# ---- pc_fetch_unit ----
## config.mk

```make
export PLATFORM = sky130hd
export DESIGN_NAME = pc_fetch_unit
export DESIGN_NICKNAME = d
export VERILOG_FILES = /design/src/rtl/pipe_pkg.sv /design/src/rtl/pc_reg.sv /design/src/rtl/pc_fetch_unit.sv
export SDC_FILE = /design/constraint.sdc
export NUM_CORES = 1
export LEC_CHECK = 0
export CAP_MARGIN = 25
export CORE_AREA = 3 3 75 77
export CTS_BUF_LIST = sky130_fd_sc_hd__clkbuf_8
export DETAILED_ROUTE_END_ITERATION = 6
export DIE_AREA = 0 0 78 80
export PLACE_DENSITY = 0.89
export SYNTH_ARGS = -nofsm -noshare
export SYNTH_HDL_FRONTEND = slang
export SYNTH_SLANG_ARGS = --single-unit
```

## constraint.sdc

```tcl
create_clock -name clk -period 2.22 [get_ports clk]
set_clock_uncertainty 0.15 [all_clocks]
set_input_delay 0.333 -clock clk [delete_from_list [all_inputs] [get_ports clk]]
set_output_delay 0.333 -clock clk [all_outputs]
set_load 0.1 [all_outputs]
```

## src/rtl/pipe_pkg.sv

```systemverilog
// -----------------------------------------------------------------------------
// pipe_pkg
// Shared definitions for the PC path of the pipeline front end.
//   - fetch_state_t : fetch sequencer states (IDLE, REQ, HOLD)
//   - *_DEFAULT     : default PC width, instruction width and last legal PC
//   - pc_next()     : sequential PC rule with wrap-around, shared with the
//                     PC incrementer so both sides agree on the successor PC
// -----------------------------------------------------------------------------
package pipe_pkg;

  localparam int PC_W_DEFAULT    = 4;
  localparam int INSTR_W_DEFAULT = 32;
  localparam int MAX_PC_DEFAULT  = 15;

  typedef enum logic [1:0] {
    IDLE = 2'd0,
    REQ  = 2'd1,
    HOLD = 2'd2
  } fetch_state_t;

  // Successor of pc. Anything at or above max_pc (only reachable through a
  // branch target) wraps to 0. The caller truncates the result to its PC width.
  function automatic int unsigned pc_next(input int unsigned pc,
                                          input int unsigned max_pc);
    return (pc >= max_pc) ? 32'd0 : pc + 32'd1;
  endfunction

endpackage

```

## src/rtl/pc_reg.sv

```systemverilog
// -----------------------------------------------------------------------------
// pc_reg
// Program-counter register with load / increment / hold control.
// Load has priority over increment; with neither asserted the PC holds.
//
// Optional feature (macro PC_WRAP_FLAG_EN): wrap_o pulses for one clock in the
// cycle after an increment takes the PC from its last legal value back to 0.
//
// Ports:
//   clk, reset     system clock (rising edge), async active-high reset
//   load_i         load load_pc_i into the PC (redirect)
//   load_pc_i      PC_W  value to load
//   inc_i          advance the PC to its sequential successor
//   pc_o           PC_W  current PC
//   next_pc_o      PC_W  sequential successor of pc_o (combinational)
//   wrap_o         wrap pulse (PC_WRAP_FLAG_EN only)
// -----------------------------------------------------------------------------
module pc_reg
  import pipe_pkg::*;
#(
  parameter int PC_W     = PC_W_DEFAULT,
  parameter int MAX_PC   = MAX_PC_DEFAULT,
  parameter int RESET_PC = 0
) (
  input  logic            clk,
  input  logic            reset,
  input  logic            load_i,
  input  logic [PC_W-1:0] load_pc_i,
  input  logic            inc_i,
`ifdef PC_WRAP_FLAG_EN
  output logic            wrap_o,
`endif
  output logic [PC_W-1:0] pc_o,
  output logic [PC_W-1:0] next_pc_o
);

  logic [PC_W-1:0] pc_q, pc_d;

  assign next_pc_o = PC_W'(pc_next(32'(pc_q), 32'(MAX_PC)));

  always_comb begin
    pc_d = pc_q;
    if (load_i) begin
      pc_d = load_pc_i;
    end else if (inc_i) begin
      pc_d = next_pc_o;
    end
  end

  // NOTE: state registers use non-blocking assignments so every flop samples
  // the pre-edge values of its peers, matching real hardware.
  always_ff @(posedge clk or posedge reset) begin
    if (reset) begin
      pc_q <= PC_W'(RESET_PC);
    end else begin
      pc_q <= pc_d;
    end
  end

  assign pc_o = pc_q;

`ifdef PC_WRAP_FLAG_EN
  logic wrap_q, wrap_d;

  // Only a sequential step lands on 0 here; a load (branch) to 0 never pulses.
  assign wrap_d = inc_i && !load_i && (next_pc_o == '0);

  always_ff @(posedge clk or posedge reset) begin
    if (reset) begin
      wrap_q <= 1'b0;
    end else begin
      wrap_q <= wrap_d;
    end
  end

  assign wrap_o = wrap_q;
`endif

endmodule

```

## src/rtl/pc_fetch_unit.sv

```systemverilog
// -----------------------------------------------------------------------------
// pc_fetch_unit
// Program-counter register and instruction-fetch sequencer. Issues fetches to
// instruction memory over a req/ack handshake, presents each fetched word to
// IF/ID over a valid/ready handshake, advances the PC with wrap-around,
// honours stalls and redirects on taken branches. All outputs are registered.
//
// Optional feature (macro PC_WRAP_FLAG_EN): adds wrap_o, a one-clock pulse in
// the cycle after the PC steps from MAX_PC to 0 by increment.
//
// Ports:
//   clk, reset       system clock (rising edge), async active-high reset
//   stall_i          hold PC and issue no new request
//   branch_taken_i   single-cycle redirect strobe
//   branch_target_i  PC_W     redirect target
//   imem_req_o       fetch request, held until imem_ack_i
//   imem_addr_o      PC_W     fetch address, stable while imem_req_o=1
//   imem_ack_i       memory returns imem_data_i this cycle
//   imem_data_i      INSTR_W  instruction word
//   if_valid_o       if_pc_o / if_instr_o are valid
//   if_ready_i       IF/ID accepts this cycle
//   if_pc_o          PC_W     PC of the presented instruction
//   if_instr_o       INSTR_W  presented instruction
//   wrap_o           wrap pulse (PC_WRAP_FLAG_EN only)
// -----------------------------------------------------------------------------
module pc_fetch_unit
  import pipe_pkg::*;
#(
  parameter int PC_W     = PC_W_DEFAULT,
  parameter int INSTR_W  = INSTR_W_DEFAULT,
  parameter int RESET_PC = 0,
  parameter int MAX_PC   = MAX_PC_DEFAULT
) (
  input  logic               clk,
  input  logic               reset,
  input  logic               stall_i,
  input  logic               branch_taken_i,
  input  logic [PC_W-1:0]    branch_target_i,
  output logic               imem_req_o,
  output logic [PC_W-1:0]    imem_addr_o,
  input  logic               imem_ack_i,
  input  logic [INSTR_W-1:0] imem_data_i,
`ifdef PC_WRAP_FLAG_EN
  output logic               wrap_o,
`endif
  output logic               if_valid_o,
  input  logic               if_ready_i,
  output logic [PC_W-1:0]    if_pc_o,
  output logic [INSTR_W-1:0] if_instr_o
);

  fetch_state_t       state_q, state_d;
  logic               req_q, req_d;
  logic [PC_W-1:0]    addr_q, addr_d;
  logic               valid_q, valid_d;
  logic [PC_W-1:0]    if_pc_q, if_pc_d;
  logic [INSTR_W-1:0] if_instr_q, if_instr_d;
  // Set when a branch lands while a request is outstanding; the returning
  // data then belongs to the wrong path and is thrown away.
  logic               squash_q, squash_d;

  logic               pc_load;
  logic               pc_inc;
  logic [PC_W-1:0]    pc_q;
  logic [PC_W-1:0]    pc_succ;

  // Fetch launch request from the state logic: start a new REQ next cycle.
  logic               launch;
  logic [PC_W-1:0]    launch_addr;

  pc_reg #(
    .PC_W     (PC_W),
    .MAX_PC   (MAX_PC),
    .RESET_PC (RESET_PC)
  ) u_pc_reg (
    .clk       (clk),
    .reset     (reset),
    .load_i    (pc_load),
    .load_pc_i (branch_target_i),
    .inc_i     (pc_inc),
`ifdef PC_WRAP_FLAG_EN
    .wrap_o    (wrap_o),
`endif
    .pc_o      (pc_q),
    .next_pc_o (pc_succ)
  );

  // NOTE: every signal written here gets a default first, so no path through
  // the case leaves one unassigned and no latch is inferred.
  always_comb begin
    state_d     = state_q;
    req_d       = req_q;
    addr_d      = addr_q;
    valid_d     = valid_q;
    if_pc_d     = if_pc_q;
    if_instr_d  = if_instr_q;
    squash_d    = squash_q;
    pc_load     = 1'b0;
    pc_inc      = 1'b0;
    launch      = 1'b0;
    launch_addr = pc_q;

    case (state_q)
      IDLE: begin
        if (branch_taken_i) begin
          pc_load     = 1'b1;
          launch      = !stall_i;
          launch_addr = branch_target_i;
        end else begin
          launch = !stall_i;
        end
      end

      REQ: begin
        if (imem_ack_i) begin
          req_d    = 1'b0;
          squash_d = 1'b0;
          if (branch_taken_i) begin
            // Data returning in the redirect cycle is on the old path.
            pc_load     = 1'b1;
            state_d     = IDLE;
            launch      = !stall_i;
            launch_addr = branch_target_i;
          end else if (squash_q) begin
            state_d = IDLE;
          end else begin
            valid_d    = 1'b1;
            if_pc_d    = pc_q;
            if_instr_d = imem_data_i;
            state_d    = HOLD;
          end
        end else if (branch_taken_i) begin
          // The memory still owes us this beat; let it finish, then drop it.
          pc_load  = 1'b1;
          squash_d = 1'b1;
        end
      end

      HOLD: begin
        if (branch_taken_i) begin
          // Redirect beats a same-cycle accept: the held word is dropped.
          valid_d     = 1'b0;
          pc_load     = 1'b1;
          state_d     = IDLE;
          launch      = !stall_i;
          launch_addr = branch_target_i;
        end else if (if_ready_i) begin
          valid_d     = 1'b0;
          pc_inc      = 1'b1;
          state_d     = IDLE;
          launch      = !stall_i;
          launch_addr = pc_succ;
        end
      end

      default: begin
        state_d = IDLE;
      end
    endcase

    if (launch) begin
      state_d = REQ;
      req_d   = 1'b1;
      addr_d  = launch_addr;
    end
  end

  always_ff @(posedge clk or posedge reset) begin
    if (reset) begin
      state_q    <= IDLE;
      req_q      <= 1'b0;
      addr_q     <= PC_W'(RESET_PC);
      valid_q    <= 1'b0;
      if_pc_q    <= '0;
      if_instr_q <= '0;
      squash_q   <= 1'b0;
    end else begin
      state_q    <= state_d;
      req_q      <= req_d;
      addr_q     <= addr_d;
      valid_q    <= valid_d;
      if_pc_q    <= if_pc_d;
      if_instr_q <= if_instr_d;
      squash_q   <= squash_d;
    end
  end

  assign imem_req_o  = req_q;
  assign imem_addr_o = addr_q;
  assign if_valid_o  = valid_q;
  assign if_pc_o     = if_pc_q;
  assign if_instr_o  = if_instr_q;

endmodule
```

==> results_dict.tcl <==
# implementation run metrics
set metrics [dict create \
    yosys-top-cells-area "dfrtp_1, mux2_2, mux2_1, a21oi_1, nand2_1" \
    reg2reg_from "state_q[1]" \
    synth_chip_area_um2 2210 \
    xor_share_pct 0.793 \
    setup_viol 0 \
    layout-drive-gt1-share_pct 36.6 \
    grt_max_degree 29 \
    cts-root-buf "clkbuf_8" \
    synthAoiAreaFrac_pct 10.9 \
    synth-async-reset-ratio_pct 100 \
    fillers 446 \
    lay_top_count "dfrtp_1" \
    track_usage_pct 16.2 \
    inv_count 8 \
    comb_share_pct 28.2 \
    r2r_end "if_instr_o[10]" \
    reg2reg_depth 5 \
    flop-count 49 \
    place_area_um2 3060 \
    rsz0062_at_grt "no" \
    cts_buffer_depth 2 \
    synthCells 171 \
    flop_cell "dfrtp_1" \
    run_status "finished clean" \
    r2r_setup_slack_ps 350 \
    ys_seq_share_pct 55.5 \
    met1_length_um 2080 \
    crit_buf_inv 2 \
    top_area_cell "dfrtp_1" \
    port-buffer-count 83 \
    busiest_layer "met2" \
    layout_setup_ws_ps 284 \
    path_cells "clkdlybuf4s50_1 -> a21boi_0 -> o32a_2 -> inv_1 -> mux2_2" \
    grt_util_met2_pct 28.9 \
    viasPerCell 4.95 \
]
pc_fetch_unit, PDN straps and rails:
The bar under the picture is 20 µm long. Pins as bars on the die edge.
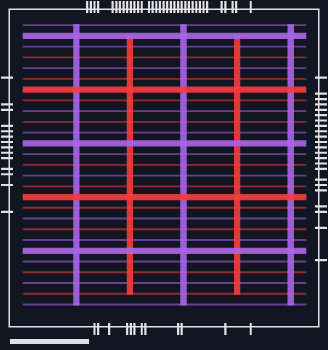
VSS: marked purple. VDD: marked red.
27 met1 rails follow the rows. The core has 26 rows. 5 straps on met4. 84 signal pins sit on the boundary.
die height: 80 µm
Die W: 78 µm
core area: 5070 µm²


# ---- dither_pixel_writer_flat ----
==> src/rtl/dither_pixel_writer_if.sv <==
// Pixel-stream and frame-memory write bus for the dither pixel writer.
// The master drives pixels and write acknowledges; the slave (the writer) drives ready and the write port.
interface dither_pixel_writer_if #(
  parameter int RGB_SIZE   = 8,
  parameter int ADDR_WIDTH = 16
) ();
  logic                    in_valid;
  logic                    in_ready;
  logic [3*RGB_SIZE-1:0]   in_pixel;
  logic                    mem_we;
  logic [ADDR_WIDTH-1:0]   mem_addr;
  logic [3*RGB_SIZE-1:0]   mem_wdata;
  logic                    mem_ack;

  modport master (
    output in_valid, in_pixel, mem_ack,
    input  in_ready, mem_we, mem_addr, mem_wdata
  );

  modport slave (
    input  in_valid, in_pixel, mem_ack,
    output in_ready, mem_we, mem_addr, mem_wdata
  );
endinterface

==> src/rtl/dither_pixel_writer.sv <==
// Writes dithered pixels in raster order to frame memory, one outstanding write at a time.
// Optional PIXEL_WRITER_CHECKSUM_EN adds a 16-bit per-frame channel-sum checksum output.
module dither_pixel_writer #(
  parameter int IMAGEX           = 256,
  parameter int IMAGEY           = 256,
  parameter int IMAGE_SIZE       = IMAGEX * IMAGEY,
  parameter int IMAGE_ADDR_WIDTH = $clog2(IMAGE_SIZE),
  parameter int IMAGEXlog2       = $clog2(IMAGEX),
  parameter int IMAGEYlog2       = $clog2(IMAGEY),
  parameter int RGB_SIZE         = 8
) (
  input  logic                  clk,
  input  logic                  rst,
  input  logic                  start_i,
  input  logic                  abort_i,
  dither_pixel_writer_if.slave  bus,
  output logic [IMAGEXlog2-1:0] cur_x_o,
  output logic [IMAGEYlog2-1:0] cur_y_o,
  output logic                  busy_o,
  output logic                  frame_done_o
`ifdef PIXEL_WRITER_CHECKSUM_EN
  ,
  output logic [15:0]           checksum_o
`endif
);

  localparam int PIX_W = 3 * RGB_SIZE;
  localparam logic [IMAGE_ADDR_WIDTH-1:0] LAST_ADDR = IMAGE_ADDR_WIDTH'(IMAGE_SIZE - 1);
  localparam logic [IMAGEXlog2-1:0]       LAST_X    = IMAGEXlog2'(IMAGEX - 1);

  typedef enum logic [1:0] {IDLE, RUN, WRITE, DONE} state_e;

  state_e                      state_q, state_d;
  logic                        mem_we_q, mem_we_d;
  logic [IMAGE_ADDR_WIDTH-1:0] mem_addr_q, mem_addr_d;
  logic [PIX_W-1:0]            mem_wdata_q, mem_wdata_d;
  logic [IMAGEXlog2-1:0]       cur_x_q, cur_x_d;
  logic [IMAGEYlog2-1:0]       cur_y_q, cur_y_d;
`ifdef PIXEL_WRITER_CHECKSUM_EN
  logic [15:0]                 csum_q, csum_d;
`endif

  always_comb begin
    // NOTE: every next-state signal gets its hold value first so no path through the case can infer a latch.
    state_d     = state_q;
    mem_we_d    = mem_we_q;
    mem_addr_d  = mem_addr_q;
    mem_wdata_d = mem_wdata_q;
    cur_x_d     = cur_x_q;
    cur_y_d     = cur_y_q;
`ifdef PIXEL_WRITER_CHECKSUM_EN
    csum_d      = csum_q;
`endif

    // Abort wins over the handshake and the acknowledge; position and checksum are kept.
    if (abort_i) begin
      state_d  = IDLE;
      mem_we_d = 1'b0;
    end else begin
      unique case (state_q)
        IDLE: begin
          if (start_i) begin
            state_d    = RUN;
            mem_addr_d = '0;
            cur_x_d    = '0;
            cur_y_d    = '0;
`ifdef PIXEL_WRITER_CHECKSUM_EN
            csum_d     = '0;
`endif
          end
        end
        RUN: begin
          if (bus.in_valid) begin
            mem_wdata_d = bus.in_pixel;
            mem_we_d    = 1'b1;
            state_d     = WRITE;
          end
        end
        WRITE: begin
          if (bus.mem_ack) begin
            mem_we_d = 1'b0;
`ifdef PIXEL_WRITER_CHECKSUM_EN
            csum_d = csum_q
                   + 16'(mem_wdata_q[2*RGB_SIZE +: RGB_SIZE])
                   + 16'(mem_wdata_q[RGB_SIZE   +: RGB_SIZE])
                   + 16'(mem_wdata_q[0          +: RGB_SIZE]);
`endif
            // The last pixel leaves address and coordinates parked on the frame's final position.
            if (mem_addr_q == LAST_ADDR) begin
              state_d = DONE;
            end else begin
              state_d    = RUN;
              mem_addr_d = mem_addr_q + IMAGE_ADDR_WIDTH'(1);
              if (cur_x_q == LAST_X) begin
                cur_x_d = '0;
                cur_y_d = cur_y_q + IMAGEYlog2'(1);
              end else begin
                cur_x_d = cur_x_q + IMAGEXlog2'(1);
              end
            end
          end
        end
        DONE: state_d = IDLE;
      endcase
    end
  end

  always_ff @(posedge clk) begin
    // NOTE: non-blocking assignments here so every register samples the pre-edge values computed above.
    if (rst) begin
      state_q     <= IDLE;
      mem_we_q    <= 1'b0;
      mem_addr_q  <= '0;
      mem_wdata_q <= '0;
      cur_x_q     <= '0;
      cur_y_q     <= '0;
`ifdef PIXEL_WRITER_CHECKSUM_EN
      csum_q      <= '0;
`endif
    end else begin
      state_q     <= state_d;
      mem_we_q    <= mem_we_d;
      mem_addr_q  <= mem_addr_d;
      mem_wdata_q <= mem_wdata_d;
      cur_x_q     <= cur_x_d;
      cur_y_q     <= cur_y_d;
`ifdef PIXEL_WRITER_CHECKSUM_EN
      csum_q      <= csum_d;
`endif
    end
  end

  assign bus.in_ready  = (state_q == RUN);
  assign bus.mem_we    = mem_we_q;
  assign bus.mem_addr  = mem_addr_q;
  assign bus.mem_wdata = mem_wdata_q;
  assign cur_x_o       = cur_x_q;
  assign cur_y_o       = cur_y_q;
  assign busy_o        = (state_q == RUN) || (state_q == WRITE);
  assign frame_done_o  = (state_q == DONE);
`ifdef PIXEL_WRITER_CHECKSUM_EN
  assign checksum_o    = csum_q;
`endif

endmodule

==> src/flat_wrapper.sv <==
// flat-port wrapper written by rule: the top's interface ports become plain ports
module dither_pixel_writer_flat 
#(
  parameter int IMAGEX           = 256,
  parameter int IMAGEY           = 256,
  parameter int IMAGE_SIZE       = IMAGEX * IMAGEY,
  parameter int IMAGE_ADDR_WIDTH = $clog2(IMAGE_SIZE),
  parameter int IMAGEXlog2       = $clog2(IMAGEX),
  parameter int IMAGEYlog2       = $clog2(IMAGEY),
  parameter int RGB_SIZE         = 8
)
  (clk, rst, start_i, abort_i, cur_x_o, cur_y_o, busy_o, frame_done_o, bus_in_valid, bus_in_pixel, bus_mem_ack, bus_in_ready, bus_mem_we, bus_mem_addr, bus_mem_wdata);
  dither_pixel_writer_if #(.RGB_SIZE(RGB_SIZE), .ADDR_WIDTH(3)) bus_i ();
  input  logic clk;
  input  logic rst;
  input  logic start_i;
  input  logic abort_i;
  output logic [IMAGEXlog2-1:0] cur_x_o;
  output logic [IMAGEYlog2-1:0] cur_y_o;
  output logic busy_o;
  output logic frame_done_o;
  input wire logic [$bits(bus_i.in_valid)-1:0] bus_in_valid;
  input wire logic [$bits(bus_i.in_pixel)-1:0] bus_in_pixel;
  input wire logic [$bits(bus_i.mem_ack)-1:0] bus_mem_ack;
  output wire logic [$bits(bus_i.in_ready)-1:0] bus_in_ready;
  output wire logic [$bits(bus_i.mem_we)-1:0] bus_mem_we;
  output wire logic [$bits(bus_i.mem_addr)-1:0] bus_mem_addr;
  output wire logic [$bits(bus_i.mem_wdata)-1:0] bus_mem_wdata;
  assign bus_i.in_valid = bus_in_valid;
  assign bus_i.in_pixel = bus_in_pixel;
  assign bus_i.mem_ack = bus_mem_ack;
  assign bus_in_ready = bus_i.in_ready;
  assign bus_mem_we = bus_i.mem_we;
  assign bus_mem_addr = bus_i.mem_addr;
  assign bus_mem_wdata = bus_i.mem_wdata;
  dither_pixel_writer #(.IMAGEX(IMAGEX), .IMAGEY(IMAGEY), .IMAGE_SIZE(IMAGE_SIZE), .IMAGE_ADDR_WIDTH(IMAGE_ADDR_WIDTH), .IMAGEXlog2(IMAGEXlog2), .IMAGEYlog2(IMAGEYlog2), .RGB_SIZE(RGB_SIZE)) u_core (.clk(clk), .rst(rst), .start_i(start_i), .abort_i(abort_i), .bus(bus_i), .cur_x_o(cur_x_o), .cur_y_o(cur_y_o), .busy_o(busy_o), .frame_done_o(frame_done_o));
endmodule
==> config.mk <==
export PLATFORM = sky130hd
export DESIGN_NAME = dither_pixel_writer_flat
export DESIGN_NICKNAME = d
export VERILOG_FILES = /design/src/rtl/dither_pixel_writer_if.sv /design/src/rtl/dither_pixel_writer.sv /design/src/flat_wrapper.sv
export SDC_FILE = /design/constraint.sdc
export NUM_CORES = 1
export LEC_CHECK = 0
export CELL_PAD_IN_SITES_DETAIL_PLACEMENT = 1
export CELL_PAD_IN_SITES_GLOBAL_PLACEMENT = 1
export CORE_UTILIZATION = 37
export DETAILED_ROUTE_END_ITERATION = 8
export MAX_ROUTING_LAYER = met4
export PLACE_DENSITY = 0.88
export SETUP_SLACK_MARGIN = 0.15
export SLEW_MARGIN = 20
export SYNTH_ARGS = -nofsm -noshare
export SYNTH_HDL_FRONTEND = slang
export SYNTH_SLANG_ARGS = --single-unit
export TNS_END_PERCENT = 50
==> constraint.sdc <==
create_clock -name clk -period 3.1 [get_ports clk]
set_input_delay 0.31 -clock clk [delete_from_list [all_inputs] [get_ports clk]]
set_output_delay 0.31 -clock clk [all_outputs]
set_load 0.03 [all_outputs]
dither_pixel_writer_flat, PDN straps and rails:
The bar under the picture is 20 µm long. Pins as bars on the die edge.
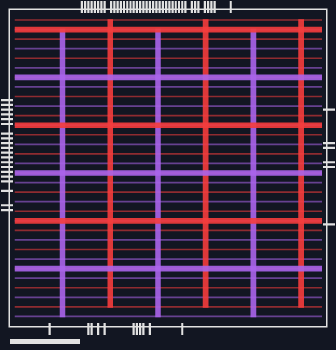
VSS: marked purple. VDD: marked red.
32 met1 rails follow the rows. The core has 31 rows. 6 straps on met4.

==> results_dict.tcl <==
# implementation run metrics
set metrics [dict create \
    hold_depth 2 \
    synth_chip_area_um2 2860 \
    cts_setup_buffers 0 \
    hold_path.class "reg -> reg" \
    met3_usage_pct 4.65 \
    clkCellAreaFrac_pct 5.83 \
    h-tree-depth 3 \
    clkPwrFrac_pct 46.8 \
    fillers 889 \
    cp_max_fo 13 \
    place_congestion 0.846 \
    numClockSinks 59 \
    place_area_um2 3660 \
    cp-end-kind "flip-flop" \
    register_area_um2 1180 \
    grt_pass1_wl_um 15300 \
    inv_count 8 \
    xor_share_pct 0 \
    grt_util_met2_pct 41.4 \
    grt_max_degree 36 \
    run_status "finished clean" \
    initCoreUtil_pct 38.8 \
    place_hpwl_um 6260 \
    p_comb_mw 0.143 \
    avgSynthCellArea_um2 7.96 \
    buffers 84 \
    hp-start "u_core.bus.mem_wdata[17]" \
    r2r_end "u_core.mem_addr_q[13]" \
    worstSetupEndpoint "u_core.mem_addr_q[13]" \
    simple_gate_share_pct 30.2 \
    fin_crit_ps 2470 \
]
dither_pixel_writer_flat, clock routing:
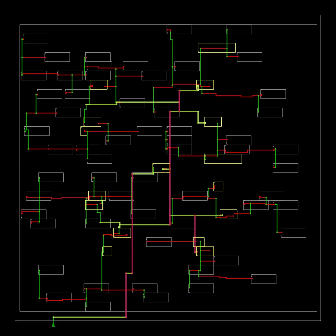
Late-Pin Clk Latency: 340 ps
Worst Skew: 9.79 ps
sequential cells: 59
clock distribution power: 0.802 mW


# ---- button_event_ctrl ----
$ cat src/rtl/button_event_ctrl.sv
// button_event_ctrl: debounces four push-buttons and turns presses and held buttons into a handshaked event stream.
//   cclk       system clock, rising edge
//   clr        asynchronous active-high reset
//   btn        raw button levels, bit i is button i
//   btn_level  debounced button levels
//   evt_valid  event present on evt_code/evt_repeat
//   evt_code   index of the button that raised the event
//   evt_repeat 0 = press event, 1 = auto-repeat event
//   evt_ready  consumer accepts the event
//   overflow   sticky: a press event was lost
module button_event_ctrl #(
    parameter int SAMPLE_DIV   = 50000,
    parameter int REPEAT_DELAY = 50,
    parameter int REPEAT_RATE  = 10
) (
    input  logic       cclk,
    input  logic       clr,
    input  logic [3:0] btn,
    output logic [3:0] btn_level,
    output logic       evt_valid,
    output logic [1:0] evt_code,
    output logic       evt_repeat,
    input  logic       evt_ready,
    output logic       overflow
);
    localparam int PW   = $clog2(SAMPLE_DIV);
    localparam int RMAX = REPEAT_DELAY > REPEAT_RATE ? REPEAT_DELAY : REPEAT_RATE;
    localparam int CW   = $clog2(RMAX + 1);

    typedef enum logic [1:0] {IDLE, DELAY, REPEAT} state_t;

    state_t          state, state_n;
    logic [PW-1:0]   pcnt;
    logic            tick;
    logic [3:0]      s1, s2, s3, prev_level, pending, pending_n, press, pend_clr;
    logic            rpt_pending, rpt_set, rpt_drop, load, take_pend, take_rpt, lost;
    logic [1:0]      owner, owner_n;
    logic [CW-1:0]   rcnt, rcnt_n, rcnt_inc;

    function automatic logic [1:0] lsb_idx(input logic [3:0] v);
        return v[0] ? 2'd0 : v[1] ? 2'd1 : v[2] ? 2'd2 : 2'd3;
    endfunction

    assign tick      = pcnt == PW'(SAMPLE_DIV - 1);
    assign btn_level = s1 & s2 & s3;
    assign press     = btn_level & ~prev_level;
    assign load      = ~evt_valid | evt_ready;
    assign take_pend = load & |pending;
    assign take_rpt  = load & ~|pending & rpt_pending;
    assign pend_clr  = take_pend ? 4'b0001 << lsb_idx(pending) : 4'b0000;
    // A press landing in the same cycle its pending bit is consumed re-arms the bit without loss.
    assign pending_n = (pending & ~pend_clr) | press;
    assign lost      = |(press & pending & ~pend_clr);
    assign rcnt_inc  = rcnt + CW'(1);

    always_comb begin
        state_n  = state;
        owner_n  = owner;
        rcnt_n   = rcnt;
        rpt_set  = 1'b0;
        rpt_drop = 1'b0;
        case (state)
            IDLE: begin
                if (|press) begin
                    owner_n = lsb_idx(press);
                    rcnt_n  = '0;
                    state_n = DELAY;
                end
            end
            DELAY, REPEAT: begin
                // Releasing the owning button wins over a counter match on the same cycle.
                if (!btn_level[owner]) begin
                    state_n  = IDLE;
                    rpt_drop = 1'b1;
                end else if (tick) begin
                    if (rcnt_inc == CW'(state == DELAY ? REPEAT_DELAY : REPEAT_RATE)) begin
                        rpt_set = 1'b1;
                        rcnt_n  = '0;
                        state_n = REPEAT;
                    end else begin
                        rcnt_n = rcnt_inc;
                    end
                end
            end
            default: state_n = IDLE;
        endcase
    end

    always_ff @(posedge cclk or posedge clr) begin
        if (clr) begin
            state       <= IDLE;
            pcnt        <= '0;
            s1          <= '0;
            s2          <= '0;
            s3          <= '0;
            prev_level  <= '0;
            pending     <= '0;
            rpt_pending <= 1'b0;
            rcnt        <= '0;
            owner       <= '0;
            overflow    <= 1'b0;
            evt_valid   <= 1'b0;
            evt_code    <= '0;
            evt_repeat  <= 1'b0;
        end else begin
            state       <= state_n;
            pcnt        <= tick ? '0 : pcnt + PW'(1);
            s1          <= tick ? btn : s1;
            s2          <= tick ? s1 : s2;
            s3          <= tick ? s2 : s3;
            prev_level  <= btn_level;
            pending     <= pending_n;
            // A repeat raised while one is already queued simply merges into it.
            rpt_pending <= rpt_drop ? 1'b0 : rpt_set ? 1'b1 : take_rpt ? 1'b0 : rpt_pending;
            rcnt        <= rcnt_n;
            owner       <= owner_n;
            overflow    <= overflow | lost;
            if (load) begin
                evt_valid  <= take_pend | take_rpt;
                evt_code   <= take_pend ? lsb_idx(pending) : take_rpt ? owner : 2'd0;
                evt_repeat <= take_rpt;
            end
        end
    end
endmodule
$ cat config.mk
export PLATFORM = sky130hd
export DESIGN_NAME = button_event_ctrl
export DESIGN_NICKNAME = d
export VERILOG_FILES = /design/src/rtl/button_event_ctrl.sv
export SDC_FILE = /design/constraint.sdc
export NUM_CORES = 1
export LEC_CHECK = 0
export CAP_MARGIN = 40
export CORE_ASPECT_RATIO = 0.8
export CORE_MARGIN = 1
export CORE_UTILIZATION = 45
export CTS_BUF_LIST = sky130_fd_sc_hd__clkbuf_2 sky130_fd_sc_hd__clkbuf_4 sky130_fd_sc_hd__clkbuf_8
export CTS_CLUSTER_DIAMETER = 200
export DETAILED_ROUTE_END_ITERATION = 8
export PLACE_DENSITY = 0.72
export SETUP_SLACK_MARGIN = 0.2
export SLEW_MARGIN = 30
export SYNTH_ARGS = -nofsm -noshare
export SYNTH_HDL_FRONTEND = slang
export SYNTH_SLANG_ARGS = --single-unit
$ cat constraint.sdc
create_clock -name cclk -period 2.4 [get_ports cclk]
set_clock_uncertainty 0.15 [all_clocks]
set_input_delay 0.48 -clock cclk [delete_from_list [all_inputs] [get_ports cclk]]
set_output_delay 0.48 -clock cclk [all_outputs]
set_load 0.02 [all_outputs]
button_event_ctrl, PDN straps and rails:
The bar under the picture is 20 µm long. Pins as bars on the die edge.
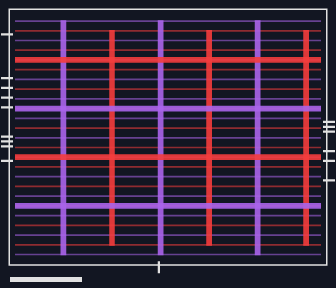
VDD: marked red. VSS: marked purple.
16 signal pins sit on the boundary. 6 straps on met4. 4 straps on met5. The core has 24 rows.

==> results_dict.tcl <==
# implementation run metrics
set metrics [dict create \
    busiest_layer "met1" \
    p_int_mw 1.20 \
    crit_buf_inv 0 \
    area_growth_pct 12.8 \
    regMostFlops "pcnt" \
    taps 78 \
    h-tree-depth 2 \
    vdd_ir_drop_max_uv 398 \
    cts_resized 3 \
    max_slew_margin_pct 65.0 \
    r2r_setup_slack_ps 280 \
    synth_nets 290 \
    min_to "pcnt[0]" \
    inv_count 11 \
    seq_share_pct 43.0 \
    dr_total_vias 1967 \
    cts-root-buf "clkbuf_8" \
    place_congestion 0.858 \
    met3_usage_pct 3.85 \
    nets 306 \
    ant_nets 0 \
    synth_chip_area_um2 2690 \
    max_stage_delay_ps 460 \
    run_status "finished clean" \
    top_cell "nand2_1" \
    fmax_ghz 0.471 \
    cp.arrival_ps 2190 \
    clkPwrFrac_pct 40.2 \
    top_layer_used "met4" \
    pwr-share-seq_pct 57.9 \
    synth-async-reset-ratio_pct 100 \
    finalHoldViolations 0 \
    cp.required_ps 2470 \
    p_comb_share_pct 2.0 \
    lay_top_count "nand2_1" \
    clk_pin_slew_ps 90 \
    antenna_cells 0 \
    netlist_area_um2 2690 \
    crit_family "AND-OR/OR-AND gates" \
    yosysCellCount 277 \
    cts_buffer_depth 2 \
    place_area_um2 2900 \
    mux_area_share_pct 1.86 \
    n_clock_buffer 5 \
    power_clock_mw 0.607 \
    top_power_group "registers" \
    xor_share_pct 4.89 \
    lay_top_cells "nand2_1, dfrtp_1, nor2_1" \
    top_cells_by_count "nand2_1, dfrtp_1, nor2_1, nand3_1, xor2_1" \
    grt_pass1_vias 1852 \
    grt_max_degree 53 \
    powerSeq_mw 0.875 \
    finalInstanceArea_um2 3030 \
    coreArea_um2 5590 \
]
button_event_ctrl, placement by cell class:
Fill, decap, tap and diode cells in gray.
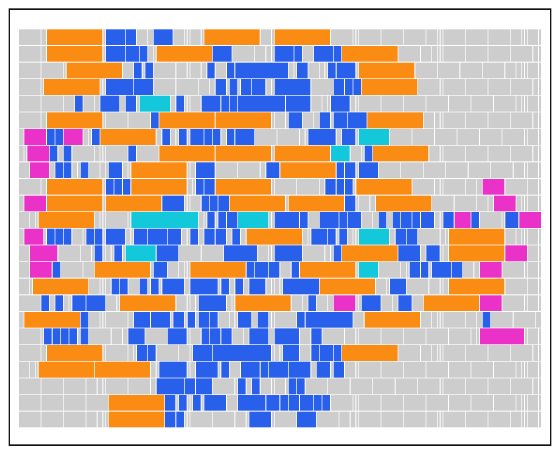
all other logic: marked blue, cells 217. other buffers and delay cells: marked magenta, cells 17. flip-flops: marked orange, cells 52. clock drivers and dummy loads: marked cyan, cells 8.


# ---- alu_unit_dispatcher ----
File: src/rtl/alu_dispatch_pkg.sv
`default_nettype none
// ============================================================================
// Module      : alu_dispatch_pkg
// Description : Shared types, error codes and one-hot helper for the ALU
//               function-unit dispatcher.
// Revision    : 1.0 - initial release
// ============================================================================
package alu_dispatch_pkg;

    // Largest supported function-unit bank; onehot() is built at this width
    // and narrowed by the caller to its own NUM_UNITS.
    localparam int MAX_UNITS = 16;

    typedef enum logic [0:0] {
        IDLE   = 1'b0,
        ACTIVE = 1'b1
    } state_t;

    localparam logic [1:0] ERR_NONE    = 2'b00;
    localparam logic [1:0] ERR_SEL     = 2'b01;
    localparam logic [1:0] ERR_TIMEOUT = 2'b10;

    // One-hot decode of a unit select; caller truncates to NUM_UNITS bits.
    function automatic logic [MAX_UNITS-1:0] onehot(input logic [3:0] sel);
        logic [MAX_UNITS-1:0] v;
        v      = '0;
        v[sel] = 1'b1;
        return v;
    endfunction

endpackage
`default_nettype wire

File: src/rtl/alu_dispatch_timer.sv
`default_nettype none
// ============================================================================
// Module      : alu_dispatch_timer
// Description : Clear/increment cycle counter that flags the last permitted
//               enabled cycle (count == TIMEOUT-1).
// Revision    : 1.0 - initial release
// ============================================================================
module alu_dispatch_timer #(
    parameter int TIMEOUT = 15
) (
    input  logic clk,
    input  logic rst,
    input  logic clr,
    input  logic inc,
    output logic expired
);
    localparam int              CNT_W  = $clog2(TIMEOUT + 1);
    localparam logic [CNT_W-1:0] c_LAST = CNT_W'(TIMEOUT - 1);

    logic [CNT_W-1:0] r_count;

    // Counter: cleared on accept (or reset), advanced once per waiting cycle.
    always_ff @(posedge clk) begin
        if (rst || clr) begin
            r_count <= '0;
        end else if (inc) begin
            r_count <= r_count + 1'b1;
        end
    end

    assign expired = (r_count == c_LAST);

endmodule
`default_nettype wire

File: src/rtl/alu_unit_dispatcher.sv
`default_nettype none
// ============================================================================
// Module      : alu_unit_dispatcher
// Description : Accepts an ALU operation over valid/ready and holds a one-hot
//               enable on the selected function unit until it reports done
//               or a timeout expires. Bad selects and timeouts are reported.
// Revision    : 1.0 - initial release
// ============================================================================
module alu_unit_dispatcher
    import alu_dispatch_pkg::*;
#(
    parameter int NUM_UNITS = 4,
    parameter int SEL_W     = 2,
    parameter int TIMEOUT   = 15
) (
    input  logic                 CLK,
    input  logic                 RST,
    input  logic [SEL_W-1:0]     ALU_FUN_SEL,
    input  logic                 Op_Valid,
    output logic                 Op_Ready,
    output logic [NUM_UNITS-1:0] Unit_Enable,
    input  logic [NUM_UNITS-1:0] Unit_Done,
    output logic                 Dispatch_Done,
    output logic                 Dispatch_Err,
    output logic [1:0]           Err_Code,
    output logic                 Busy
);
    localparam logic [SEL_W:0] c_NUM_UNITS = (SEL_W + 1)'(NUM_UNITS);

    state_t               r_state;
    state_t               w_state_nxt;
    logic [NUM_UNITS-1:0] r_enable;
    logic [NUM_UNITS-1:0] w_enable_nxt;
    logic                 r_ddone;
    logic                 w_ddone_nxt;
    logic                 r_derr;
    logic                 w_derr_nxt;
    logic [1:0]           r_err_code;
    logic [1:0]           w_err_code_nxt;
    logic                 r_busy;
    logic                 w_tmr_clr;
    logic                 w_tmr_inc;
    logic                 w_expired;
    logic                 w_sel_ok;
    logic                 w_hit;

    assign w_sel_ok = ({1'b0, ALU_FUN_SEL} < c_NUM_UNITS);
    // The enable register already encodes the latched select, so masking
    // done with it observes only the active unit.
    assign w_hit    = |(Unit_Done & r_enable);

    alu_dispatch_timer #(
        .TIMEOUT (TIMEOUT)
    ) u_timer (
        .clk     (CLK),
        .rst     (RST),
        .clr     (w_tmr_clr),
        .inc     (w_tmr_inc),
        .expired (w_expired)
    );

    // Next-state and next-output decode; done takes priority over timeout.
    always_comb begin
        w_state_nxt    = r_state;
        w_enable_nxt   = r_enable;
        w_ddone_nxt    = 1'b0;
        w_derr_nxt     = 1'b0;
        w_err_code_nxt = r_err_code;
        w_tmr_clr      = 1'b0;
        w_tmr_inc      = 1'b0;
        case (r_state)
            IDLE: begin
                w_enable_nxt = '0;
                if (Op_Valid) begin
                    if (w_sel_ok) begin
                        w_enable_nxt = NUM_UNITS'(onehot(4'(ALU_FUN_SEL)));
                        w_tmr_clr    = 1'b1;
                        w_state_nxt  = ACTIVE;
                    end else begin
                        w_derr_nxt     = 1'b1;
                        w_err_code_nxt = ERR_SEL;
                    end
                end
            end
            ACTIVE: begin
                if (w_hit) begin
                    w_enable_nxt = '0;
                    w_ddone_nxt  = 1'b1;
                    w_state_nxt  = IDLE;
                end else if (w_expired) begin
                    w_enable_nxt   = '0;
                    w_derr_nxt     = 1'b1;
                    w_err_code_nxt = ERR_TIMEOUT;
                    w_state_nxt    = IDLE;
                end else begin
                    w_tmr_inc = 1'b1;
                end
            end
            default: begin
                w_enable_nxt = '0;
                w_state_nxt  = IDLE;
            end
        endcase
    end

    // State and registered outputs; reset discards any in-flight operation.
    always_ff @(posedge CLK) begin
        if (RST) begin
            r_state    <= IDLE;
            r_enable   <= '0;
            r_ddone    <= 1'b0;
            r_derr     <= 1'b0;
            r_err_code <= ERR_NONE;
            r_busy     <= 1'b0;
        end else begin
            r_state    <= w_state_nxt;
            r_enable   <= w_enable_nxt;
            r_ddone    <= w_ddone_nxt;
            r_derr     <= w_derr_nxt;
            r_err_code <= w_err_code_nxt;
            r_busy     <= (w_state_nxt == ACTIVE);
        end
    end

    assign Op_Ready      = (r_state == IDLE);
    assign Unit_Enable   = r_enable;
    assign Dispatch_Done = r_ddone;
    assign Dispatch_Err  = r_derr;
    assign Err_Code      = r_err_code;
    assign Busy          = r_busy;

endmodule
`default_nettype wire

File: config.mk
export PLATFORM = sky130hd
export DESIGN_NAME = alu_unit_dispatcher
export DESIGN_NICKNAME = d
export VERILOG_FILES = /design/src/rtl/alu_dispatch_pkg.sv /design/src/rtl/alu_dispatch_timer.sv /design/src/rtl/alu_unit_dispatcher.sv
export SDC_FILE = /design/constraint.sdc
export NUM_CORES = 1
export LEC_CHECK = 0
export ABC_AREA = 1
export CORE_AREA = 2 2 39 41
export CTS_BUF_LIST = sky130_fd_sc_hd__clkbuf_4 sky130_fd_sc_hd__clkbuf_8
export CTS_CLUSTER_DIAMETER = 60
export DETAILED_ROUTE_END_ITERATION = 8
export DIE_AREA = 0 0 41 43
export PLACE_DENSITY_LB_ADDON = 0.05
export RECOVER_POWER = 50
export SYNTH_ARGS = -nofsm -noshare
export SYNTH_HDL_FRONTEND = slang
export SYNTH_SLANG_ARGS = --single-unit
File: constraint.sdc
create_clock -name CLK -period 1.4 [get_ports CLK]
set_input_delay 0.28 -clock CLK [delete_from_list [all_inputs] [get_ports CLK]]
set_output_delay 0.28 -clock CLK [all_outputs]
set_load 0.05 [all_outputs]
==> results_dict.tcl <==
# implementation run metrics
set metrics [dict create \
    hold_depth 2 \
    finalNonFillerCells 110 \
    firstDrtPassIters 3 \
    top_cells_by_count "nand3_1, dfxtp_1, nand2_1, a21oi_1, inv_1" \
    overflow 0 \
    antenna_found_initial 0 \
    power_clock_mw 0.275 \
    cts_buffer_depth 2 \
    max_stage_delay_ps 400 \
    xor_share_pct 1.52 \
    start_kind "flip-flop" \
    layout-drive-gt1-share_pct 26.6 \
    fin_setup_tns_ps 0 \
    power.density_nw_per_um2 1070 \
    busiest_layer "met2" \
    run_status "finished clean" \
    nets 106 \
    cp.required_ps 1120 \
    cp_max_fo 4 \
    synthCells 74 \
    slowest_stage "dfxtp_4" \
    finalCritPeriodShare_pct 90.1 \
]
alu_unit_dispatcher, PDN straps and rails:
The bar under the picture is 10 µm long. Pins as bars on the die edge.
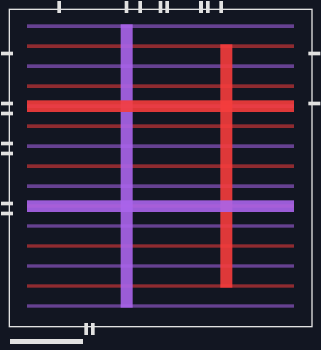
VDD: marked red. VSS: marked purple.
The core has 14 rows. 2 straps on met5. 15 met1 rails follow the rows.
Die W: 41 µm
core area: 1380 µm²
worst vdd ir: 491 µV

alu_unit_dispatcher, placement by cell class:
Fill, decap, tap and diode cells in gray.
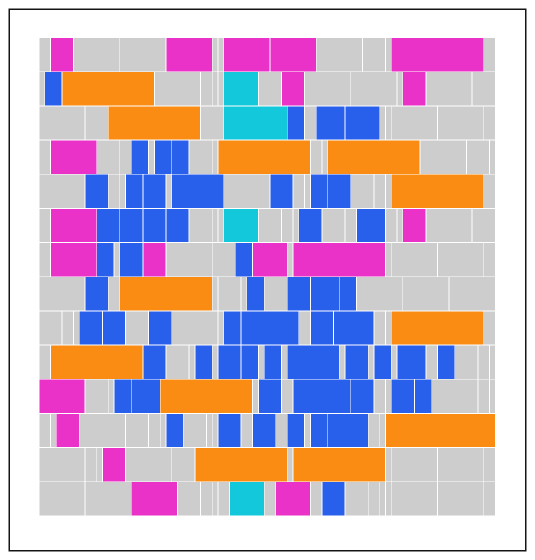
flip-flops: marked orange, cells 12. all other logic: marked blue, cells 59. clock drivers and dummy loads: marked cyan, cells 4. other buffers and delay cells: marked magenta, cells 19.
post-route cell area: 782 µm²
fraction of area in registers: 31.2%
fin util: 56.5%


# ---- ram64_arbiter ----
ram64_arbiter, PDN straps and rails:
The bar under the picture is 20 µm long. Pins as bars on the die edge.
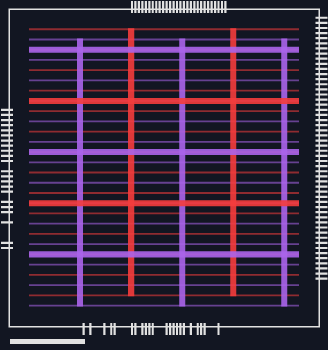
ram64_arbiter, placement by cell class:
Fill, decap, tap and diode cells in gray.
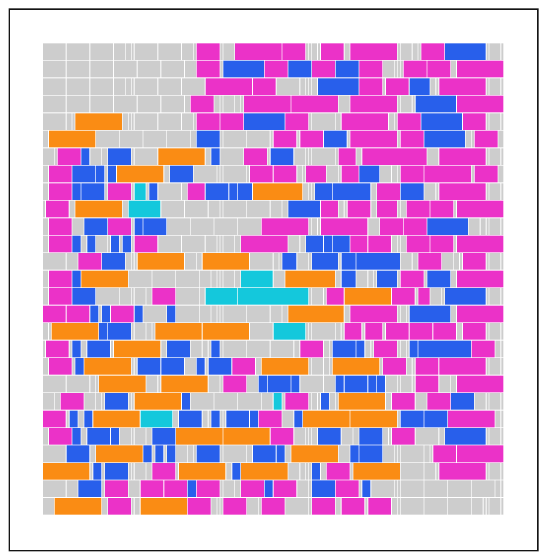
**config.mk**
```make
export PLATFORM = sky130hd
export DESIGN_NAME = ram64_arbiter
export DESIGN_NICKNAME = d
export VERILOG_FILES = /design/src/rtl/ram64_arbiter_pkg.sv /design/src/rtl/ram64_arbiter_rr_arbiter2.sv /design/src/rtl/ram64_arbiter.sv
export SDC_FILE = /design/constraint.sdc
export NUM_CORES = 1
export LEC_CHECK = 0
export ABC_AREA = 0
export CORE_AREA = 5 5 77 79
export DETAILED_ROUTE_END_ITERATION = 10
export DIE_AREA = 0 0 82 84
export HOLD_SLACK_MARGIN = 0.03
export PLACE_DENSITY_LB_ADDON = 0.3
export SLEW_MARGIN = 15
export SYNTH_ARGS = -nofsm -noshare
export SYNTH_HDL_FRONTEND = slang
export SYNTH_SLANG_ARGS = --single-unit
```
**constraint.sdc**
```tcl
create_clock -name clk -period 2.1 [get_ports clk]
set_clock_uncertainty 0.2 [all_clocks]
set_input_delay 0.315 -clock clk [delete_from_list [all_inputs] [get_ports clk]]
set_output_delay 0.315 -clock clk [all_outputs]
set_load 0.05 [all_outputs]
```
**src/rtl/ram64_arbiter_pkg.sv**
```systemverilog
// Shared widths and port identifiers for the RAM64 two-master arbiter.
package ram64_arbiter_pkg;

   localparam int unsigned RAM64_AW = 6;
   localparam int unsigned RAM64_DW = 16;

   typedef enum logic {
      PORT0 = 1'b0,
      PORT1 = 1'b1
   } port_t;

   // One-hot grant vector for a given port.
   function automatic logic [1:0] port_onehot(input port_t p);
      logic [1:0] oh;
      oh = '0;
      oh[p] = 1'b1;
      return oh;
   endfunction

endpackage

```
**src/rtl/ram64_arbiter_rr_arbiter2.sv**
```systemverilog
// Two-way round-robin arbiter: combinational one-hot grant, registered last-served pointer.
module rr_arbiter2
   import ram64_arbiter_pkg::*;
(
   input  logic       clk,
   input  logic       reset_n,
   input  logic [1:0] elig,
   output logic [1:0] g
);

   port_t last;

   always_comb begin
      g = '0;
      unique case (elig)
         2'b01:   g = port_onehot(PORT0);
         2'b10:   g = port_onehot(PORT1);
         // On conflict the port that was not served last wins.
         2'b11:   g = (last == PORT0) ? port_onehot(PORT1) : port_onehot(PORT0);
         default: g = '0;
      endcase
   end

   always_ff @(posedge clk) begin
      if (!reset_n) begin
         last <= PORT1;
      end else if (g[0]) begin
         last <= PORT0;
      end else if (g[1]) begin
         last <= PORT1;
      end
   end

endmodule

```
**src/rtl/ram64_arbiter.sv**
```systemverilog
// Shares one single-port RAM64 between two request/ack masters, round-robin,
// with registered ack and read-data per port.
module ram64_arbiter
   import ram64_arbiter_pkg::*;
#(
   parameter int unsigned AW = RAM64_AW,
   parameter int unsigned DW = RAM64_DW
) (
   input  logic          clk,
   input  logic          reset_n,
   input  logic          req0,
   input  logic          we0,
   input  logic [AW-1:0] addr0,
   input  logic [DW-1:0] wdata0,
   output logic          ack0,
   output logic [DW-1:0] rdata0,
   input  logic          req1,
   input  logic          we1,
   input  logic [AW-1:0] addr1,
   input  logic [DW-1:0] wdata1,
   output logic          ack1,
   output logic [DW-1:0] rdata1,
   output logic          mem_load,
   output logic [AW-1:0] mem_addr,
   output logic [DW-1:0] mem_in,
   input  logic [DW-1:0] mem_out,
   output logic          busy
);

   logic [1:0] elig;
   logic [1:0] g;
   logic       sel_we;

   // A port is never eligible in its own ack cycle.
   assign elig = {req1 & ~ack1, req0 & ~ack0};

   rr_arbiter2 u_rr (
      .clk     (clk),
      .reset_n (reset_n),
      .elig    (elig),
      .g       (g)
   );

   always_comb begin
      mem_addr = '0;
      mem_in   = '0;
      sel_we   = 1'b0;
      if (g[0]) begin
         mem_addr = addr0;
         mem_in   = wdata0;
         sel_we   = we0;
      end else if (g[1]) begin
         mem_addr = addr1;
         mem_in   = wdata1;
         sel_we   = we1;
      end
   end

   assign mem_load = sel_we & reset_n;

   always_ff @(posedge clk) begin
      if (!reset_n) begin
         ack0   <= 1'b0;
         ack1   <= 1'b0;
         rdata0 <= '0;
         rdata1 <= '0;
         busy   <= 1'b0;
      end else begin
         ack0 <= g[0];
         ack1 <= g[1];
         busy <= |g;
         if (g[0] && !we0) begin
            rdata0 <= mem_out;
         end
         if (g[1] && !we1) begin
            rdata1 <= mem_out;
         end
      end
   end

endmodule

```
==> results_dict.tcl <==
# implementation run metrics
set metrics [dict create \
    run_status "finished clean" \
    ys_seq_share_pct 44.3 \
    nets 363 \
    slowest_stage "dfxtp_2" \
    register_area_um2 727 \
    met1_length_um 2290 \
    nonClkBufAreaFrac_pct 46.3 \
    synth_chip_area_um2 1630 \
    place_congestion 0.668 \
    n_clock_buffer 6 \
    synthAoiAreaFrac_pct 13.2 \
    grt_pass1_vias 1790 \
    p_sw_share_pct 32.3 \
    cts_buffer_depth 2 \
    lay_top_count "clkdlybuf4s50_1" \
    max_cap_violations 0 \
    yosys.area_share.adder_pct 0 \
    xor_share_pct 0 \
    layout_setup_ws_ps 40.7 \
    slew_violations 0 \
    top_area_cell "dfxtp_1" \
    met3_usage_pct 4.75 \
    powerSeq_mw 0.739 \
    crit_buf_inv 2 \
    reg_top3 "rdata0 (16), rdata1 (16)" \
    simple_gate_share_pct 16.1 \
    yosysCellCount 168 \
    fmax_ghz 0.486 \
    buffers 136 \
    path_cells "and2b_1 -> a21oi_4 -> buf_4 -> a22o_2 -> buf_12" \
    rsz0062_at_grt "yes" \
    layout-drive-gt1-share_pct 24.5 \
    port-buffer-count 123 \
    comb_area_um2 957 \
]
Notes on 'PDN straps and rails' of ram64_arbiter above:
VSS: marked purple. VDD: marked red.
The core has 27 rows. 5 straps on met4.
worst vdd ir: 462 µV
die height: 84 µm
Die W: 82 µm
core area: 5270 µm²

Notes on 'placement by cell class' of ram64_arbiter above:
all other logic: marked blue, cells 118. flip-flops: marked orange, cells 36. other buffers and delay cells: marked magenta, cells 136. clock drivers and dummy loads: marked cyan, cells 8.


# ---- fifo_drain_ctrl_flat ----
fifo_drain_ctrl_flat, PDN straps and rails:
The bar under the picture is 20 µm long. Pins as bars on the die edge.
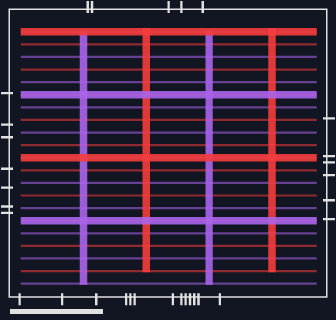
fifo_drain_ctrl_flat, placement by cell class:
Fill, decap, tap and diode cells in gray.
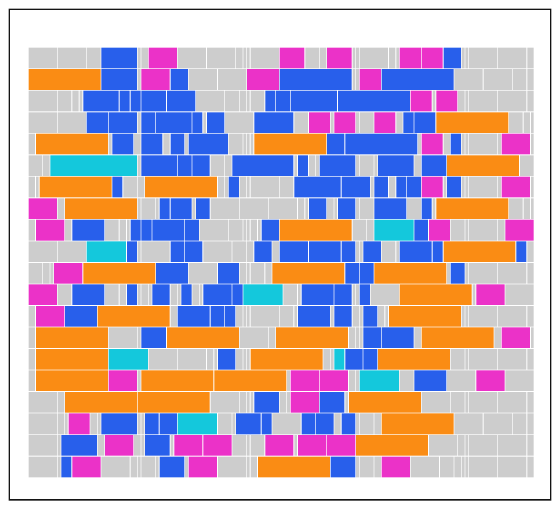
### src/rtl/fifo_drain_pkg.sv
// Shared types and constants for the FIFO read-side drain controller.
package fifo_drain_pkg;

    typedef enum logic [1:0] {
        IDLE  = 2'd0,
        DRAIN = 2'd1,
        STALL = 2'd2
    } state_t;

    localparam int SKID_DEPTH = 2;
    localparam int OCC_W      = 2;

    typedef logic [OCC_W-1:0] occ_t;

endpackage

### src/rtl/fifo_drain_ctrl_if.sv
// FIFO-side and downstream-side signals of the drain controller.
interface fifo_drain_ctrl_if #(
    parameter int WORD_SIZE = 6,
    parameter int CNT_W     = 8
);
    logic                 enable;
    logic                 fifo_empty;
    logic                 fifo_almost_empty;
    logic                 fifo_error;
    logic [WORD_SIZE-1:0] fifo_data_out;
    logic                 pause;
    logic                 fifo_rd;
    logic [WORD_SIZE-1:0] data_out;
    logic                 valid_out;
    logic [CNT_W-1:0]     words_out;
    logic                 busy;
    logic                 error;

    modport master (
        input  enable, fifo_empty, fifo_almost_empty, fifo_error, fifo_data_out, pause,
        output fifo_rd, data_out, valid_out, words_out, busy, error
    );

    modport slave (
        output enable, fifo_empty, fifo_almost_empty, fifo_error, fifo_data_out, pause,
        input  fifo_rd, data_out, valid_out, words_out, busy, error
    );
endinterface

### src/rtl/fifo_drain_skid.sv
// Two-entry skid buffer catching words returned by the FIFO one cycle after each pop strobe.
module fifo_drain_skid
    import fifo_drain_pkg::*;
#(
    parameter int WORD_SIZE = 6
) (
    input  logic                 clk,
    input  logic                 reset,
    input  logic                 wr,
    input  logic [WORD_SIZE-1:0] wr_data,
    input  logic                 pop,
    output logic [WORD_SIZE-1:0] head,
    output occ_t                 occ
);

    localparam occ_t FULL = occ_t'(SKID_DEPTH);

    logic [WORD_SIZE-1:0] ent0;
    logic [WORD_SIZE-1:0] ent1;

    always_ff @(posedge clk or posedge reset) begin
        if (reset) begin
            ent0 <= '0;
            ent1 <= '0;
            occ  <= '0;
        end else begin
            case ({wr, pop})
                2'b10: begin
                    if (occ == 2'd0) begin
                        ent0 <= wr_data;
                    end else if (occ == 2'd1) begin
                        ent1 <= wr_data;
                    end
                    // A write into a full buffer is dropped; the top flags it as overflow.
                    if (occ != FULL) begin
                        occ <= occ + 2'd1;
                    end
                end
                2'b01: begin
                    ent0 <= ent1;
                    occ  <= occ - 2'd1;
                end
                2'b11: begin
                    if (occ == FULL) begin
                        ent0 <= ent1;
                        ent1 <= wr_data;
                    end else begin
                        ent0 <= wr_data;
                    end
                end
                default: ;
            endcase
        end
    end

    assign head = ent0;

endmodule

### src/rtl/fifo_drain_ctrl.sv
// Read-side FIFO drain controller: pops the FIFO, absorbs read latency in a skid, delivers on valid/pause.
// Optional FIFO_DRAIN_BURST_EN: start draining only once the FIFO is above its almost-empty threshold.
module fifo_drain_ctrl
    import fifo_drain_pkg::*;
#(
    parameter int WORD_SIZE = 6,
    parameter int CNT_W     = 8
) (
    input  logic              clk,
    input  logic              reset,
    fifo_drain_ctrl_if.master bus
);

    localparam occ_t           FULL  = occ_t'(SKID_DEPTH);
    localparam logic [OCC_W:0] DEPTH = (OCC_W+1)'(SKID_DEPTH);

    state_t               state;
    state_t               state_n;
    logic                 rd_q;
    logic                 rd_ok;
    logic                 pop;
    logic                 start_ok;
    logic                 stop_req;
    logic                 stall_exit;
    logic                 overflow;
    occ_t                 occ;
    logic [WORD_SIZE-1:0] head;
    logic [OCC_W:0]       occ_after_pop;
    logic [OCC_W:0]       occ_proj;

    assign pop           = !bus.pause && (occ != '0);
    assign occ_after_pop = {1'b0, occ} - {{OCC_W{1'b0}}, pop};
    assign occ_proj      = occ_after_pop + {{OCC_W{1'b0}}, rd_q};
    assign stop_req      = !bus.enable || bus.fifo_empty;
    assign stall_exit    = !bus.pause && (occ_after_pop < DEPTH);
    assign overflow      = rd_q && (occ == FULL) && !pop;

`ifdef FIFO_DRAIN_BURST_EN
    assign start_ok = bus.enable && !bus.fifo_empty && !bus.fifo_almost_empty;
`else
    logic unused_almost_empty;
    assign unused_almost_empty = bus.fifo_almost_empty;
    assign start_ok            = bus.enable && !bus.fifo_empty;
`endif

    always_ff @(posedge clk or posedge reset) begin
        if (reset) begin
            state <= IDLE;
        end else begin
            state <= state_n;
        end
    end

    // Reads resume in the same cycle STALL is left, so the refill overlaps the skid
    // draining its two held words and the stream continues without a bubble.
    always_comb begin
        state_n = state;
        rd_ok   = 1'b0;
        case (state)
            IDLE: begin
                if (start_ok) begin
                    state_n = DRAIN;
                end
            end
            DRAIN: begin
                if (stop_req) begin
                    state_n = IDLE;
                end else begin
                    rd_ok = 1'b1;
                    if (bus.pause || (occ == FULL)) begin
                        state_n = STALL;
                    end
                end
            end
            STALL: begin
                if (stop_req) begin
                    state_n = IDLE;
                end else if (stall_exit) begin
                    state_n = DRAIN;
                    rd_ok   = 1'b1;
                end
            end
            default: state_n = IDLE;
        endcase
    end

    assign bus.fifo_rd = rd_ok && !bus.fifo_empty && (occ_proj < DEPTH);
    assign bus.busy    = (state == DRAIN) || (state == STALL) || (occ != '0) || rd_q;

    fifo_drain_skid #(
        .WORD_SIZE(WORD_SIZE)
    ) u_skid (
        .clk    (clk),
        .reset  (reset),
        .wr     (rd_q),
        .wr_data(bus.fifo_data_out),
        .pop    (pop),
        .head   (head),
        .occ    (occ)
    );

    // Output stage: one skid word per unpaused cycle.
    always_ff @(posedge clk or posedge reset) begin
        if (reset) begin
            rd_q          <= 1'b0;
            bus.data_out  <= '0;
            bus.valid_out <= 1'b0;
            bus.words_out <= '0;
            bus.error     <= 1'b0;
        end else begin
            rd_q          <= bus.fifo_rd;
            bus.valid_out <= pop;
            if (pop) begin
                bus.data_out <= head;
            end
            bus.words_out <= bus.words_out + CNT_W'(pop);
            if (overflow || bus.fifo_error) begin
                bus.error <= 1'b1;
            end
        end
    end

endmodule

### src/flat_wrapper.sv
// flat-port wrapper written by rule: the top's interface ports become plain ports
module fifo_drain_ctrl_flat import fifo_drain_pkg::*;
#(
    parameter int WORD_SIZE = 6,
    parameter int CNT_W     = 8
)
  (clk, reset, bus_enable, bus_fifo_empty, bus_fifo_almost_empty, bus_fifo_error, bus_fifo_data_out, bus_pause, bus_fifo_rd, bus_data_out, bus_valid_out, bus_words_out, bus_busy, bus_error);
  fifo_drain_ctrl_if #(.WORD_SIZE(WORD_SIZE), .CNT_W(CNT_W)) bus_i ();
  input  logic clk;
  input  logic reset;
  input wire logic [$bits(bus_i.enable)-1:0] bus_enable;
  input wire logic [$bits(bus_i.fifo_empty)-1:0] bus_fifo_empty;
  input wire logic [$bits(bus_i.fifo_almost_empty)-1:0] bus_fifo_almost_empty;
  input wire logic [$bits(bus_i.fifo_error)-1:0] bus_fifo_error;
  input wire logic [$bits(bus_i.fifo_data_out)-1:0] bus_fifo_data_out;
  input wire logic [$bits(bus_i.pause)-1:0] bus_pause;
  output wire logic [$bits(bus_i.fifo_rd)-1:0] bus_fifo_rd;
  output wire logic [$bits(bus_i.data_out)-1:0] bus_data_out;
  output wire logic [$bits(bus_i.valid_out)-1:0] bus_valid_out;
  output wire logic [$bits(bus_i.words_out)-1:0] bus_words_out;
  output wire logic [$bits(bus_i.busy)-1:0] bus_busy;
  output wire logic [$bits(bus_i.error)-1:0] bus_error;
  assign bus_i.enable = bus_enable;
  assign bus_i.fifo_empty = bus_fifo_empty;
  assign bus_i.fifo_almost_empty = bus_fifo_almost_empty;
  assign bus_i.fifo_error = bus_fifo_error;
  assign bus_i.fifo_data_out = bus_fifo_data_out;
  assign bus_i.pause = bus_pause;
  assign bus_fifo_rd = bus_i.fifo_rd;
  assign bus_data_out = bus_i.data_out;
  assign bus_valid_out = bus_i.valid_out;
  assign bus_words_out = bus_i.words_out;
  assign bus_busy = bus_i.busy;
  assign bus_error = bus_i.error;
  fifo_drain_ctrl #(.WORD_SIZE(WORD_SIZE), .CNT_W(CNT_W)) u_core (.clk(clk), .reset(reset), .bus(bus_i));
endmodule
### config.mk
export PLATFORM = sky130hd
export DESIGN_NAME = fifo_drain_ctrl_flat
export DESIGN_NICKNAME = d
export VERILOG_FILES = /design/src/rtl/fifo_drain_pkg.sv /design/src/rtl/fifo_drain_ctrl_if.sv /design/src/rtl/fifo_drain_skid.sv /design/src/rtl/fifo_drain_ctrl.sv /design/src/flat_wrapper.sv
export SDC_FILE = /design/constraint.sdc
export NUM_CORES = 1
export LEC_CHECK = 0
export CAP_MARGIN = 20
export CORE_ASPECT_RATIO = 0.9
export CORE_MARGIN = 2
export CORE_UTILIZATION = 46
export DETAILED_ROUTE_END_ITERATION = 7
export PLACE_DENSITY = 0.69
export SETUP_SLACK_MARGIN = 0.5
export SLEW_MARGIN = 10
export SYNTH_ARGS = -nofsm -noshare
export SYNTH_HDL_FRONTEND = slang
export SYNTH_SLANG_ARGS = --single-unit
### constraint.sdc
create_clock -name clk -period 2.95 [get_ports clk]
set_clock_uncertainty 0.1 [all_clocks]
set_input_delay 0.4425 -clock clk [delete_from_list [all_inputs] [get_ports clk]]
set_output_delay 0.4425 -clock clk [all_outputs]
set_load 0.03 [all_outputs]
==> results_dict.tcl <==
# implementation run metrics
set metrics [dict create \
    pwr-share-seq_pct 31.2 \
    taps 44 \
    met3_usage_pct 5.77 \
    setup_viol 0 \
    place_area_um2 2110 \
    antenna_found_initial 0 \
    max_cap_violations 0 \
    top_cell "dfrtp_1" \
    mux_area_share_pct 10.8 \
    area_growth_pct 34.8 \
    fmax_ghz 0.369 \
    top_power_group "combinational cells" \
    fin_setup_tns_ps 0 \
    avgSynthCellArea_um2 11.1 \
    port-buffer-count 29 \
    synth_cell_types 36 \
    yosys.area_share.adder_pct 8.78 \
    synth_nets 179 \
    grt_pass1_vias 1254 \
    dr_total_vias 1294 \
    overflow 0 \
    cp-end-kind "output pin" \
    slowest_stage "dfrtp_1" \
    numClockSinks 33 \
    p_sw_share_pct 38.2 \
    firstDrtPassIters 4 \
    cts_buffer_depth 2 \
    crit_top_cell "ha_4" \
    h-tree-depth 2 \
    xor_share_pct 4.10 \
    powerSeq_mw 0.755 \
    openroad.warnings 35 \
    layout_setup_ws_ps 240 \
    synth_chip_area_um2 1710 \
    hold_depth 1 \
    flop_cell "dfrtp_1" \
    grt_pass1_wl_um 5620 \
    comb_area_um2 888 \
    initCoreUtil_pct 49.1 \
    synthCells 154 \
    n_clock_buffer 7 \
    hold_buffers 0 \
    startpoint "u_core.u_skid.occ[1]" \
    regMostFlops "u_core.bus.words_out" \
    drt-total-wl_um 3490 \
    p_total_mw 2.42 \
    top_area_cell "dfrtp_1" \
    max_slew_margin_pct 70.3 \
    p_leak_nw 1.02 \
    place_hpwl_um 2470 \
    finalInstanceArea_um2 2300 \
    run_status "finished clean" \
    drc 0 \
    p_comb_share_pct 50.9 \
    lay_top_cells "dfrtp_1, clkdlybuf4s50_1, mux2_2, buf_4" \
    top_layer_used "met4" \
    synth-async-reset-ratio_pct 100 \
    lay_top_count "dfrtp_1" \
]
## Picture notes: 'PDN straps and rails' of fifo_drain_ctrl_flat
VSS: marked purple. VDD: marked red.
21 met1 rails follow the rows. 31 signal pins sit on the boundary. 4 straps on met5. 4 straps on met4. The core has 20 rows.
die height: 61.8 µm
core area: 3480 µm²

## Picture notes: 'placement by cell class' of fifo_drain_ctrl_flat
flip-flops: marked orange, cells 33. all other logic: marked blue, cells 115. clock drivers and dummy loads: marked cyan, cells 8. other buffers and delay cells: marked magenta, cells 41.


# ---- ula_arbiter ----
<file path="config.mk">
export PLATFORM = sky130hd
export DESIGN_NAME = ula_arbiter
export DESIGN_NICKNAME = d
export VERILOG_FILES = /design/src/rtl/ula_arbiter.sv
export SDC_FILE = /design/constraint.sdc
export NUM_CORES = 1
export LEC_CHECK = 0
export ABC_AREA = 1
export ABC_CLOCK_PERIOD_IN_PS = 1400
export CORE_UTILIZATION = 42
export CTS_CLUSTER_SIZE = 30
export DETAILED_ROUTE_END_ITERATION = 10
export PLACE_DENSITY_LB_ADDON = 0.25
export SLEW_MARGIN = 20
export SYNTH_ARGS = -nofsm -noshare
export SYNTH_HDL_FRONTEND = slang
export SYNTH_SLANG_ARGS = --single-unit
export TNS_END_PERCENT = 10
</file>
<file path="constraint.sdc">
create_clock -name iCLK -period 1.4 [get_ports iCLK]
set_input_delay 0.21 -clock iCLK [delete_from_list [all_inputs] [get_ports iCLK]]
set_output_delay 0.21 -clock iCLK [all_outputs]
set_load 0.01 [all_outputs]
</file>
<file path="src/rtl/ula_arbiter.sv">
// Round-robin arbiter that shares one combinational ULA between two requesters.
// Operands are registered onto the ULA, and each result is captured back with a one-cycle ack.
module ula_arbiter #(
  parameter int W    = 4,
  parameter int SELW = 2
) (
  input  logic            iCLK,
  input  logic            iRST_N,
  input  logic            req0,
  input  logic [W-1:0]    a0,
  input  logic [W-1:0]    b0,
  input  logic [SELW-1:0] sel0,
  output logic            ack0,
  output logic [W-1:0]    res0,
  output logic            ovrf0,
  input  logic            req1,
  input  logic [W-1:0]    a1,
  input  logic [W-1:0]    b1,
  input  logic [SELW-1:0] sel1,
  output logic            ack1,
  output logic [W-1:0]    res1,
  output logic            ovrf1,
  output logic [W-1:0]    ula_a,
  output logic [W-1:0]    ula_b,
  output logic [SELW-1:0] ula_sel,
  input  logic [W-1:0]    ula_res,
  input  logic            ula_ovrf,
  output logic [1:0]      gnt,
  output logic            busy
);

  typedef enum logic [1:0] {
    IDLE = 2'd0,
    EXEC = 2'd1,
    ACK  = 2'd2
  } state_t;

  state_t          state_q, state_d;
  logic            last_q, last_d;
  logic [1:0]      gnt_q, gnt_d;
  logic            busy_q, busy_d;
  logic            ack0_q, ack0_d, ack1_q, ack1_d;
  logic [W-1:0]    res0_q, res0_d, res1_q, res1_d;
  logic            ovrf0_q, ovrf0_d, ovrf1_q, ovrf1_d;
  logic [W-1:0]    ula_a_q, ula_a_d, ula_b_q, ula_b_d;
  logic [SELW-1:0] ula_sel_q, ula_sel_d;
  logic            grant_s, win_s;

  // Next-state and output logic; requests only matter while IDLE.
  always_comb begin
    state_d   = state_q;
    last_d    = last_q;
    gnt_d     = gnt_q;
    busy_d    = busy_q;
    ack0_d    = 1'b0;
    ack1_d    = 1'b0;
    res0_d    = res0_q;
    res1_d    = res1_q;
    ovrf0_d   = ovrf0_q;
    ovrf1_d   = ovrf1_q;
    ula_a_d   = ula_a_q;
    ula_b_d   = ula_b_q;
    ula_sel_d = ula_sel_q;
    grant_s   = 1'b0;
    win_s     = 1'b0;
    case (state_q)
      IDLE: begin
        // On contention the winner is whoever was not served last.
        if (req0 && req1) begin
          grant_s = 1'b1;
          win_s   = ~last_q;
        end else if (req0) begin
          grant_s = 1'b1;
          win_s   = 1'b0;
        end else if (req1) begin
          grant_s = 1'b1;
          win_s   = 1'b1;
        end else begin
          grant_s = 1'b0;
          win_s   = 1'b0;
        end
        if (grant_s) begin
          state_d   = EXEC;
          last_d    = win_s;
          busy_d    = 1'b1;
          gnt_d     = win_s ? 2'b10 : 2'b01;
          ula_a_d   = win_s ? a1 : a0;
          ula_b_d   = win_s ? b1 : b0;
          ula_sel_d = win_s ? sel1 : sel0;
        end else begin
          busy_d = 1'b0;
          gnt_d  = 2'b00;
        end
      end
      EXEC: begin
        state_d = ACK;
        if (gnt_q[1]) begin
          res1_d  = ula_res;
          ovrf1_d = ula_ovrf;
          ack1_d  = 1'b1;
        end else begin
          res0_d  = ula_res;
          ovrf0_d = ula_ovrf;
          ack0_d  = 1'b1;
        end
      end
      ACK: begin
        state_d = IDLE;
        gnt_d   = 2'b00;
        busy_d  = 1'b0;
      end
      default: begin
        state_d = IDLE;
        gnt_d   = 2'b00;
        busy_d  = 1'b0;
      end
    endcase
  end

  // State and output registers; last_q resets to 1 so requester 0 wins first.
  always_ff @(posedge iCLK or negedge iRST_N) begin
    if (!iRST_N) begin
      state_q   <= IDLE;
      last_q    <= 1'b1;
      gnt_q     <= 2'b00;
      busy_q    <= 1'b0;
      ack0_q    <= 1'b0;
      ack1_q    <= 1'b0;
      res0_q    <= {W{1'b0}};
      res1_q    <= {W{1'b0}};
      ovrf0_q   <= 1'b0;
      ovrf1_q   <= 1'b0;
      ula_a_q   <= {W{1'b0}};
      ula_b_q   <= {W{1'b0}};
      ula_sel_q <= {SELW{1'b0}};
    end else begin
      state_q   <= state_d;
      last_q    <= last_d;
      gnt_q     <= gnt_d;
      busy_q    <= busy_d;
      ack0_q    <= ack0_d;
      ack1_q    <= ack1_d;
      res0_q    <= res0_d;
      res1_q    <= res1_d;
      ovrf0_q   <= ovrf0_d;
      ovrf1_q   <= ovrf1_d;
      ula_a_q   <= ula_a_d;
      ula_b_q   <= ula_b_d;
      ula_sel_q <= ula_sel_d;
    end
  end

  assign ack0    = ack0_q;
  assign ack1    = ack1_q;
  assign res0    = res0_q;
  assign res1    = res1_q;
  assign ovrf0   = ovrf0_q;
  assign ovrf1   = ovrf1_q;
  assign ula_a   = ula_a_q;
  assign ula_b   = ula_b_q;
  assign ula_sel = ula_sel_q;
  assign gnt     = gnt_q;
  assign busy    = busy_q;

endmodule

</file>
==> results_dict.tcl <==
# implementation run metrics
set metrics [dict create \
    run_status "finished with violations" \
    violations "design-rule violations" \
    drt-total-wl_um 2750 \
    synth-async-reset-ratio_pct 100 \
    layout-drive-gt1-share_pct 12.9 \
    logic_family "simple AND/OR/NAND/NOR gates" \
    p_comb_mw 1.63 \
    numClockSinks 28 \
    initCoreUtil_pct 45.8 \
    h-tree-depth 1 \
    setup_viol 0 \
    drt_iter0_markers 36 \
    die_y_um 57.6 \
    p_sw_share_pct 37.6 \
    path_cells "nor2_4 -> nand2_1 -> nand2_1 -> o21ai_2" \
    power.density_nw_per_um2 1890 \
    grt_pass1_vias 1193 \
    comb_share_pct 22.8 \
    top_cell "nand2_1" \
    slowest_stage "dfrtp_1" \
    antenna_cells 0 \
    crit_family "simple AND/OR/NAND/NOR gates" \
    clk_latency_ps 320 \
    ys.warnings.count 0 \
    reg2reg_from "state_q[1]" \
    cp_max_fo 11 \
    top_cells_by_count "nand2_1, inv_1, dfrtp_1, nand3_1, o21ai_2" \
    top_area_cell "dfrtp_1" \
    wl_met2_um 1400 \
    finalInstanceArea_um2 1890 \
    place_area_um2 1860 \
    cts-root-buf "clkbuf_4" \
    grt_max_degree 17 \
    startpoint "state_q[1]" \
    dr_total_vias 1150 \
    buffers 60 \
    drc 2 \
    fin_worst_skew_ps 2.52 \
    p_total_mw 3.56 \
    max_slew_margin_pct 69.5 \
    r2r_end "res0[0]" \
    die_w_um 57.6 \
    worstSetupEndpoint "res0[0]" \
    clkCellAreaFrac_pct 2.78 \
    openroad.warnings 26 \
]
ula_arbiter, PDN straps and rails:
The bar under the picture is 20 µm long. Pins as bars on the die edge.
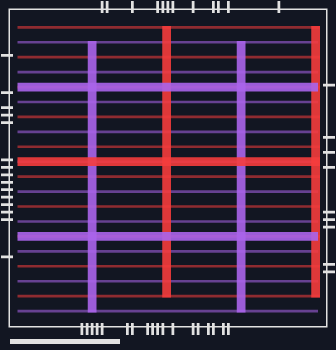
VDD: marked red. VSS: marked purple.
The core has 19 rows. 3 straps on met5. 54 signal pins sit on the boundary. 4 straps on met4. 20 met1 rails follow the rows.


# ---- key_click_decoder ----
File: src/rtl/key_click_decoder.sv
// key_click_decoder: groups debounced key pulses arriving within a time window into click events
//   clk          system clock
//   rst          asynchronous reset, active-high
//   key_pulse    one-cycle press pulse from the debounce stage
//   click_valid  one-cycle strobe marking a completed click event
//   click_count  clicks in the event, valid while click_valid=1
//   busy         high while a click sequence is open
//   total_events running event count, present only when KEY_CLICK_TOTAL_EN is defined
module key_click_decoder #(
    parameter int WINDOW_CNT = 5_000_000,
    parameter int TMR_W      = 24,
    parameter int MAX_CLICKS = 3,
    parameter int CNT_W      = 2
) (
    input  logic             clk,
    input  logic             rst,
    input  logic             key_pulse,
    output logic             click_valid,
    output logic [CNT_W-1:0] click_count,
`ifdef KEY_CLICK_TOTAL_EN
    output logic [15:0]      total_events,
`endif
    output logic             busy
);
    typedef enum logic {IDLE, WAIT} state_t;
    localparam logic [TMR_W-1:0] WIN_LAST = TMR_W'(WINDOW_CNT - 1);
    localparam logic [CNT_W:0]   MAX_C    = (CNT_W+1)'(MAX_CLICKS);
    state_t           state_q, state_d;
    logic [TMR_W-1:0] timer_q, timer_d;
    logic [CNT_W-1:0] count_q, count_d, ccount_d;
    logic             valid_d;
    logic             last_click;
    // widened by one bit so count+1 cannot wrap before the compare
    assign last_click = ({1'b0, count_q} + 1'b1) == MAX_C;
    always_comb begin
        state_d  = state_q;
        timer_d  = timer_q;
        count_d  = count_q;
        valid_d  = 1'b0;
        ccount_d = click_count;
        if (state_q == IDLE) begin
            if (key_pulse) begin
                count_d = CNT_W'(1);
                timer_d = '0;
                state_d = WAIT;
            end
        end else if (key_pulse) begin
            // a pulse takes priority over a timeout on the same edge
            if (last_click) begin
                valid_d  = 1'b1;
                ccount_d = MAX_C[CNT_W-1:0];
                count_d  = '0;
                state_d  = IDLE;
            end else begin
                count_d = count_q + 1'b1;
                timer_d = '0;
            end
        end else if (timer_q == WIN_LAST) begin
            valid_d  = 1'b1;
            ccount_d = count_q;
            count_d  = '0;
            timer_d  = '0;
            state_d  = IDLE;
        end else begin
            timer_d = timer_q + 1'b1;
        end
    end
    always_ff @(posedge clk or posedge rst) begin
        if (rst) begin
            state_q     <= IDLE;
            timer_q     <= '0;
            count_q     <= '0;
            click_valid <= 1'b0;
            click_count <= '0;
            busy        <= 1'b0;
        end else begin
            state_q     <= state_d;
            timer_q     <= timer_d;
            count_q     <= count_d;
            click_valid <= valid_d;
            click_count <= ccount_d;
            busy        <= state_d == WAIT;
        end
    end
`ifdef KEY_CLICK_TOTAL_EN
    always_ff @(posedge clk or posedge rst) begin
        if (rst) total_events <= '0;
        else if (valid_d) total_events <= total_events + 1'b1;
    end
`endif
endmodule

File: config.mk
export PLATFORM = sky130hd
export DESIGN_NAME = key_click_decoder
export DESIGN_NICKNAME = d
export VERILOG_FILES = /design/src/rtl/key_click_decoder.sv
export SDC_FILE = /design/constraint.sdc
export NUM_CORES = 1
export LEC_CHECK = 0
export CORE_MARGIN = 2
export CORE_UTILIZATION = 52
export DETAILED_ROUTE_END_ITERATION = 6
export PLACE_DENSITY = 0.68
export SLEW_MARGIN = 20
export SYNTH_ARGS = -nofsm -noshare
export SYNTH_HDL_FRONTEND = slang
export SYNTH_SLANG_ARGS = --single-unit
File: constraint.sdc
create_clock -name clk -period 2.27 [get_ports clk]
set_input_delay 0.454 -clock clk [delete_from_list [all_inputs] [get_ports clk]]
set_output_delay 0.454 -clock clk [all_outputs]
set_load 0.01 [all_outputs]
==> results_dict.tcl <==
# implementation run metrics
set metrics [dict create \
    powerSeq_mw 0.700 \
    fmax_ghz 0.471 \
    synth_cell_types 46 \
    finalInstanceArea_um2 1870 \
    top_cells_by_count "dfrtp_1, o21ai_0, nand2_1, nor2_1" \
    netlist_area_um2 1730 \
    track_usage_pct 23.0 \
    antenna_cells 0 \
    fillers 290 \
    finalCritPeriodShare_pct 93.5 \
    synth_chip_area_um2 1730 \
    fin_crit_ps 2120 \
    run_status "finished clean" \
    top_layer_used "met4" \
    cts-root-buf "clkbuf_4" \
]
key_click_decoder, routed clock nets over the placement:
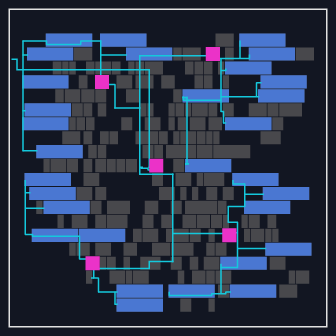
flip-flops: marked blue, count 30. cells driving clock nets: marked magenta, count 5. clock wires: marked cyan, length 372 µm.
Position of the flops: widely spread. There are 6 routed clock nets.

key_click_decoder, PDN straps and rails:
The bar under the picture is 20 µm long. Pins as bars on the die edge.
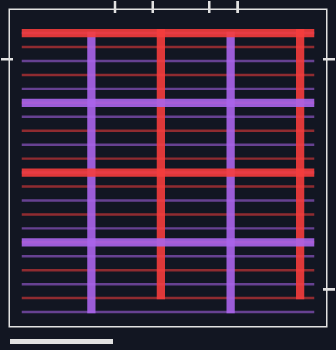
VSS: marked purple. VDD: marked red.
The core has 20 rows. 4 straps on met4. 7 signal pins sit on the boundary. 21 met1 rails follow the rows. 4 straps on met5.

key_click_decoder, clock routing:
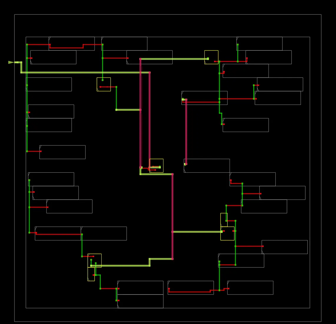
Worst Skew: 10.5 ps
Clock Buffer Count: 7
Late-Pin Clk Latency: 340 ps


# ---- multicycle_control ----
==> src/rtl/multicycle_control.sv <==
// Multicycle MIPS control unit: sequences fetch/decode/execute/memory/writeback,
// decodes datapath strobes from the state register, counts retired instructions, traps on bad encodings.
module multicycle_control #(
    parameter int RETIRE_W = 32
) (
    input  logic                clk,
    input  logic                rst,
    input  logic [31:0]         instruction,
    input  logic                Zero,
    input  logic                mem_ready,
    output logic                MemRead,
    output logic                MemWrite,
    output logic                IorD,
    output logic                IRWrite,
    output logic                PCWrite,
    output logic [1:0]          PCSource,
    output logic                ALUSrcA,
    output logic [1:0]          ALUScr,
    output logic [3:0]          ALUControl,
    output logic                RegWrite,
    output logic                RegDst,
    output logic                MemtoReg,
    output logic                illegal,
    output logic [RETIRE_W-1:0] retired
);

    localparam logic [3:0] S_FETCH    = 4'd0;
    localparam logic [3:0] S_DECODE   = 4'd1;
    localparam logic [3:0] S_EXEC_R   = 4'd2;
    localparam logic [3:0] S_ALU_WB   = 4'd3;
    localparam logic [3:0] S_MEM_ADDR = 4'd4;
    localparam logic [3:0] S_MEM_RD   = 4'd5;
    localparam logic [3:0] S_MEM_WB   = 4'd6;
    localparam logic [3:0] S_MEM_WR   = 4'd7;
    localparam logic [3:0] S_ADDI_EX  = 4'd8;
    localparam logic [3:0] S_ADDI_WB  = 4'd9;
    localparam logic [3:0] S_BRANCH   = 4'd10;
    localparam logic [3:0] S_JUMP     = 4'd11;
    localparam logic [3:0] S_TRAP     = 4'd12;

    localparam logic [5:0] OP_RTYPE = 6'h00;
    localparam logic [5:0] OP_LW    = 6'h23;
    localparam logic [5:0] OP_SW    = 6'h2B;
    localparam logic [5:0] OP_ADDI  = 6'h08;
    localparam logic [5:0] OP_BEQ   = 6'h04;
    localparam logic [5:0] OP_J     = 6'h02;

    localparam logic [3:0] ALU_AND = 4'b0000;
    localparam logic [3:0] ALU_OR  = 4'b0001;
    localparam logic [3:0] ALU_ADD = 4'b0010;
    localparam logic [3:0] ALU_SUB = 4'b0110;
    localparam logic [3:0] ALU_SLT = 4'b0111;
    localparam logic [3:0] ALU_NOR = 4'b1100;

    function automatic logic funct_legal(input logic [5:0] f);
        case (f)
            6'h20, 6'h22, 6'h24, 6'h25, 6'h27, 6'h2A: return 1'b1;
            default:                                  return 1'b0;
        endcase
    endfunction

    function automatic logic [3:0] funct_alu(input logic [5:0] f);
        case (f)
            6'h20:   return ALU_ADD;
            6'h22:   return ALU_SUB;
            6'h24:   return ALU_AND;
            6'h25:   return ALU_OR;
            6'h27:   return ALU_NOR;
            6'h2A:   return ALU_SLT;
            default: return ALU_ADD;
        endcase
    endfunction

    logic [3:0]          state_r;
    logic [3:0]          next_state_s;
    logic                retire_s;
    logic [RETIRE_W-1:0] retired_r;
    logic                illegal_r;
    logic [5:0]          opcode_s;
    logic [5:0]          funct_s;
    logic                unused_fields_s;

    assign opcode_s        = instruction[31:26];
    assign funct_s         = instruction[5:0];
    assign unused_fields_s = ^instruction[25:6];

    logic       mem_read_s;
    logic       mem_write_s;
    logic       iord_s;
    logic       ir_write_s;
    logic       pc_write_s;
    logic [1:0] pc_source_s;
    logic       alu_src_a_s;
    logic [1:0] alu_src_b_s;
    logic [3:0] alu_control_s;
    logic       reg_write_s;
    logic       reg_dst_s;
    logic       mem_to_reg_s;

    // Next-state selection and retire detection
    always_comb begin
        next_state_s = state_r;
        retire_s     = 1'b0;
        case (state_r)
            S_FETCH: begin
                if (mem_ready) begin
                    next_state_s = S_DECODE;
                end else begin
                    next_state_s = S_FETCH;
                end
            end
            S_DECODE: begin
                case (opcode_s)
                    OP_RTYPE: begin
                        if (funct_legal(funct_s)) begin
                            next_state_s = S_EXEC_R;
                        end else begin
                            next_state_s = S_TRAP;
                        end
                    end
                    OP_LW, OP_SW: next_state_s = S_MEM_ADDR;
                    OP_ADDI:      next_state_s = S_ADDI_EX;
                    OP_BEQ:       next_state_s = S_BRANCH;
                    OP_J:         next_state_s = S_JUMP;
                    default:      next_state_s = S_TRAP;
                endcase
            end
            S_EXEC_R: next_state_s = S_ALU_WB;
            S_MEM_ADDR: begin
                if (opcode_s == OP_LW) begin
                    next_state_s = S_MEM_RD;
                end else begin
                    next_state_s = S_MEM_WR;
                end
            end
            S_MEM_RD: begin
                if (mem_ready) begin
                    next_state_s = S_MEM_WB;
                end else begin
                    next_state_s = S_MEM_RD;
                end
            end
            S_MEM_WR: begin
                if (mem_ready) begin
                    next_state_s = S_FETCH;
                    retire_s     = 1'b1;
                end else begin
                    next_state_s = S_MEM_WR;
                end
            end
            S_ADDI_EX: next_state_s = S_ADDI_WB;
            S_ALU_WB, S_MEM_WB, S_ADDI_WB, S_BRANCH, S_JUMP: begin
                next_state_s = S_FETCH;
                retire_s     = 1'b1;
            end
            S_TRAP:  next_state_s = S_TRAP;
            // A corrupted state register is treated as a trap rather than guessed at
            default: next_state_s = S_TRAP;
        endcase
    end

    // State, retire counter and sticky trap flag
    always_ff @(posedge clk or negedge rst) begin
        if (!rst) begin
            state_r   <= S_FETCH;
            retired_r <= {RETIRE_W{1'b0}};
            illegal_r <= 1'b0;
        end else begin
            state_r <= next_state_s;
            if (retire_s) begin
                retired_r <= retired_r + {{(RETIRE_W-1){1'b0}}, 1'b1};
            end else begin
                retired_r <= retired_r;
            end
            illegal_r <= illegal_r | (next_state_s == S_TRAP);
        end
    end

    // Strobe decode from the current state, mem_ready and Zero
    always_comb begin
        mem_read_s    = 1'b0;
        mem_write_s   = 1'b0;
        iord_s        = 1'b0;
        ir_write_s    = 1'b0;
        pc_write_s    = 1'b0;
        pc_source_s   = 2'b00;
        alu_src_a_s   = 1'b0;
        alu_src_b_s   = 2'b00;
        alu_control_s = 4'b0000;
        reg_write_s   = 1'b0;
        reg_dst_s     = 1'b0;
        mem_to_reg_s  = 1'b0;
        case (state_r)
            S_FETCH: begin
                mem_read_s    = 1'b1;
                alu_src_b_s   = 2'b01;
                alu_control_s = ALU_ADD;
                ir_write_s    = mem_ready;
                pc_write_s    = mem_ready;
            end
            S_DECODE: begin
                alu_src_b_s   = 2'b11;
                alu_control_s = ALU_ADD;
            end
            S_EXEC_R: begin
                alu_src_a_s   = 1'b1;
                alu_control_s = funct_alu(funct_s);
            end
            S_ALU_WB: begin
                reg_write_s = 1'b1;
                reg_dst_s   = 1'b1;
            end
            S_MEM_ADDR, S_ADDI_EX: begin
                alu_src_a_s   = 1'b1;
                alu_src_b_s   = 2'b10;
                alu_control_s = ALU_ADD;
            end
            S_MEM_RD: begin
                mem_read_s = 1'b1;
                iord_s     = 1'b1;
            end
            S_MEM_WB: begin
                reg_write_s  = 1'b1;
                mem_to_reg_s = 1'b1;
            end
            S_MEM_WR: begin
                mem_write_s = 1'b1;
                iord_s      = 1'b1;
            end
            S_ADDI_WB: reg_write_s = 1'b1;
            S_BRANCH: begin
                alu_src_a_s   = 1'b1;
                alu_control_s = ALU_SUB;
                pc_source_s   = 2'b01;
                pc_write_s    = Zero;
            end
            S_JUMP: begin
                pc_source_s = 2'b10;
                pc_write_s  = 1'b1;
            end
            S_TRAP:  mem_read_s = 1'b0;
            default: mem_read_s = 1'b0;
        endcase
    end

    // Reset suppresses every strobe immediately, independent of the state register
    assign MemRead    = rst & mem_read_s;
    assign MemWrite   = rst & mem_write_s;
    assign IorD       = rst & iord_s;
    assign IRWrite    = rst & ir_write_s;
    assign PCWrite    = rst & pc_write_s;
    assign PCSource   = rst ? pc_source_s : 2'b00;
    assign ALUSrcA    = rst & alu_src_a_s;
    assign ALUScr     = rst ? alu_src_b_s : 2'b00;
    assign ALUControl = rst ? alu_control_s : 4'b0000;
    assign RegWrite   = rst & reg_write_s;
    assign RegDst     = rst & reg_dst_s;
    assign MemtoReg   = rst & mem_to_reg_s;
    assign illegal    = illegal_r;
    assign retired    = retired_r;

endmodule

==> config.mk <==
export PLATFORM = sky130hd
export DESIGN_NAME = multicycle_control
export DESIGN_NICKNAME = d
export VERILOG_FILES = /design/src/rtl/multicycle_control.sv
export SDC_FILE = /design/constraint.sdc
export NUM_CORES = 1
export LEC_CHECK = 0
export CAP_MARGIN = 5
export CORE_ASPECT_RATIO = 0.6
export CORE_MARGIN = 2
export CORE_UTILIZATION = 39
export CTS_CLUSTER_SIZE = 24
export DETAILED_ROUTE_END_ITERATION = 8
export GPL_TIMING_DRIVEN = 0
export PLACE_DENSITY = 0.79
export SYNTH_ARGS = -nofsm -noshare
export SYNTH_HDL_FRONTEND = slang
export SYNTH_SLANG_ARGS = --single-unit
==> constraint.sdc <==
create_clock -name clk -period 2 [get_ports clk]
set_input_delay 0.2 -clock clk [delete_from_list [all_inputs] [get_ports clk]]
set_output_delay 0.2 -clock clk [all_outputs]
set_load 0.01 [all_outputs]
multicycle_control, signal wires by layer:
The bar under the picture is 20 µm long. Two of the layers only.
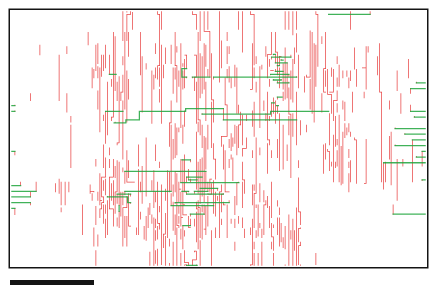
met3: marked green, wire length 328 µm. met2: marked red, wire length 2,560 µm.

multicycle_control, placement by cell class:
Fill, decap, tap and diode cells in gray.
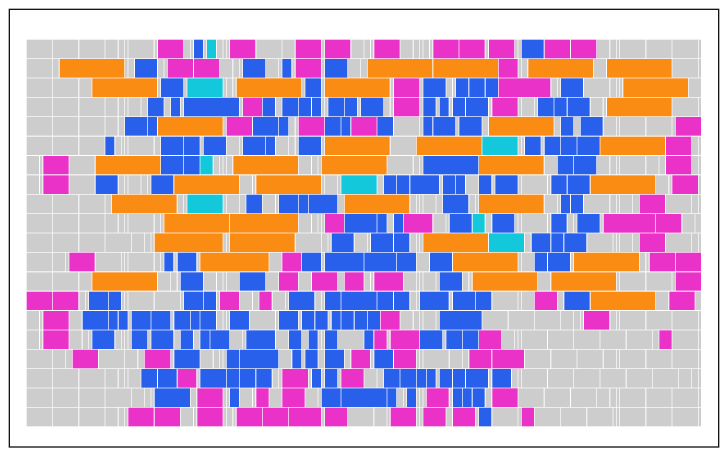
flip-flops: marked orange, cells 37. other buffers and delay cells: marked magenta, cells 82. clock drivers and dummy loads: marked cyan, cells 8. all other logic: marked blue, cells 178.
fraction of area in registers: 29.6%
core area: 5150 µm²
post-route cell area: 3140 µm²
row cnt: 20
fin util: 60.9%

==> results_dict.tcl <==
# implementation run metrics
set metrics [dict create \
    cts_buffer_depth 2 \
    max_stage_delay_ps 610 \
    num-multi-input-gates 173 \
    nonClkBufAreaFrac_pct 25.1 \
    fin_worst_skew_ps 9.45 \
    buffers 82 \
    yosys-top-cells-area "dfrtp_1, xnor2_1, xor2_1, nand3_1, nand2_1" \
    finalNonFillerCells 371 \
    cp.required_ps 2220 \
    setup_viol 0 \
    grt_pass1_vias 1779 \
    pwr-share-seq_pct 34.7 \
    overflow 0 \
    die_area_um2 6080 \
    mux_area_share_pct 0.999 \
    logic_family "simple AND/OR/NAND/NOR gates" \
    numClockSinks 37 \
    drt-total-wl_um 5900 \
    clk_latency_ps 290 \
    dr_total_vias 2054 \
    avgRoutedWirePerCell_um 15.9 \
    dp_cells 354 \
    enable_flop_cells 0 \
    drt_iter0_markers 236 \
    synthCells 222 \
    grt_pass1_wl_um 8900 \
    comb_share_pct 39.4 \
    biggestCellCategory "multi-input combinational cells" \
    h-tree-depth 2 \
    inv_count 5 \
    met1_length_um 2920 \
    slew_violations 0 \
    nets 341 \
    cp.arrival_ps 2180 \
    power.net_switching_mw 1.12 \
    crit_cells 6 \
    dp_worst_setup_slack_ps -410 \
    n_clock_buffer 6 \
    power_clock_mw 0.500 \
    powerSeq_mw 1.00 \
    p_int_mw 1.77 \
    flop-count 37 \
    reg2reg_depth 6 \
    largest_register_ffs 32 \
    start_kind "flip-flop" \
    run_status "finished clean" \
    cts_resized 43 \
    cp-end-kind "flip-flop" \
    grt_max_degree 31 \
    route.met3.wl_um 327 \
    fillers 454 \
    grt_util_met2_pct 25.9 \
    worstSetupEndpoint "retired[20]" \
    port-buffer-count 65 \
    avgSynthCellArea_um2 9.59 \
    vdd_ir_drop_max_uv 331 \
    ant_nets 0 \
    synthAoiAreaFrac_pct 9.47 \
    hold_path.class "in -> async" \
    worst_slew_pin_slew_ps 583 \
    p_total_mw 2.89 \
    met3_usage_pct 4.20 \
]

# ---- tsc_sequencer ----
tsc_sequencer, PDN straps and rails:
The bar under the picture is 20 µm long. Pins as bars on the die edge.
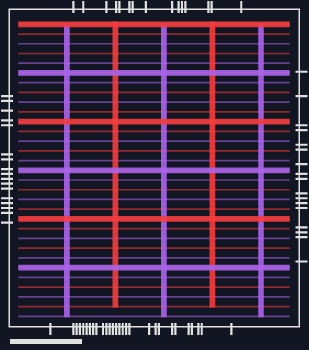
tsc_sequencer, placement by cell class:
Fill, decap, tap and diode cells in gray.
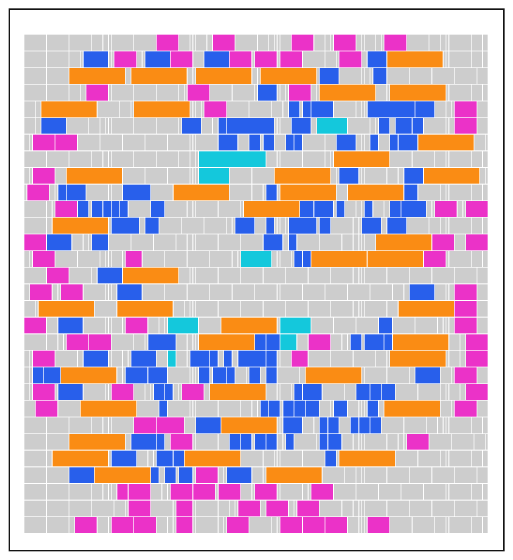
$ cat src/rtl/tsc_sequencer.sv
// tsc_sequencer: multi-cycle FETCH/DECODE/EXEC/WB control sequencer owning PC, IR and retired count
module tsc_sequencer #(
   parameter int WORD_SIZE = 16,
   parameter int PC_SIZE   = 8
) (
   input  logic                 clk,
   input  logic                 reset_cpu_n,
   input  logic                 cpu_enable,
   input  logic                 wwd_enable,
   input  logic                 imem_ack,
   input  logic [WORD_SIZE-1:0] imem_data,
   output logic                 imem_req,
   output logic [PC_SIZE-1:0]   imem_addr,
   output logic [PC_SIZE-1:0]   pc,
   output logic [WORD_SIZE-1:0] ir,
   output logic                 rdst,
   output logic                 alus,
   output logic                 lhi,
   output logic                 regw,
   output logic                 wwd,
   output logic [WORD_SIZE-1:0] num_inst,
   output logic [1:0]           state
);
   typedef enum logic [1:0] {FETCH = 2'd0, DECODE = 2'd1, EXEC = 2'd2, WB = 2'd3} state_t;
   state_t               state_q, state_d;
   logic [PC_SIZE-1:0]   pc_q, pc_d;
   logic [WORD_SIZE-1:0] ir_q, ir_d;
   logic [WORD_SIZE-1:0] num_q, num_d;
   logic [3:0]           opcode;
   logic [5:0]           func;
   logic                 is_add, is_wwd, is_adi, is_lhi, is_jmp, in_fetch, in_wb, fetch_hit;
   assign opcode    = ir_q[WORD_SIZE-1 -: 4];
   assign func      = ir_q[5:0];
   assign is_add    = (opcode == 4'hF) && (func == 6'h00);
   assign is_wwd    = (opcode == 4'hF) && (func == 6'h1C);
   assign is_adi    = opcode == 4'h4;
   assign is_lhi    = opcode == 4'h6;
   assign is_jmp    = opcode == 4'h9;
   assign in_fetch  = state_q == FETCH;
   assign in_wb     = cpu_enable && (state_q == WB);
   assign fetch_hit = imem_req && imem_ack;
   always_ff @(posedge clk or negedge reset_cpu_n) begin
      if (!reset_cpu_n) begin
         state_q <= FETCH;
         pc_q    <= '0;
         ir_q    <= '0;
         num_q   <= '0;
      end else begin
         state_q <= state_d;
         pc_q    <= pc_d;
         ir_q    <= ir_d;
         num_q   <= num_d;
      end
   end
   always_comb begin
      state_d = state_q;
      if (cpu_enable) begin
         case (state_q)
            FETCH:   state_d = fetch_hit ? DECODE : FETCH;
            DECODE:  state_d = EXEC;
            EXEC:    state_d = WB;
            default: state_d = FETCH;
         endcase
      end
   end
   // pc wraps modulo 2^PC_SIZE and the JMP target is the low PC_SIZE bits of ir
   always_comb begin
      ir_d  = (in_fetch && fetch_hit) ? imem_data : ir_q;
      pc_d  = in_wb ? (is_jmp ? ir_q[PC_SIZE-1:0] : pc_q + 1'b1) : pc_q;
      num_d = in_wb ? num_q + 1'b1 : num_q;
   end
   // reset gating keeps the request low while reset is held even though state reads FETCH
   always_comb begin
      imem_req  = reset_cpu_n && cpu_enable && in_fetch;
      imem_addr = pc_q;
      rdst      = !in_fetch && is_add;
      alus      = !in_fetch && is_adi;
      lhi       = !in_fetch && is_lhi;
      regw      = reset_cpu_n && in_wb && (is_add || is_adi || is_lhi);
      wwd       = reset_cpu_n && in_wb && is_wwd && wwd_enable;
   end
   assign pc       = pc_q;
   assign ir       = ir_q;
   assign num_inst = num_q;
   assign state    = state_q;
endmodule

$ cat config.mk
export PLATFORM = sky130hd
export DESIGN_NAME = tsc_sequencer
export DESIGN_NICKNAME = d
export VERILOG_FILES = /design/src/rtl/tsc_sequencer.sv
export SDC_FILE = /design/constraint.sdc
export NUM_CORES = 1
export LEC_CHECK = 0
export ABC_AREA = 0
export CAP_MARGIN = 15
export CORE_ASPECT_RATIO = 1.1
export CORE_MARGIN = 2
export CORE_UTILIZATION = 32
export CTS_BUF_LIST = sky130_fd_sc_hd__clkbuf_8 sky130_fd_sc_hd__clkbuf_16
export DETAILED_ROUTE_END_ITERATION = 6
export PLACE_DENSITY_LB_ADDON = 0.2
export SYNTH_ARGS = -nofsm -noshare
export SYNTH_HDL_FRONTEND = slang
export SYNTH_SLANG_ARGS = --single-unit
export TNS_END_PERCENT = 20
$ cat constraint.sdc
create_clock -name clk -period 2.65 [get_ports clk]
set_input_delay 0.265 -clock clk [delete_from_list [all_inputs] [get_ports clk]]
set_output_delay 0.265 -clock clk [all_outputs]
set_load 0.03 [all_outputs]
==> results_dict.tcl <==
# implementation run metrics
set metrics [dict create \
    run_status "finished clean" \
    numClockSinks 42 \
    die_y_um 88.3 \
    top_layer_used "met4" \
    avgRoutedWirePerCell_um 13.8 \
    reg2reg_from "state[0]" \
    top_cell_area_share_pct 50.8 \
    reg2reg_depth 5 \
    avgSynthCellArea_um2 11.1 \
    comb_area_um2 908 \
    cts_buffer_depth 2 \
    layout-drive-gt1-share_pct 15.1 \
    track_usage_pct 13.8 \
    xor_share_pct 6.35 \
    crit_buf_inv 1 \
    r2r_setup_slack_ps 920 \
    slew_violations 0 \
    cts_setup_buffers 0 \
    synth_chip_area_um2 2070 \
    clk_latency_ps 290 \
    enable_flop_cells 0 \
    max_stage_delay_ps 700 \
    dr_total_vias 1634 \
    finalHoldViolations 0 \
    top_area_cell "dfrtp_1" \
    taps 80 \
    ys.warnings.count 0 \
]
About 'PDN straps and rails' of tsc_sequencer:
VDD: marked red. VSS: marked purple.
5 straps on met4. 6 straps on met5.

About 'placement by cell class' of tsc_sequencer:
other buffers and delay cells: marked magenta, cells 78. all other logic: marked blue, cells 131. clock drivers and dummy loads: marked cyan, cells 8. flip-flops: marked orange, cells 42.
core area: 6190 µm²
fraction of area in registers: 35.5%
row cnt: 30
fin util: 47.7%
post-route cell area: 2960 µm²


# ---- univ_reg ----
univ_reg, PDN straps and rails:
The bar under the picture is 10 µm long. Pins as bars on the die edge.
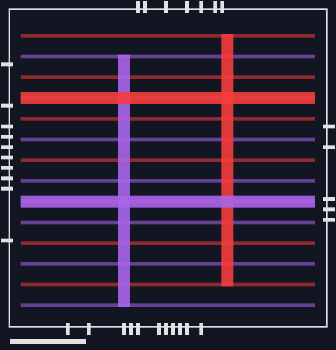
univ_reg, placement by cell class:
Fill, decap, tap and diode cells in gray.
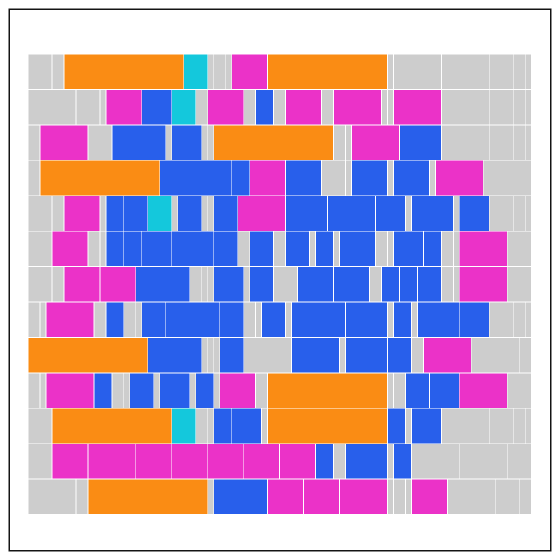
`config.mk`:
```
export PLATFORM = sky130hd
export DESIGN_NAME = univ_reg
export DESIGN_NICKNAME = d
export VERILOG_FILES = /design/src/rtl/univ_reg.sv
export SDC_FILE = /design/constraint.sdc
export NUM_CORES = 1
export LEC_CHECK = 0
export CAP_MARGIN = 5
export CORE_UTILIZATION = 45
export CTS_BUF_LIST = sky130_fd_sc_hd__clkbuf_2
export DETAILED_ROUTE_END_ITERATION = 6
export PLACE_DENSITY = 0.95
export RECOVER_POWER = 25
export SLEW_MARGIN = 20
export SYNTH_ARGS = -nofsm -noshare
export SYNTH_HDL_FRONTEND = slang
export SYNTH_SLANG_ARGS = --single-unit
```
`constraint.sdc`:
```
create_clock -name clk_in -period 3.18 [get_ports clk_in]
set_input_delay 0.636 -clock clk_in [delete_from_list [all_inputs] [get_ports clk_in]]
set_output_delay 0.636 -clock clk_in [all_outputs]
set_load 0.1 [all_outputs]
```
`src/rtl/univ_reg.sv`:
```
// univ_reg: universal load/shift/rotate register with carry, complement and zero flags.
// Define UNIV_REG_COUNT_EN to build INC/DEC; otherwise modes 110/111 hold.
module univ_reg #(
  parameter int WIDTH = 8,
  parameter logic [WIDTH-1:0] RESET_VAL = '0
) (
  input  logic             clk_in,
  input  logic             rst_n_in,
  input  logic             en_in,
  input  logic [2:0]       mode_in,
  input  logic [WIDTH-1:0] d_in,
  input  logic             ser_in,
  output logic [WIDTH-1:0] q_out,
  output logic [WIDTH-1:0] q_comp,
  output logic             carry_out,
  output logic             zero_out
);
  logic [WIDTH-1:0] q, q_nxt;
  logic c, c_nxt;
  always_comb begin
    q_nxt = q;
    c_nxt = c;
    case (mode_in)
      3'b001: begin q_nxt = d_in;                     c_nxt = 1'b0;       end
      3'b010: begin q_nxt = {q[WIDTH-2:0], ser_in};   c_nxt = q[WIDTH-1]; end
      3'b011: begin q_nxt = {ser_in, q[WIDTH-1:1]};   c_nxt = q[0];       end
      3'b100: begin q_nxt = {q[WIDTH-2:0], q[WIDTH-1]}; c_nxt = q[WIDTH-1]; end
      3'b101: begin q_nxt = {q[0], q[WIDTH-1:1]};     c_nxt = q[0];       end
`ifdef UNIV_REG_COUNT_EN
      3'b110: begin q_nxt = q + WIDTH'(1);            c_nxt = &q;         end
      3'b111: begin q_nxt = q - WIDTH'(1);            c_nxt = ~|q;        end
`endif
      default: ;
    endcase
  end
  always_ff @(posedge clk_in or negedge rst_n_in)
    if (!rst_n_in) begin
      q <= RESET_VAL;
      c <= 1'b0;
    end else if (en_in) begin
      q <= q_nxt;
      c <= c_nxt;
    end
  assign q_out     = q;
  assign q_comp    = ~q;
  assign carry_out = c;
  assign zero_out  = (q == '0);
endmodule

```
==> results_dict.tcl <==
# implementation run metrics
set metrics [dict create \
    max_slew_margin_pct 64.4 \
    grt_pass1_vias 698 \
    nonClkBufAreaFrac_pct 28.9 \
    hold_depth 1 \
    dr_total_vias 778 \
    num-multi-input-gates 55 \
    p_int_mw 0.280 \
    grt_max_degree 18 \
    cts-root-buf "clkbuf_2" \
    power.net_switching_mw 0.471 \
    largest_register_ffs 8 \
    antenna_found_initial 0 \
    cts_buffer_depth 2 \
    port-buffer-count 32 \
    initCoreUtil_pct 51.3 \
    coreArea_um2 1370 \
    slew_violations 0 \
    hold_path.class "reg -> reg" \
    cp_max_fo 11 \
    hold_buffers 0 \
    start_kind "input pin" \
    numCtsBuffers 3 \
    top_cell_area_share_pct 32.1 \
    top_cell "inv_1" \
    seq_share_pct 23.0 \
    slowest_stage "clkdlybuf4s50_1" \
    run_status "finished clean" \
    crit_cells 4 \
    cp.arrival_ps 2470 \
    top_area_cell "dfrtp_1" \
    busiest_layer "met2" \
    synth_chip_area_um2 701 \
    met1_length_um 798 \
    layout-drive-gt1-share_pct 28.3 \
    overflow 0 \
    inv_count 12 \
    buffers 33 \
    power.density_nw_per_um2 768 \
    reg2reg_depth 3 \
    top_layer_used "met4" \
    grt_pass1_wl_um 3060 \
    finalInstanceArea_um2 978 \
    biggestCellCategory "multi-input combinational cells" \
    n_clock_buffer 4 \
    fillers 116 \
    cts_setup_buffers 0 \
    pwr-share-seq_pct 22.0 \
    netlist_area_um2 701 \
    top_power_group "combinational cells" \
    layout_setup_ws_ps 855 \
    vdd_ir_drop_max_uv 671 \
    avgSynthCellArea_um2 8.44 \
    power_clock_mw 0.0743 \
    crit_buf_inv 1 \
    min_to "carry_out" \
    clkPwrFrac_pct 9.9 \
    dp_cells 124 \
    rows 13 \
    lay_top_cells "buf_4, clkdlybuf4s50_1, inv_1" \
    fmax_ghz 0.430 \
    worstSetupEndpoint "carry_out" \
    die_w_um 41.5 \
    cp-end-kind "flip-flop" \
    cts_resized 0 \
    use_met1_pct 29.6 \
    ys.warnings.count 0 \
    crit_family "AND-OR/OR-AND gates" \
    r2r_setup_slack_ps 1960 \
    clk_pin_slew_ps 90 \
    reg2reg_from "q_out[3]" \
]
About 'PDN straps and rails' of univ_reg:
VSS: marked purple. VDD: marked red.
2 straps on met5. 14 met1 rails follow the rows.

About 'placement by cell class' of univ_reg:
clock drivers and dummy loads: marked cyan, cells 4. all other logic: marked blue, cells 67. flip-flops: marked orange, cells 9. other buffers and delay cells: marked magenta, cells 33.


# ---- ahb_apb_bridge_flat ----
ahb_apb_bridge_flat, PDN straps and rails:
The bar under the picture is 20 µm long. Pins as bars on the die edge.
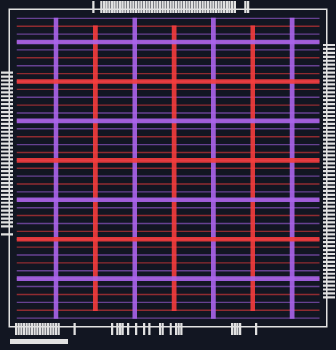
ahb_apb_bridge_flat, placement by cell class:
Fill, decap, tap and diode cells in gray.
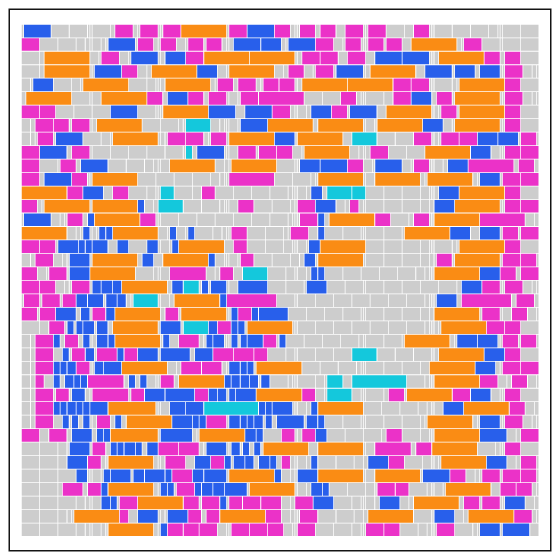
## config.mk

```make
export PLATFORM = sky130hd
export DESIGN_NAME = ahb_apb_bridge_flat
export DESIGN_NICKNAME = d
export VERILOG_FILES = /design/src/rtl/ahb_apb_pkg.sv /design/src/rtl/ahb_apb_bridge_if.sv /design/src/rtl/ahb_apb_strobe_gen.sv /design/src/rtl/ahb_apb_bridge.sv /design/src/flat_wrapper.sv
export SDC_FILE = /design/constraint.sdc
export NUM_CORES = 1
export LEC_CHECK = 0
export ABC_AREA = 1
export CAP_MARGIN = 15
export CORE_MARGIN = 2
export CORE_UTILIZATION = 37
export DETAILED_ROUTE_END_ITERATION = 6
export GPL_ROUTABILITY_DRIVEN = 0
export PLACE_DENSITY = 0.76
export RECOVER_POWER = 50
export SLEW_MARGIN = 20
export SYNTH_ARGS = -nofsm -noshare
export SYNTH_HDL_FRONTEND = slang
export SYNTH_SLANG_ARGS = --single-unit
```

## constraint.sdc

```tcl
create_clock -name HCLK -period 1.6 [get_ports HCLK]
set_clock_uncertainty 0.15 [all_clocks]
set_input_delay 0.24 -clock HCLK [delete_from_list [all_inputs] [get_ports HCLK]]
set_output_delay 0.24 -clock HCLK [all_outputs]
set_load 0.01 [all_outputs]
```

## src/rtl/ahb_apb_pkg.sv

```systemverilog
// Shared encodings for the AHB-Lite to APB4 bridge: bus codes, FSM states
// and a helper that decides whether an HTRANS value carries a real transfer.
package ahb_apb_pkg;

   localparam logic [1:0] HTRANS_IDLE   = 2'b00;
   localparam logic [1:0] HTRANS_BUSY   = 2'b01;
   localparam logic [1:0] HTRANS_NONSEQ = 2'b10;
   localparam logic [1:0] HTRANS_SEQ    = 2'b11;

   localparam logic [2:0] HSIZE_BYTE = 3'b000;
   localparam logic [2:0] HSIZE_HALF = 3'b001;
   localparam logic [2:0] HSIZE_WORD = 3'b010;

   localparam logic HRESP_OKAY  = 1'b0;
   localparam logic HRESP_ERROR = 1'b1;

   typedef enum logic [2:0] {
      ST_IDLE   = 3'd0,
      ST_WWAIT  = 3'd1,
      ST_SETUP  = 3'd2,
      ST_ACCESS = 3'd3,
      ST_ERR1   = 3'd4,
      ST_ERR2   = 3'd5
   } state_e;

   function automatic logic trans_active(input logic [1:0] i_trans);
      logic v;
      case (i_trans)
         HTRANS_IDLE, HTRANS_BUSY:  v = 1'b0;
         HTRANS_NONSEQ, HTRANS_SEQ: v = 1'b1;
         default:                   v = 1'b0;
      endcase
      return v;
   endfunction

endpackage

```

## src/rtl/ahb_apb_bridge_if.sv

```systemverilog
// Bus bundle between the AHB master side and the APB peripheral side of the
// bridge; the slave modport is the bridge's own view.
interface ahb_apb_bridge_if #(
   parameter int ADDR_WIDTH  = 32,
   parameter int PADDR_WIDTH = 16
);
   logic                   HSEL;
   logic [ADDR_WIDTH-1:0]  HADDR;
   logic [1:0]             HTRANS;
   logic                   HWRITE;
   logic [2:0]             HSIZE;
   logic [31:0]            HWDATA;
   logic                   HREADY;
   logic                   HREADYOUT;
   logic                   HRESP;
   logic [31:0]            HRDATA;
   logic                   PSEL;
   logic                   PENABLE;
   logic                   PWRITE;
   logic [PADDR_WIDTH-1:0] PADDR;
   logic [31:0]            PWDATA;
   logic [3:0]             PSTRB;
   logic [31:0]            PRDATA;
   logic                   PREADY;
   logic                   PSLVERR;

   modport slave (
      input  HSEL, HADDR, HTRANS, HWRITE, HSIZE, HWDATA, HREADY,
      input  PRDATA, PREADY, PSLVERR,
      output HREADYOUT, HRESP, HRDATA,
      output PSEL, PENABLE, PWRITE, PADDR, PWDATA, PSTRB
   );

   modport master (
      output HSEL, HADDR, HTRANS, HWRITE, HSIZE, HWDATA, HREADY,
      output PRDATA, PREADY, PSLVERR,
      input  HREADYOUT, HRESP, HRDATA,
      input  PSEL, PENABLE, PWRITE, PADDR, PWDATA, PSTRB
   );

endinterface

```

## src/rtl/ahb_apb_strobe_gen.sv

```systemverilog
// Byte-lane strobe decode from HSIZE and the low address bits; flags sizes
// above a word and misaligned halfword/word accesses as illegal.
module ahb_apb_strobe_gen
   import ahb_apb_pkg::*;
(
   input  logic [2:0] i_hsize,
   input  logic [1:0] i_addr_lo,
   output logic [3:0] o_strb,
   output logic       o_illegal
);

   // Strobe and legality decode
   always_comb begin
      o_strb    = 4'b0000;
      o_illegal = 1'b0;
      case (i_hsize)
         HSIZE_BYTE: begin
            o_strb    = 4'b0001 << i_addr_lo;
            o_illegal = 1'b0;
         end
         HSIZE_HALF: begin
            o_strb    = 4'b0011 << {i_addr_lo[1], 1'b0};
            o_illegal = i_addr_lo[0];
         end
         HSIZE_WORD: begin
            o_strb    = 4'b1111;
            o_illegal = (i_addr_lo != 2'b00);
         end
         default: begin
            o_strb    = 4'b0000;
            o_illegal = 1'b1;
         end
      endcase
   end

endmodule

```

## src/rtl/ahb_apb_bridge.sv

```systemverilog
// AHB-Lite slave to APB4 master bridge: one APB setup/access per accepted AHB
// transfer, wait states until PREADY, and a two-cycle ERROR on failure.
module ahb_apb_bridge
   import ahb_apb_pkg::*;
#(
   parameter int ADDR_WIDTH     = 32,
   parameter int PADDR_WIDTH    = 16,
   parameter int TIMEOUT_CYCLES = 256
) (
   input  logic            HCLK,
   input  logic            HRESETn,
   ahb_apb_bridge_if.slave bus
);

   localparam int TW = (TIMEOUT_CYCLES > 0) ? $clog2(TIMEOUT_CYCLES + 1) : 1;
   localparam logic [TW-1:0] TCNT_LAST =
      (TIMEOUT_CYCLES > 0) ? TW'(TIMEOUT_CYCLES - 1) : {TW{1'b0}};

   state_e                 r_state;
   state_e                 w_state_nxt;
   logic                   w_accept;
   logic                   w_start;
   logic                   w_illegal;
   logic                   w_timeout;
   logic                   w_unused_addr;
   logic [3:0]             w_strb;
   logic                   r_hreadyout;
   logic                   r_hresp;
   logic [31:0]            r_hrdata;
   logic                   r_psel;
   logic                   r_penable;
   logic                   r_pwrite;
   logic [PADDR_WIDTH-1:0] r_paddr;
   logic [31:0]            r_pwdata;
   logic [3:0]             r_pstrb;
   logic [TW-1:0]          r_tcnt;

   ahb_apb_strobe_gen u_strobe (
      .i_hsize   (bus.HSIZE),
      .i_addr_lo (bus.HADDR[1:0]),
      .o_strb    (w_strb),
      .o_illegal (w_illegal)
   );

   assign w_accept      = bus.HSEL && bus.HREADY && trans_active(bus.HTRANS);
   assign w_start       = w_accept && ((r_state == ST_IDLE) || (r_state == ST_ERR2));
   assign w_timeout     = (TIMEOUT_CYCLES > 0) && !bus.PREADY && (r_tcnt == TCNT_LAST);
   assign w_unused_addr = ^bus.HADDR[ADDR_WIDTH-1:PADDR_WIDTH];

   // Next-state decode; PREADY takes priority over an expiring timeout
   always_comb begin
      w_state_nxt = r_state;
      case (r_state)
         ST_IDLE, ST_ERR2: begin
            if (!w_start) begin
               w_state_nxt = ST_IDLE;
            end else if (w_illegal) begin
               w_state_nxt = ST_ERR1;
            end else if (bus.HWRITE) begin
               w_state_nxt = ST_WWAIT;
            end else begin
               w_state_nxt = ST_SETUP;
            end
         end
         ST_WWAIT: w_state_nxt = ST_SETUP;
         ST_SETUP: w_state_nxt = ST_ACCESS;
         ST_ACCESS: begin
            if (bus.PREADY) begin
               w_state_nxt = bus.PSLVERR ? ST_ERR1 : ST_IDLE;
            end else if (w_timeout) begin
               w_state_nxt = ST_ERR1;
            end else begin
               w_state_nxt = ST_ACCESS;
            end
         end
         ST_ERR1: w_state_nxt = ST_ERR2;
         default: w_state_nxt = ST_IDLE;
      endcase
   end

   // State and handshake outputs, registered from the next state
   always_ff @(posedge HCLK or negedge HRESETn) begin
      if (!HRESETn) begin
         r_state     <= ST_IDLE;
         r_hreadyout <= 1'b1;
         r_hresp     <= HRESP_OKAY;
         r_psel      <= 1'b0;
         r_penable   <= 1'b0;
      end else begin
         r_state     <= w_state_nxt;
         r_hreadyout <= (w_state_nxt == ST_IDLE) || (w_state_nxt == ST_ERR2);
         r_hresp     <= ((w_state_nxt == ST_ERR1) || (w_state_nxt == ST_ERR2)) ?
                        HRESP_ERROR : HRESP_OKAY;
         r_psel      <= (w_state_nxt == ST_SETUP) || (w_state_nxt == ST_ACCESS);
         r_penable   <= (w_state_nxt == ST_ACCESS);
      end
   end

   // Transfer attributes are captured only for legal transfers and held after
   always_ff @(posedge HCLK or negedge HRESETn) begin
      if (!HRESETn) begin
         r_paddr  <= {PADDR_WIDTH{1'b0}};
         r_pwrite <= 1'b0;
         r_pstrb  <= 4'b0000;
         r_pwdata <= 32'h0000_0000;
      end else begin
         if (w_start && !w_illegal) begin
            r_paddr  <= bus.HADDR[PADDR_WIDTH-1:0];
            r_pwrite <= bus.HWRITE;
            r_pstrb  <= bus.HWRITE ? w_strb : 4'b0000;
         end
         if (r_state == ST_WWAIT) begin
            r_pwdata <= bus.HWDATA;
         end
      end
   end

   // Read data return and ACCESS-cycle timeout counter
   always_ff @(posedge HCLK or negedge HRESETn) begin
      if (!HRESETn) begin
         r_hrdata <= 32'h0000_0000;
         r_tcnt   <= {TW{1'b0}};
      end else begin
         if ((r_state == ST_ACCESS) && bus.PREADY && !bus.PSLVERR && !r_pwrite) begin
            r_hrdata <= bus.PRDATA;
         end
         if (r_state == ST_SETUP) begin
            r_tcnt <= {TW{1'b0}};
         end else if ((r_state == ST_ACCESS) && !bus.PREADY && (TIMEOUT_CYCLES > 0)) begin
            r_tcnt <= r_tcnt + {{(TW-1){1'b0}}, 1'b1};
         end
      end
   end

   assign bus.HREADYOUT = r_hreadyout;
   assign bus.HRESP     = r_hresp;
   assign bus.HRDATA    = r_hrdata;
   assign bus.PSEL      = r_psel;
   assign bus.PENABLE   = r_penable;
   assign bus.PWRITE    = r_pwrite;
   assign bus.PADDR     = r_paddr;
   assign bus.PWDATA    = r_pwdata;
   assign bus.PSTRB     = r_pstrb;

endmodule

```

## src/flat_wrapper.sv

```systemverilog
// flat-port wrapper written by rule: the top's interface ports become plain ports
module ahb_apb_bridge_flat import ahb_apb_pkg::*;
#(
   parameter int ADDR_WIDTH     = 32,
   parameter int PADDR_WIDTH    = 16,
   parameter int TIMEOUT_CYCLES = 256
)
  (HCLK, HRESETn, bus_HSEL, bus_HADDR, bus_HTRANS, bus_HWRITE, bus_HSIZE, bus_HWDATA, bus_HREADY, bus_PRDATA, bus_PREADY, bus_PSLVERR, bus_HREADYOUT, bus_HRESP, bus_HRDATA, bus_PSEL, bus_PENABLE, bus_PWRITE, bus_PADDR, bus_PWDATA, bus_PSTRB);
  ahb_apb_bridge_if #(.ADDR_WIDTH(ADDR_WIDTH), .PADDR_WIDTH(PADDR_WIDTH)) bus_i ();
  input  logic HCLK;
  input  logic HRESETn;
  input wire logic [$bits(bus_i.HSEL)-1:0] bus_HSEL;
  input wire logic [$bits(bus_i.HADDR)-1:0] bus_HADDR;
  input wire logic [$bits(bus_i.HTRANS)-1:0] bus_HTRANS;
  input wire logic [$bits(bus_i.HWRITE)-1:0] bus_HWRITE;
  input wire logic [$bits(bus_i.HSIZE)-1:0] bus_HSIZE;
  input wire logic [$bits(bus_i.HWDATA)-1:0] bus_HWDATA;
  input wire logic [$bits(bus_i.HREADY)-1:0] bus_HREADY;
  input wire logic [$bits(bus_i.PRDATA)-1:0] bus_PRDATA;
  input wire logic [$bits(bus_i.PREADY)-1:0] bus_PREADY;
  input wire logic [$bits(bus_i.PSLVERR)-1:0] bus_PSLVERR;
  output wire logic [$bits(bus_i.HREADYOUT)-1:0] bus_HREADYOUT;
  output wire logic [$bits(bus_i.HRESP)-1:0] bus_HRESP;
  output wire logic [$bits(bus_i.HRDATA)-1:0] bus_HRDATA;
  output wire logic [$bits(bus_i.PSEL)-1:0] bus_PSEL;
  output wire logic [$bits(bus_i.PENABLE)-1:0] bus_PENABLE;
  output wire logic [$bits(bus_i.PWRITE)-1:0] bus_PWRITE;
  output wire logic [$bits(bus_i.PADDR)-1:0] bus_PADDR;
  output wire logic [$bits(bus_i.PWDATA)-1:0] bus_PWDATA;
  output wire logic [$bits(bus_i.PSTRB)-1:0] bus_PSTRB;
  assign bus_i.HSEL = bus_HSEL;
  assign bus_i.HADDR = bus_HADDR;
  assign bus_i.HTRANS = bus_HTRANS;
  assign bus_i.HWRITE = bus_HWRITE;
  assign bus_i.HSIZE = bus_HSIZE;
  assign bus_i.HWDATA = bus_HWDATA;
  assign bus_i.HREADY = bus_HREADY;
  assign bus_i.PRDATA = bus_PRDATA;
  assign bus_i.PREADY = bus_PREADY;
  assign bus_i.PSLVERR = bus_PSLVERR;
  assign bus_HREADYOUT = bus_i.HREADYOUT;
  assign bus_HRESP = bus_i.HRESP;
  assign bus_HRDATA = bus_i.HRDATA;
  assign bus_PSEL = bus_i.PSEL;
  assign bus_PENABLE = bus_i.PENABLE;
  assign bus_PWRITE = bus_i.PWRITE;
  assign bus_PADDR = bus_i.PADDR;
  assign bus_PWDATA = bus_i.PWDATA;
  assign bus_PSTRB = bus_i.PSTRB;
  ahb_apb_bridge #(.ADDR_WIDTH(ADDR_WIDTH), .PADDR_WIDTH(PADDR_WIDTH), .TIMEOUT_CYCLES(TIMEOUT_CYCLES)) u_core (.HCLK(HCLK), .HRESETn(HRESETn), .bus(bus_i));
endmodule
```

==> results_dict.tcl <==
# implementation run metrics
set metrics [dict create \
    die_area_um2 11900 \
    fin_crit_ps 1820 \
    layout_setup_ws_ps -218 \
    antenna_found_initial 0 \
    flop_cell "dfrtp_1" \
    initCoreUtil_pct 37.8 \
    pwr-share-seq_pct 36.8 \
    busiest_layer "met2" \
    nonClkBufAreaFrac_pct 32.3 \
    drc 0 \
    grt_pass1_wl_um 17000 \
    violations "negative setup slack" \
    rsz0062_at_grt "yes" \
    finalInstanceArea_um2 7130 \
    drt-total-wl_um 12700 \
    reg2reg_from "u_core.r_tcnt[3]" \
    start_kind "flip-flop" \
    setup_viol 87 \
    run_status "finished with violations" \
    finalCritPeriodShare_pct 114 \
]
Notes on 'PDN straps and rails' of ahb_apb_bridge_flat above:
VSS: marked purple. VDD: marked red.
39 met1 rails follow the rows. 7 straps on met5. 197 signal pins sit on the boundary. The core has 38 rows.

Notes on 'placement by cell class' of ahb_apb_bridge_flat above:
flip-flops: marked orange, cells 101. other buffers and delay cells: marked magenta, cells 236. clock drivers and dummy loads: marked cyan, cells 16. all other logic: marked blue, cells 239.



==> notes/layouts.md <==
Pictures saved along the way, in no particular order.

Placement by cell class.
Fill, decap, tap and diode cells in gray.
shot_01.png
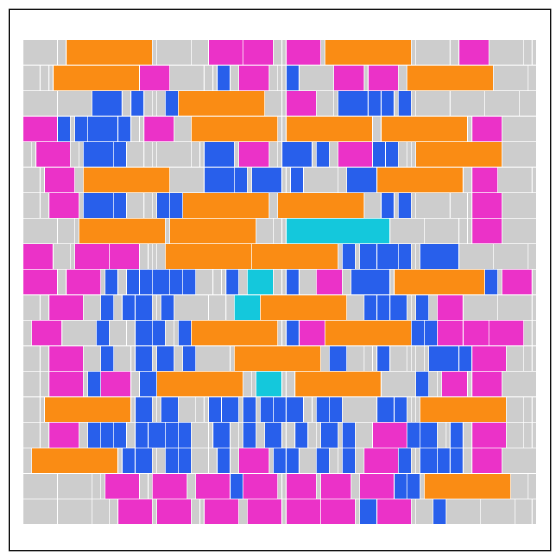
shot_02.png
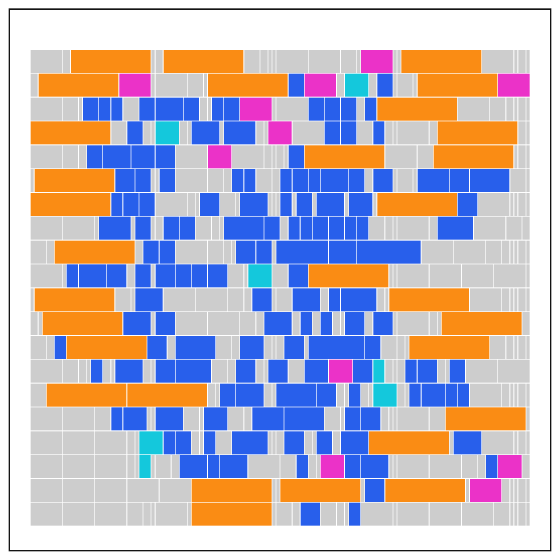
shot_03.png
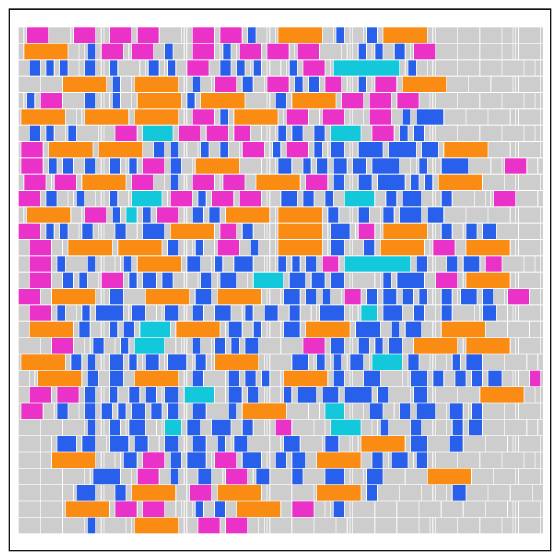
shot_04.png
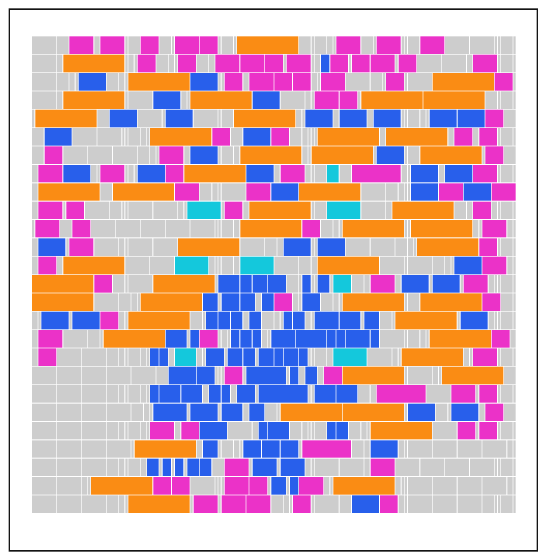
key_click_decoder -> shot_02.png
pc_fetch_unit -> shot_04.png
ula_arbiter -> shot_01.png
dither_pixel_writer_flat -> shot_03.png
Of these, most sequential cells: shot_03.png
Of these, most cells: shot_03.png

Key to shot_03.png:
other buffers and delay cells: marked magenta, cells 84. clock drivers and dummy loads: marked cyan, cells 16. flip-flops: marked orange, cells 59. all other logic: marked blue, cells 277.


==> layout pictures side by side <==
Clock routing.
image #1
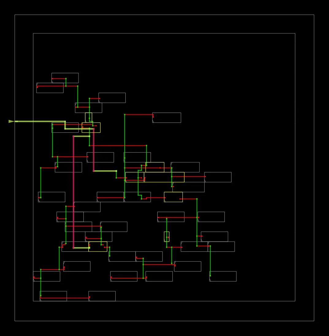
image #2
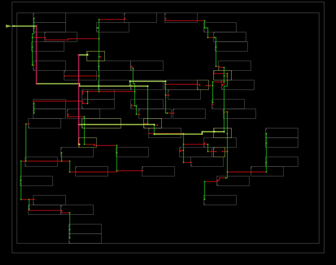
image #3
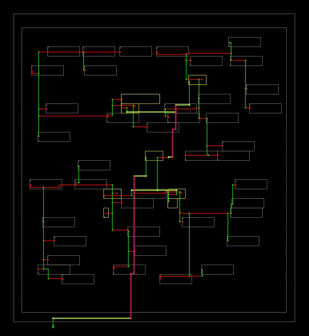
image #4
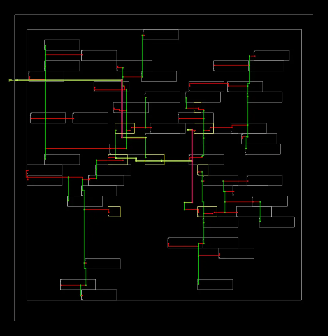
image #5
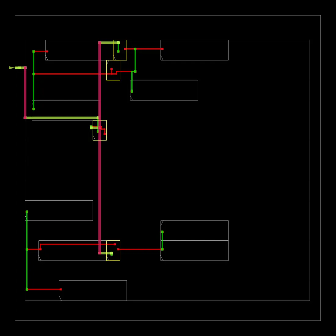
image #6
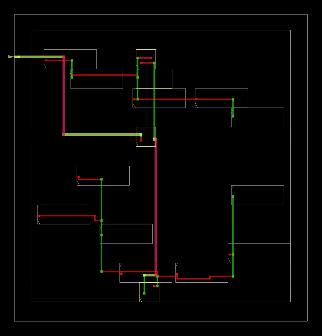
- ram64_arbiter = image #1
- univ_reg = image #5
- button_event_ctrl = image #2
- pc_fetch_unit = image #4
- tsc_sequencer = image #3
- alu_unit_dispatcher = image #6

No activity file was given, so power comes from the tool's default toggle rates.
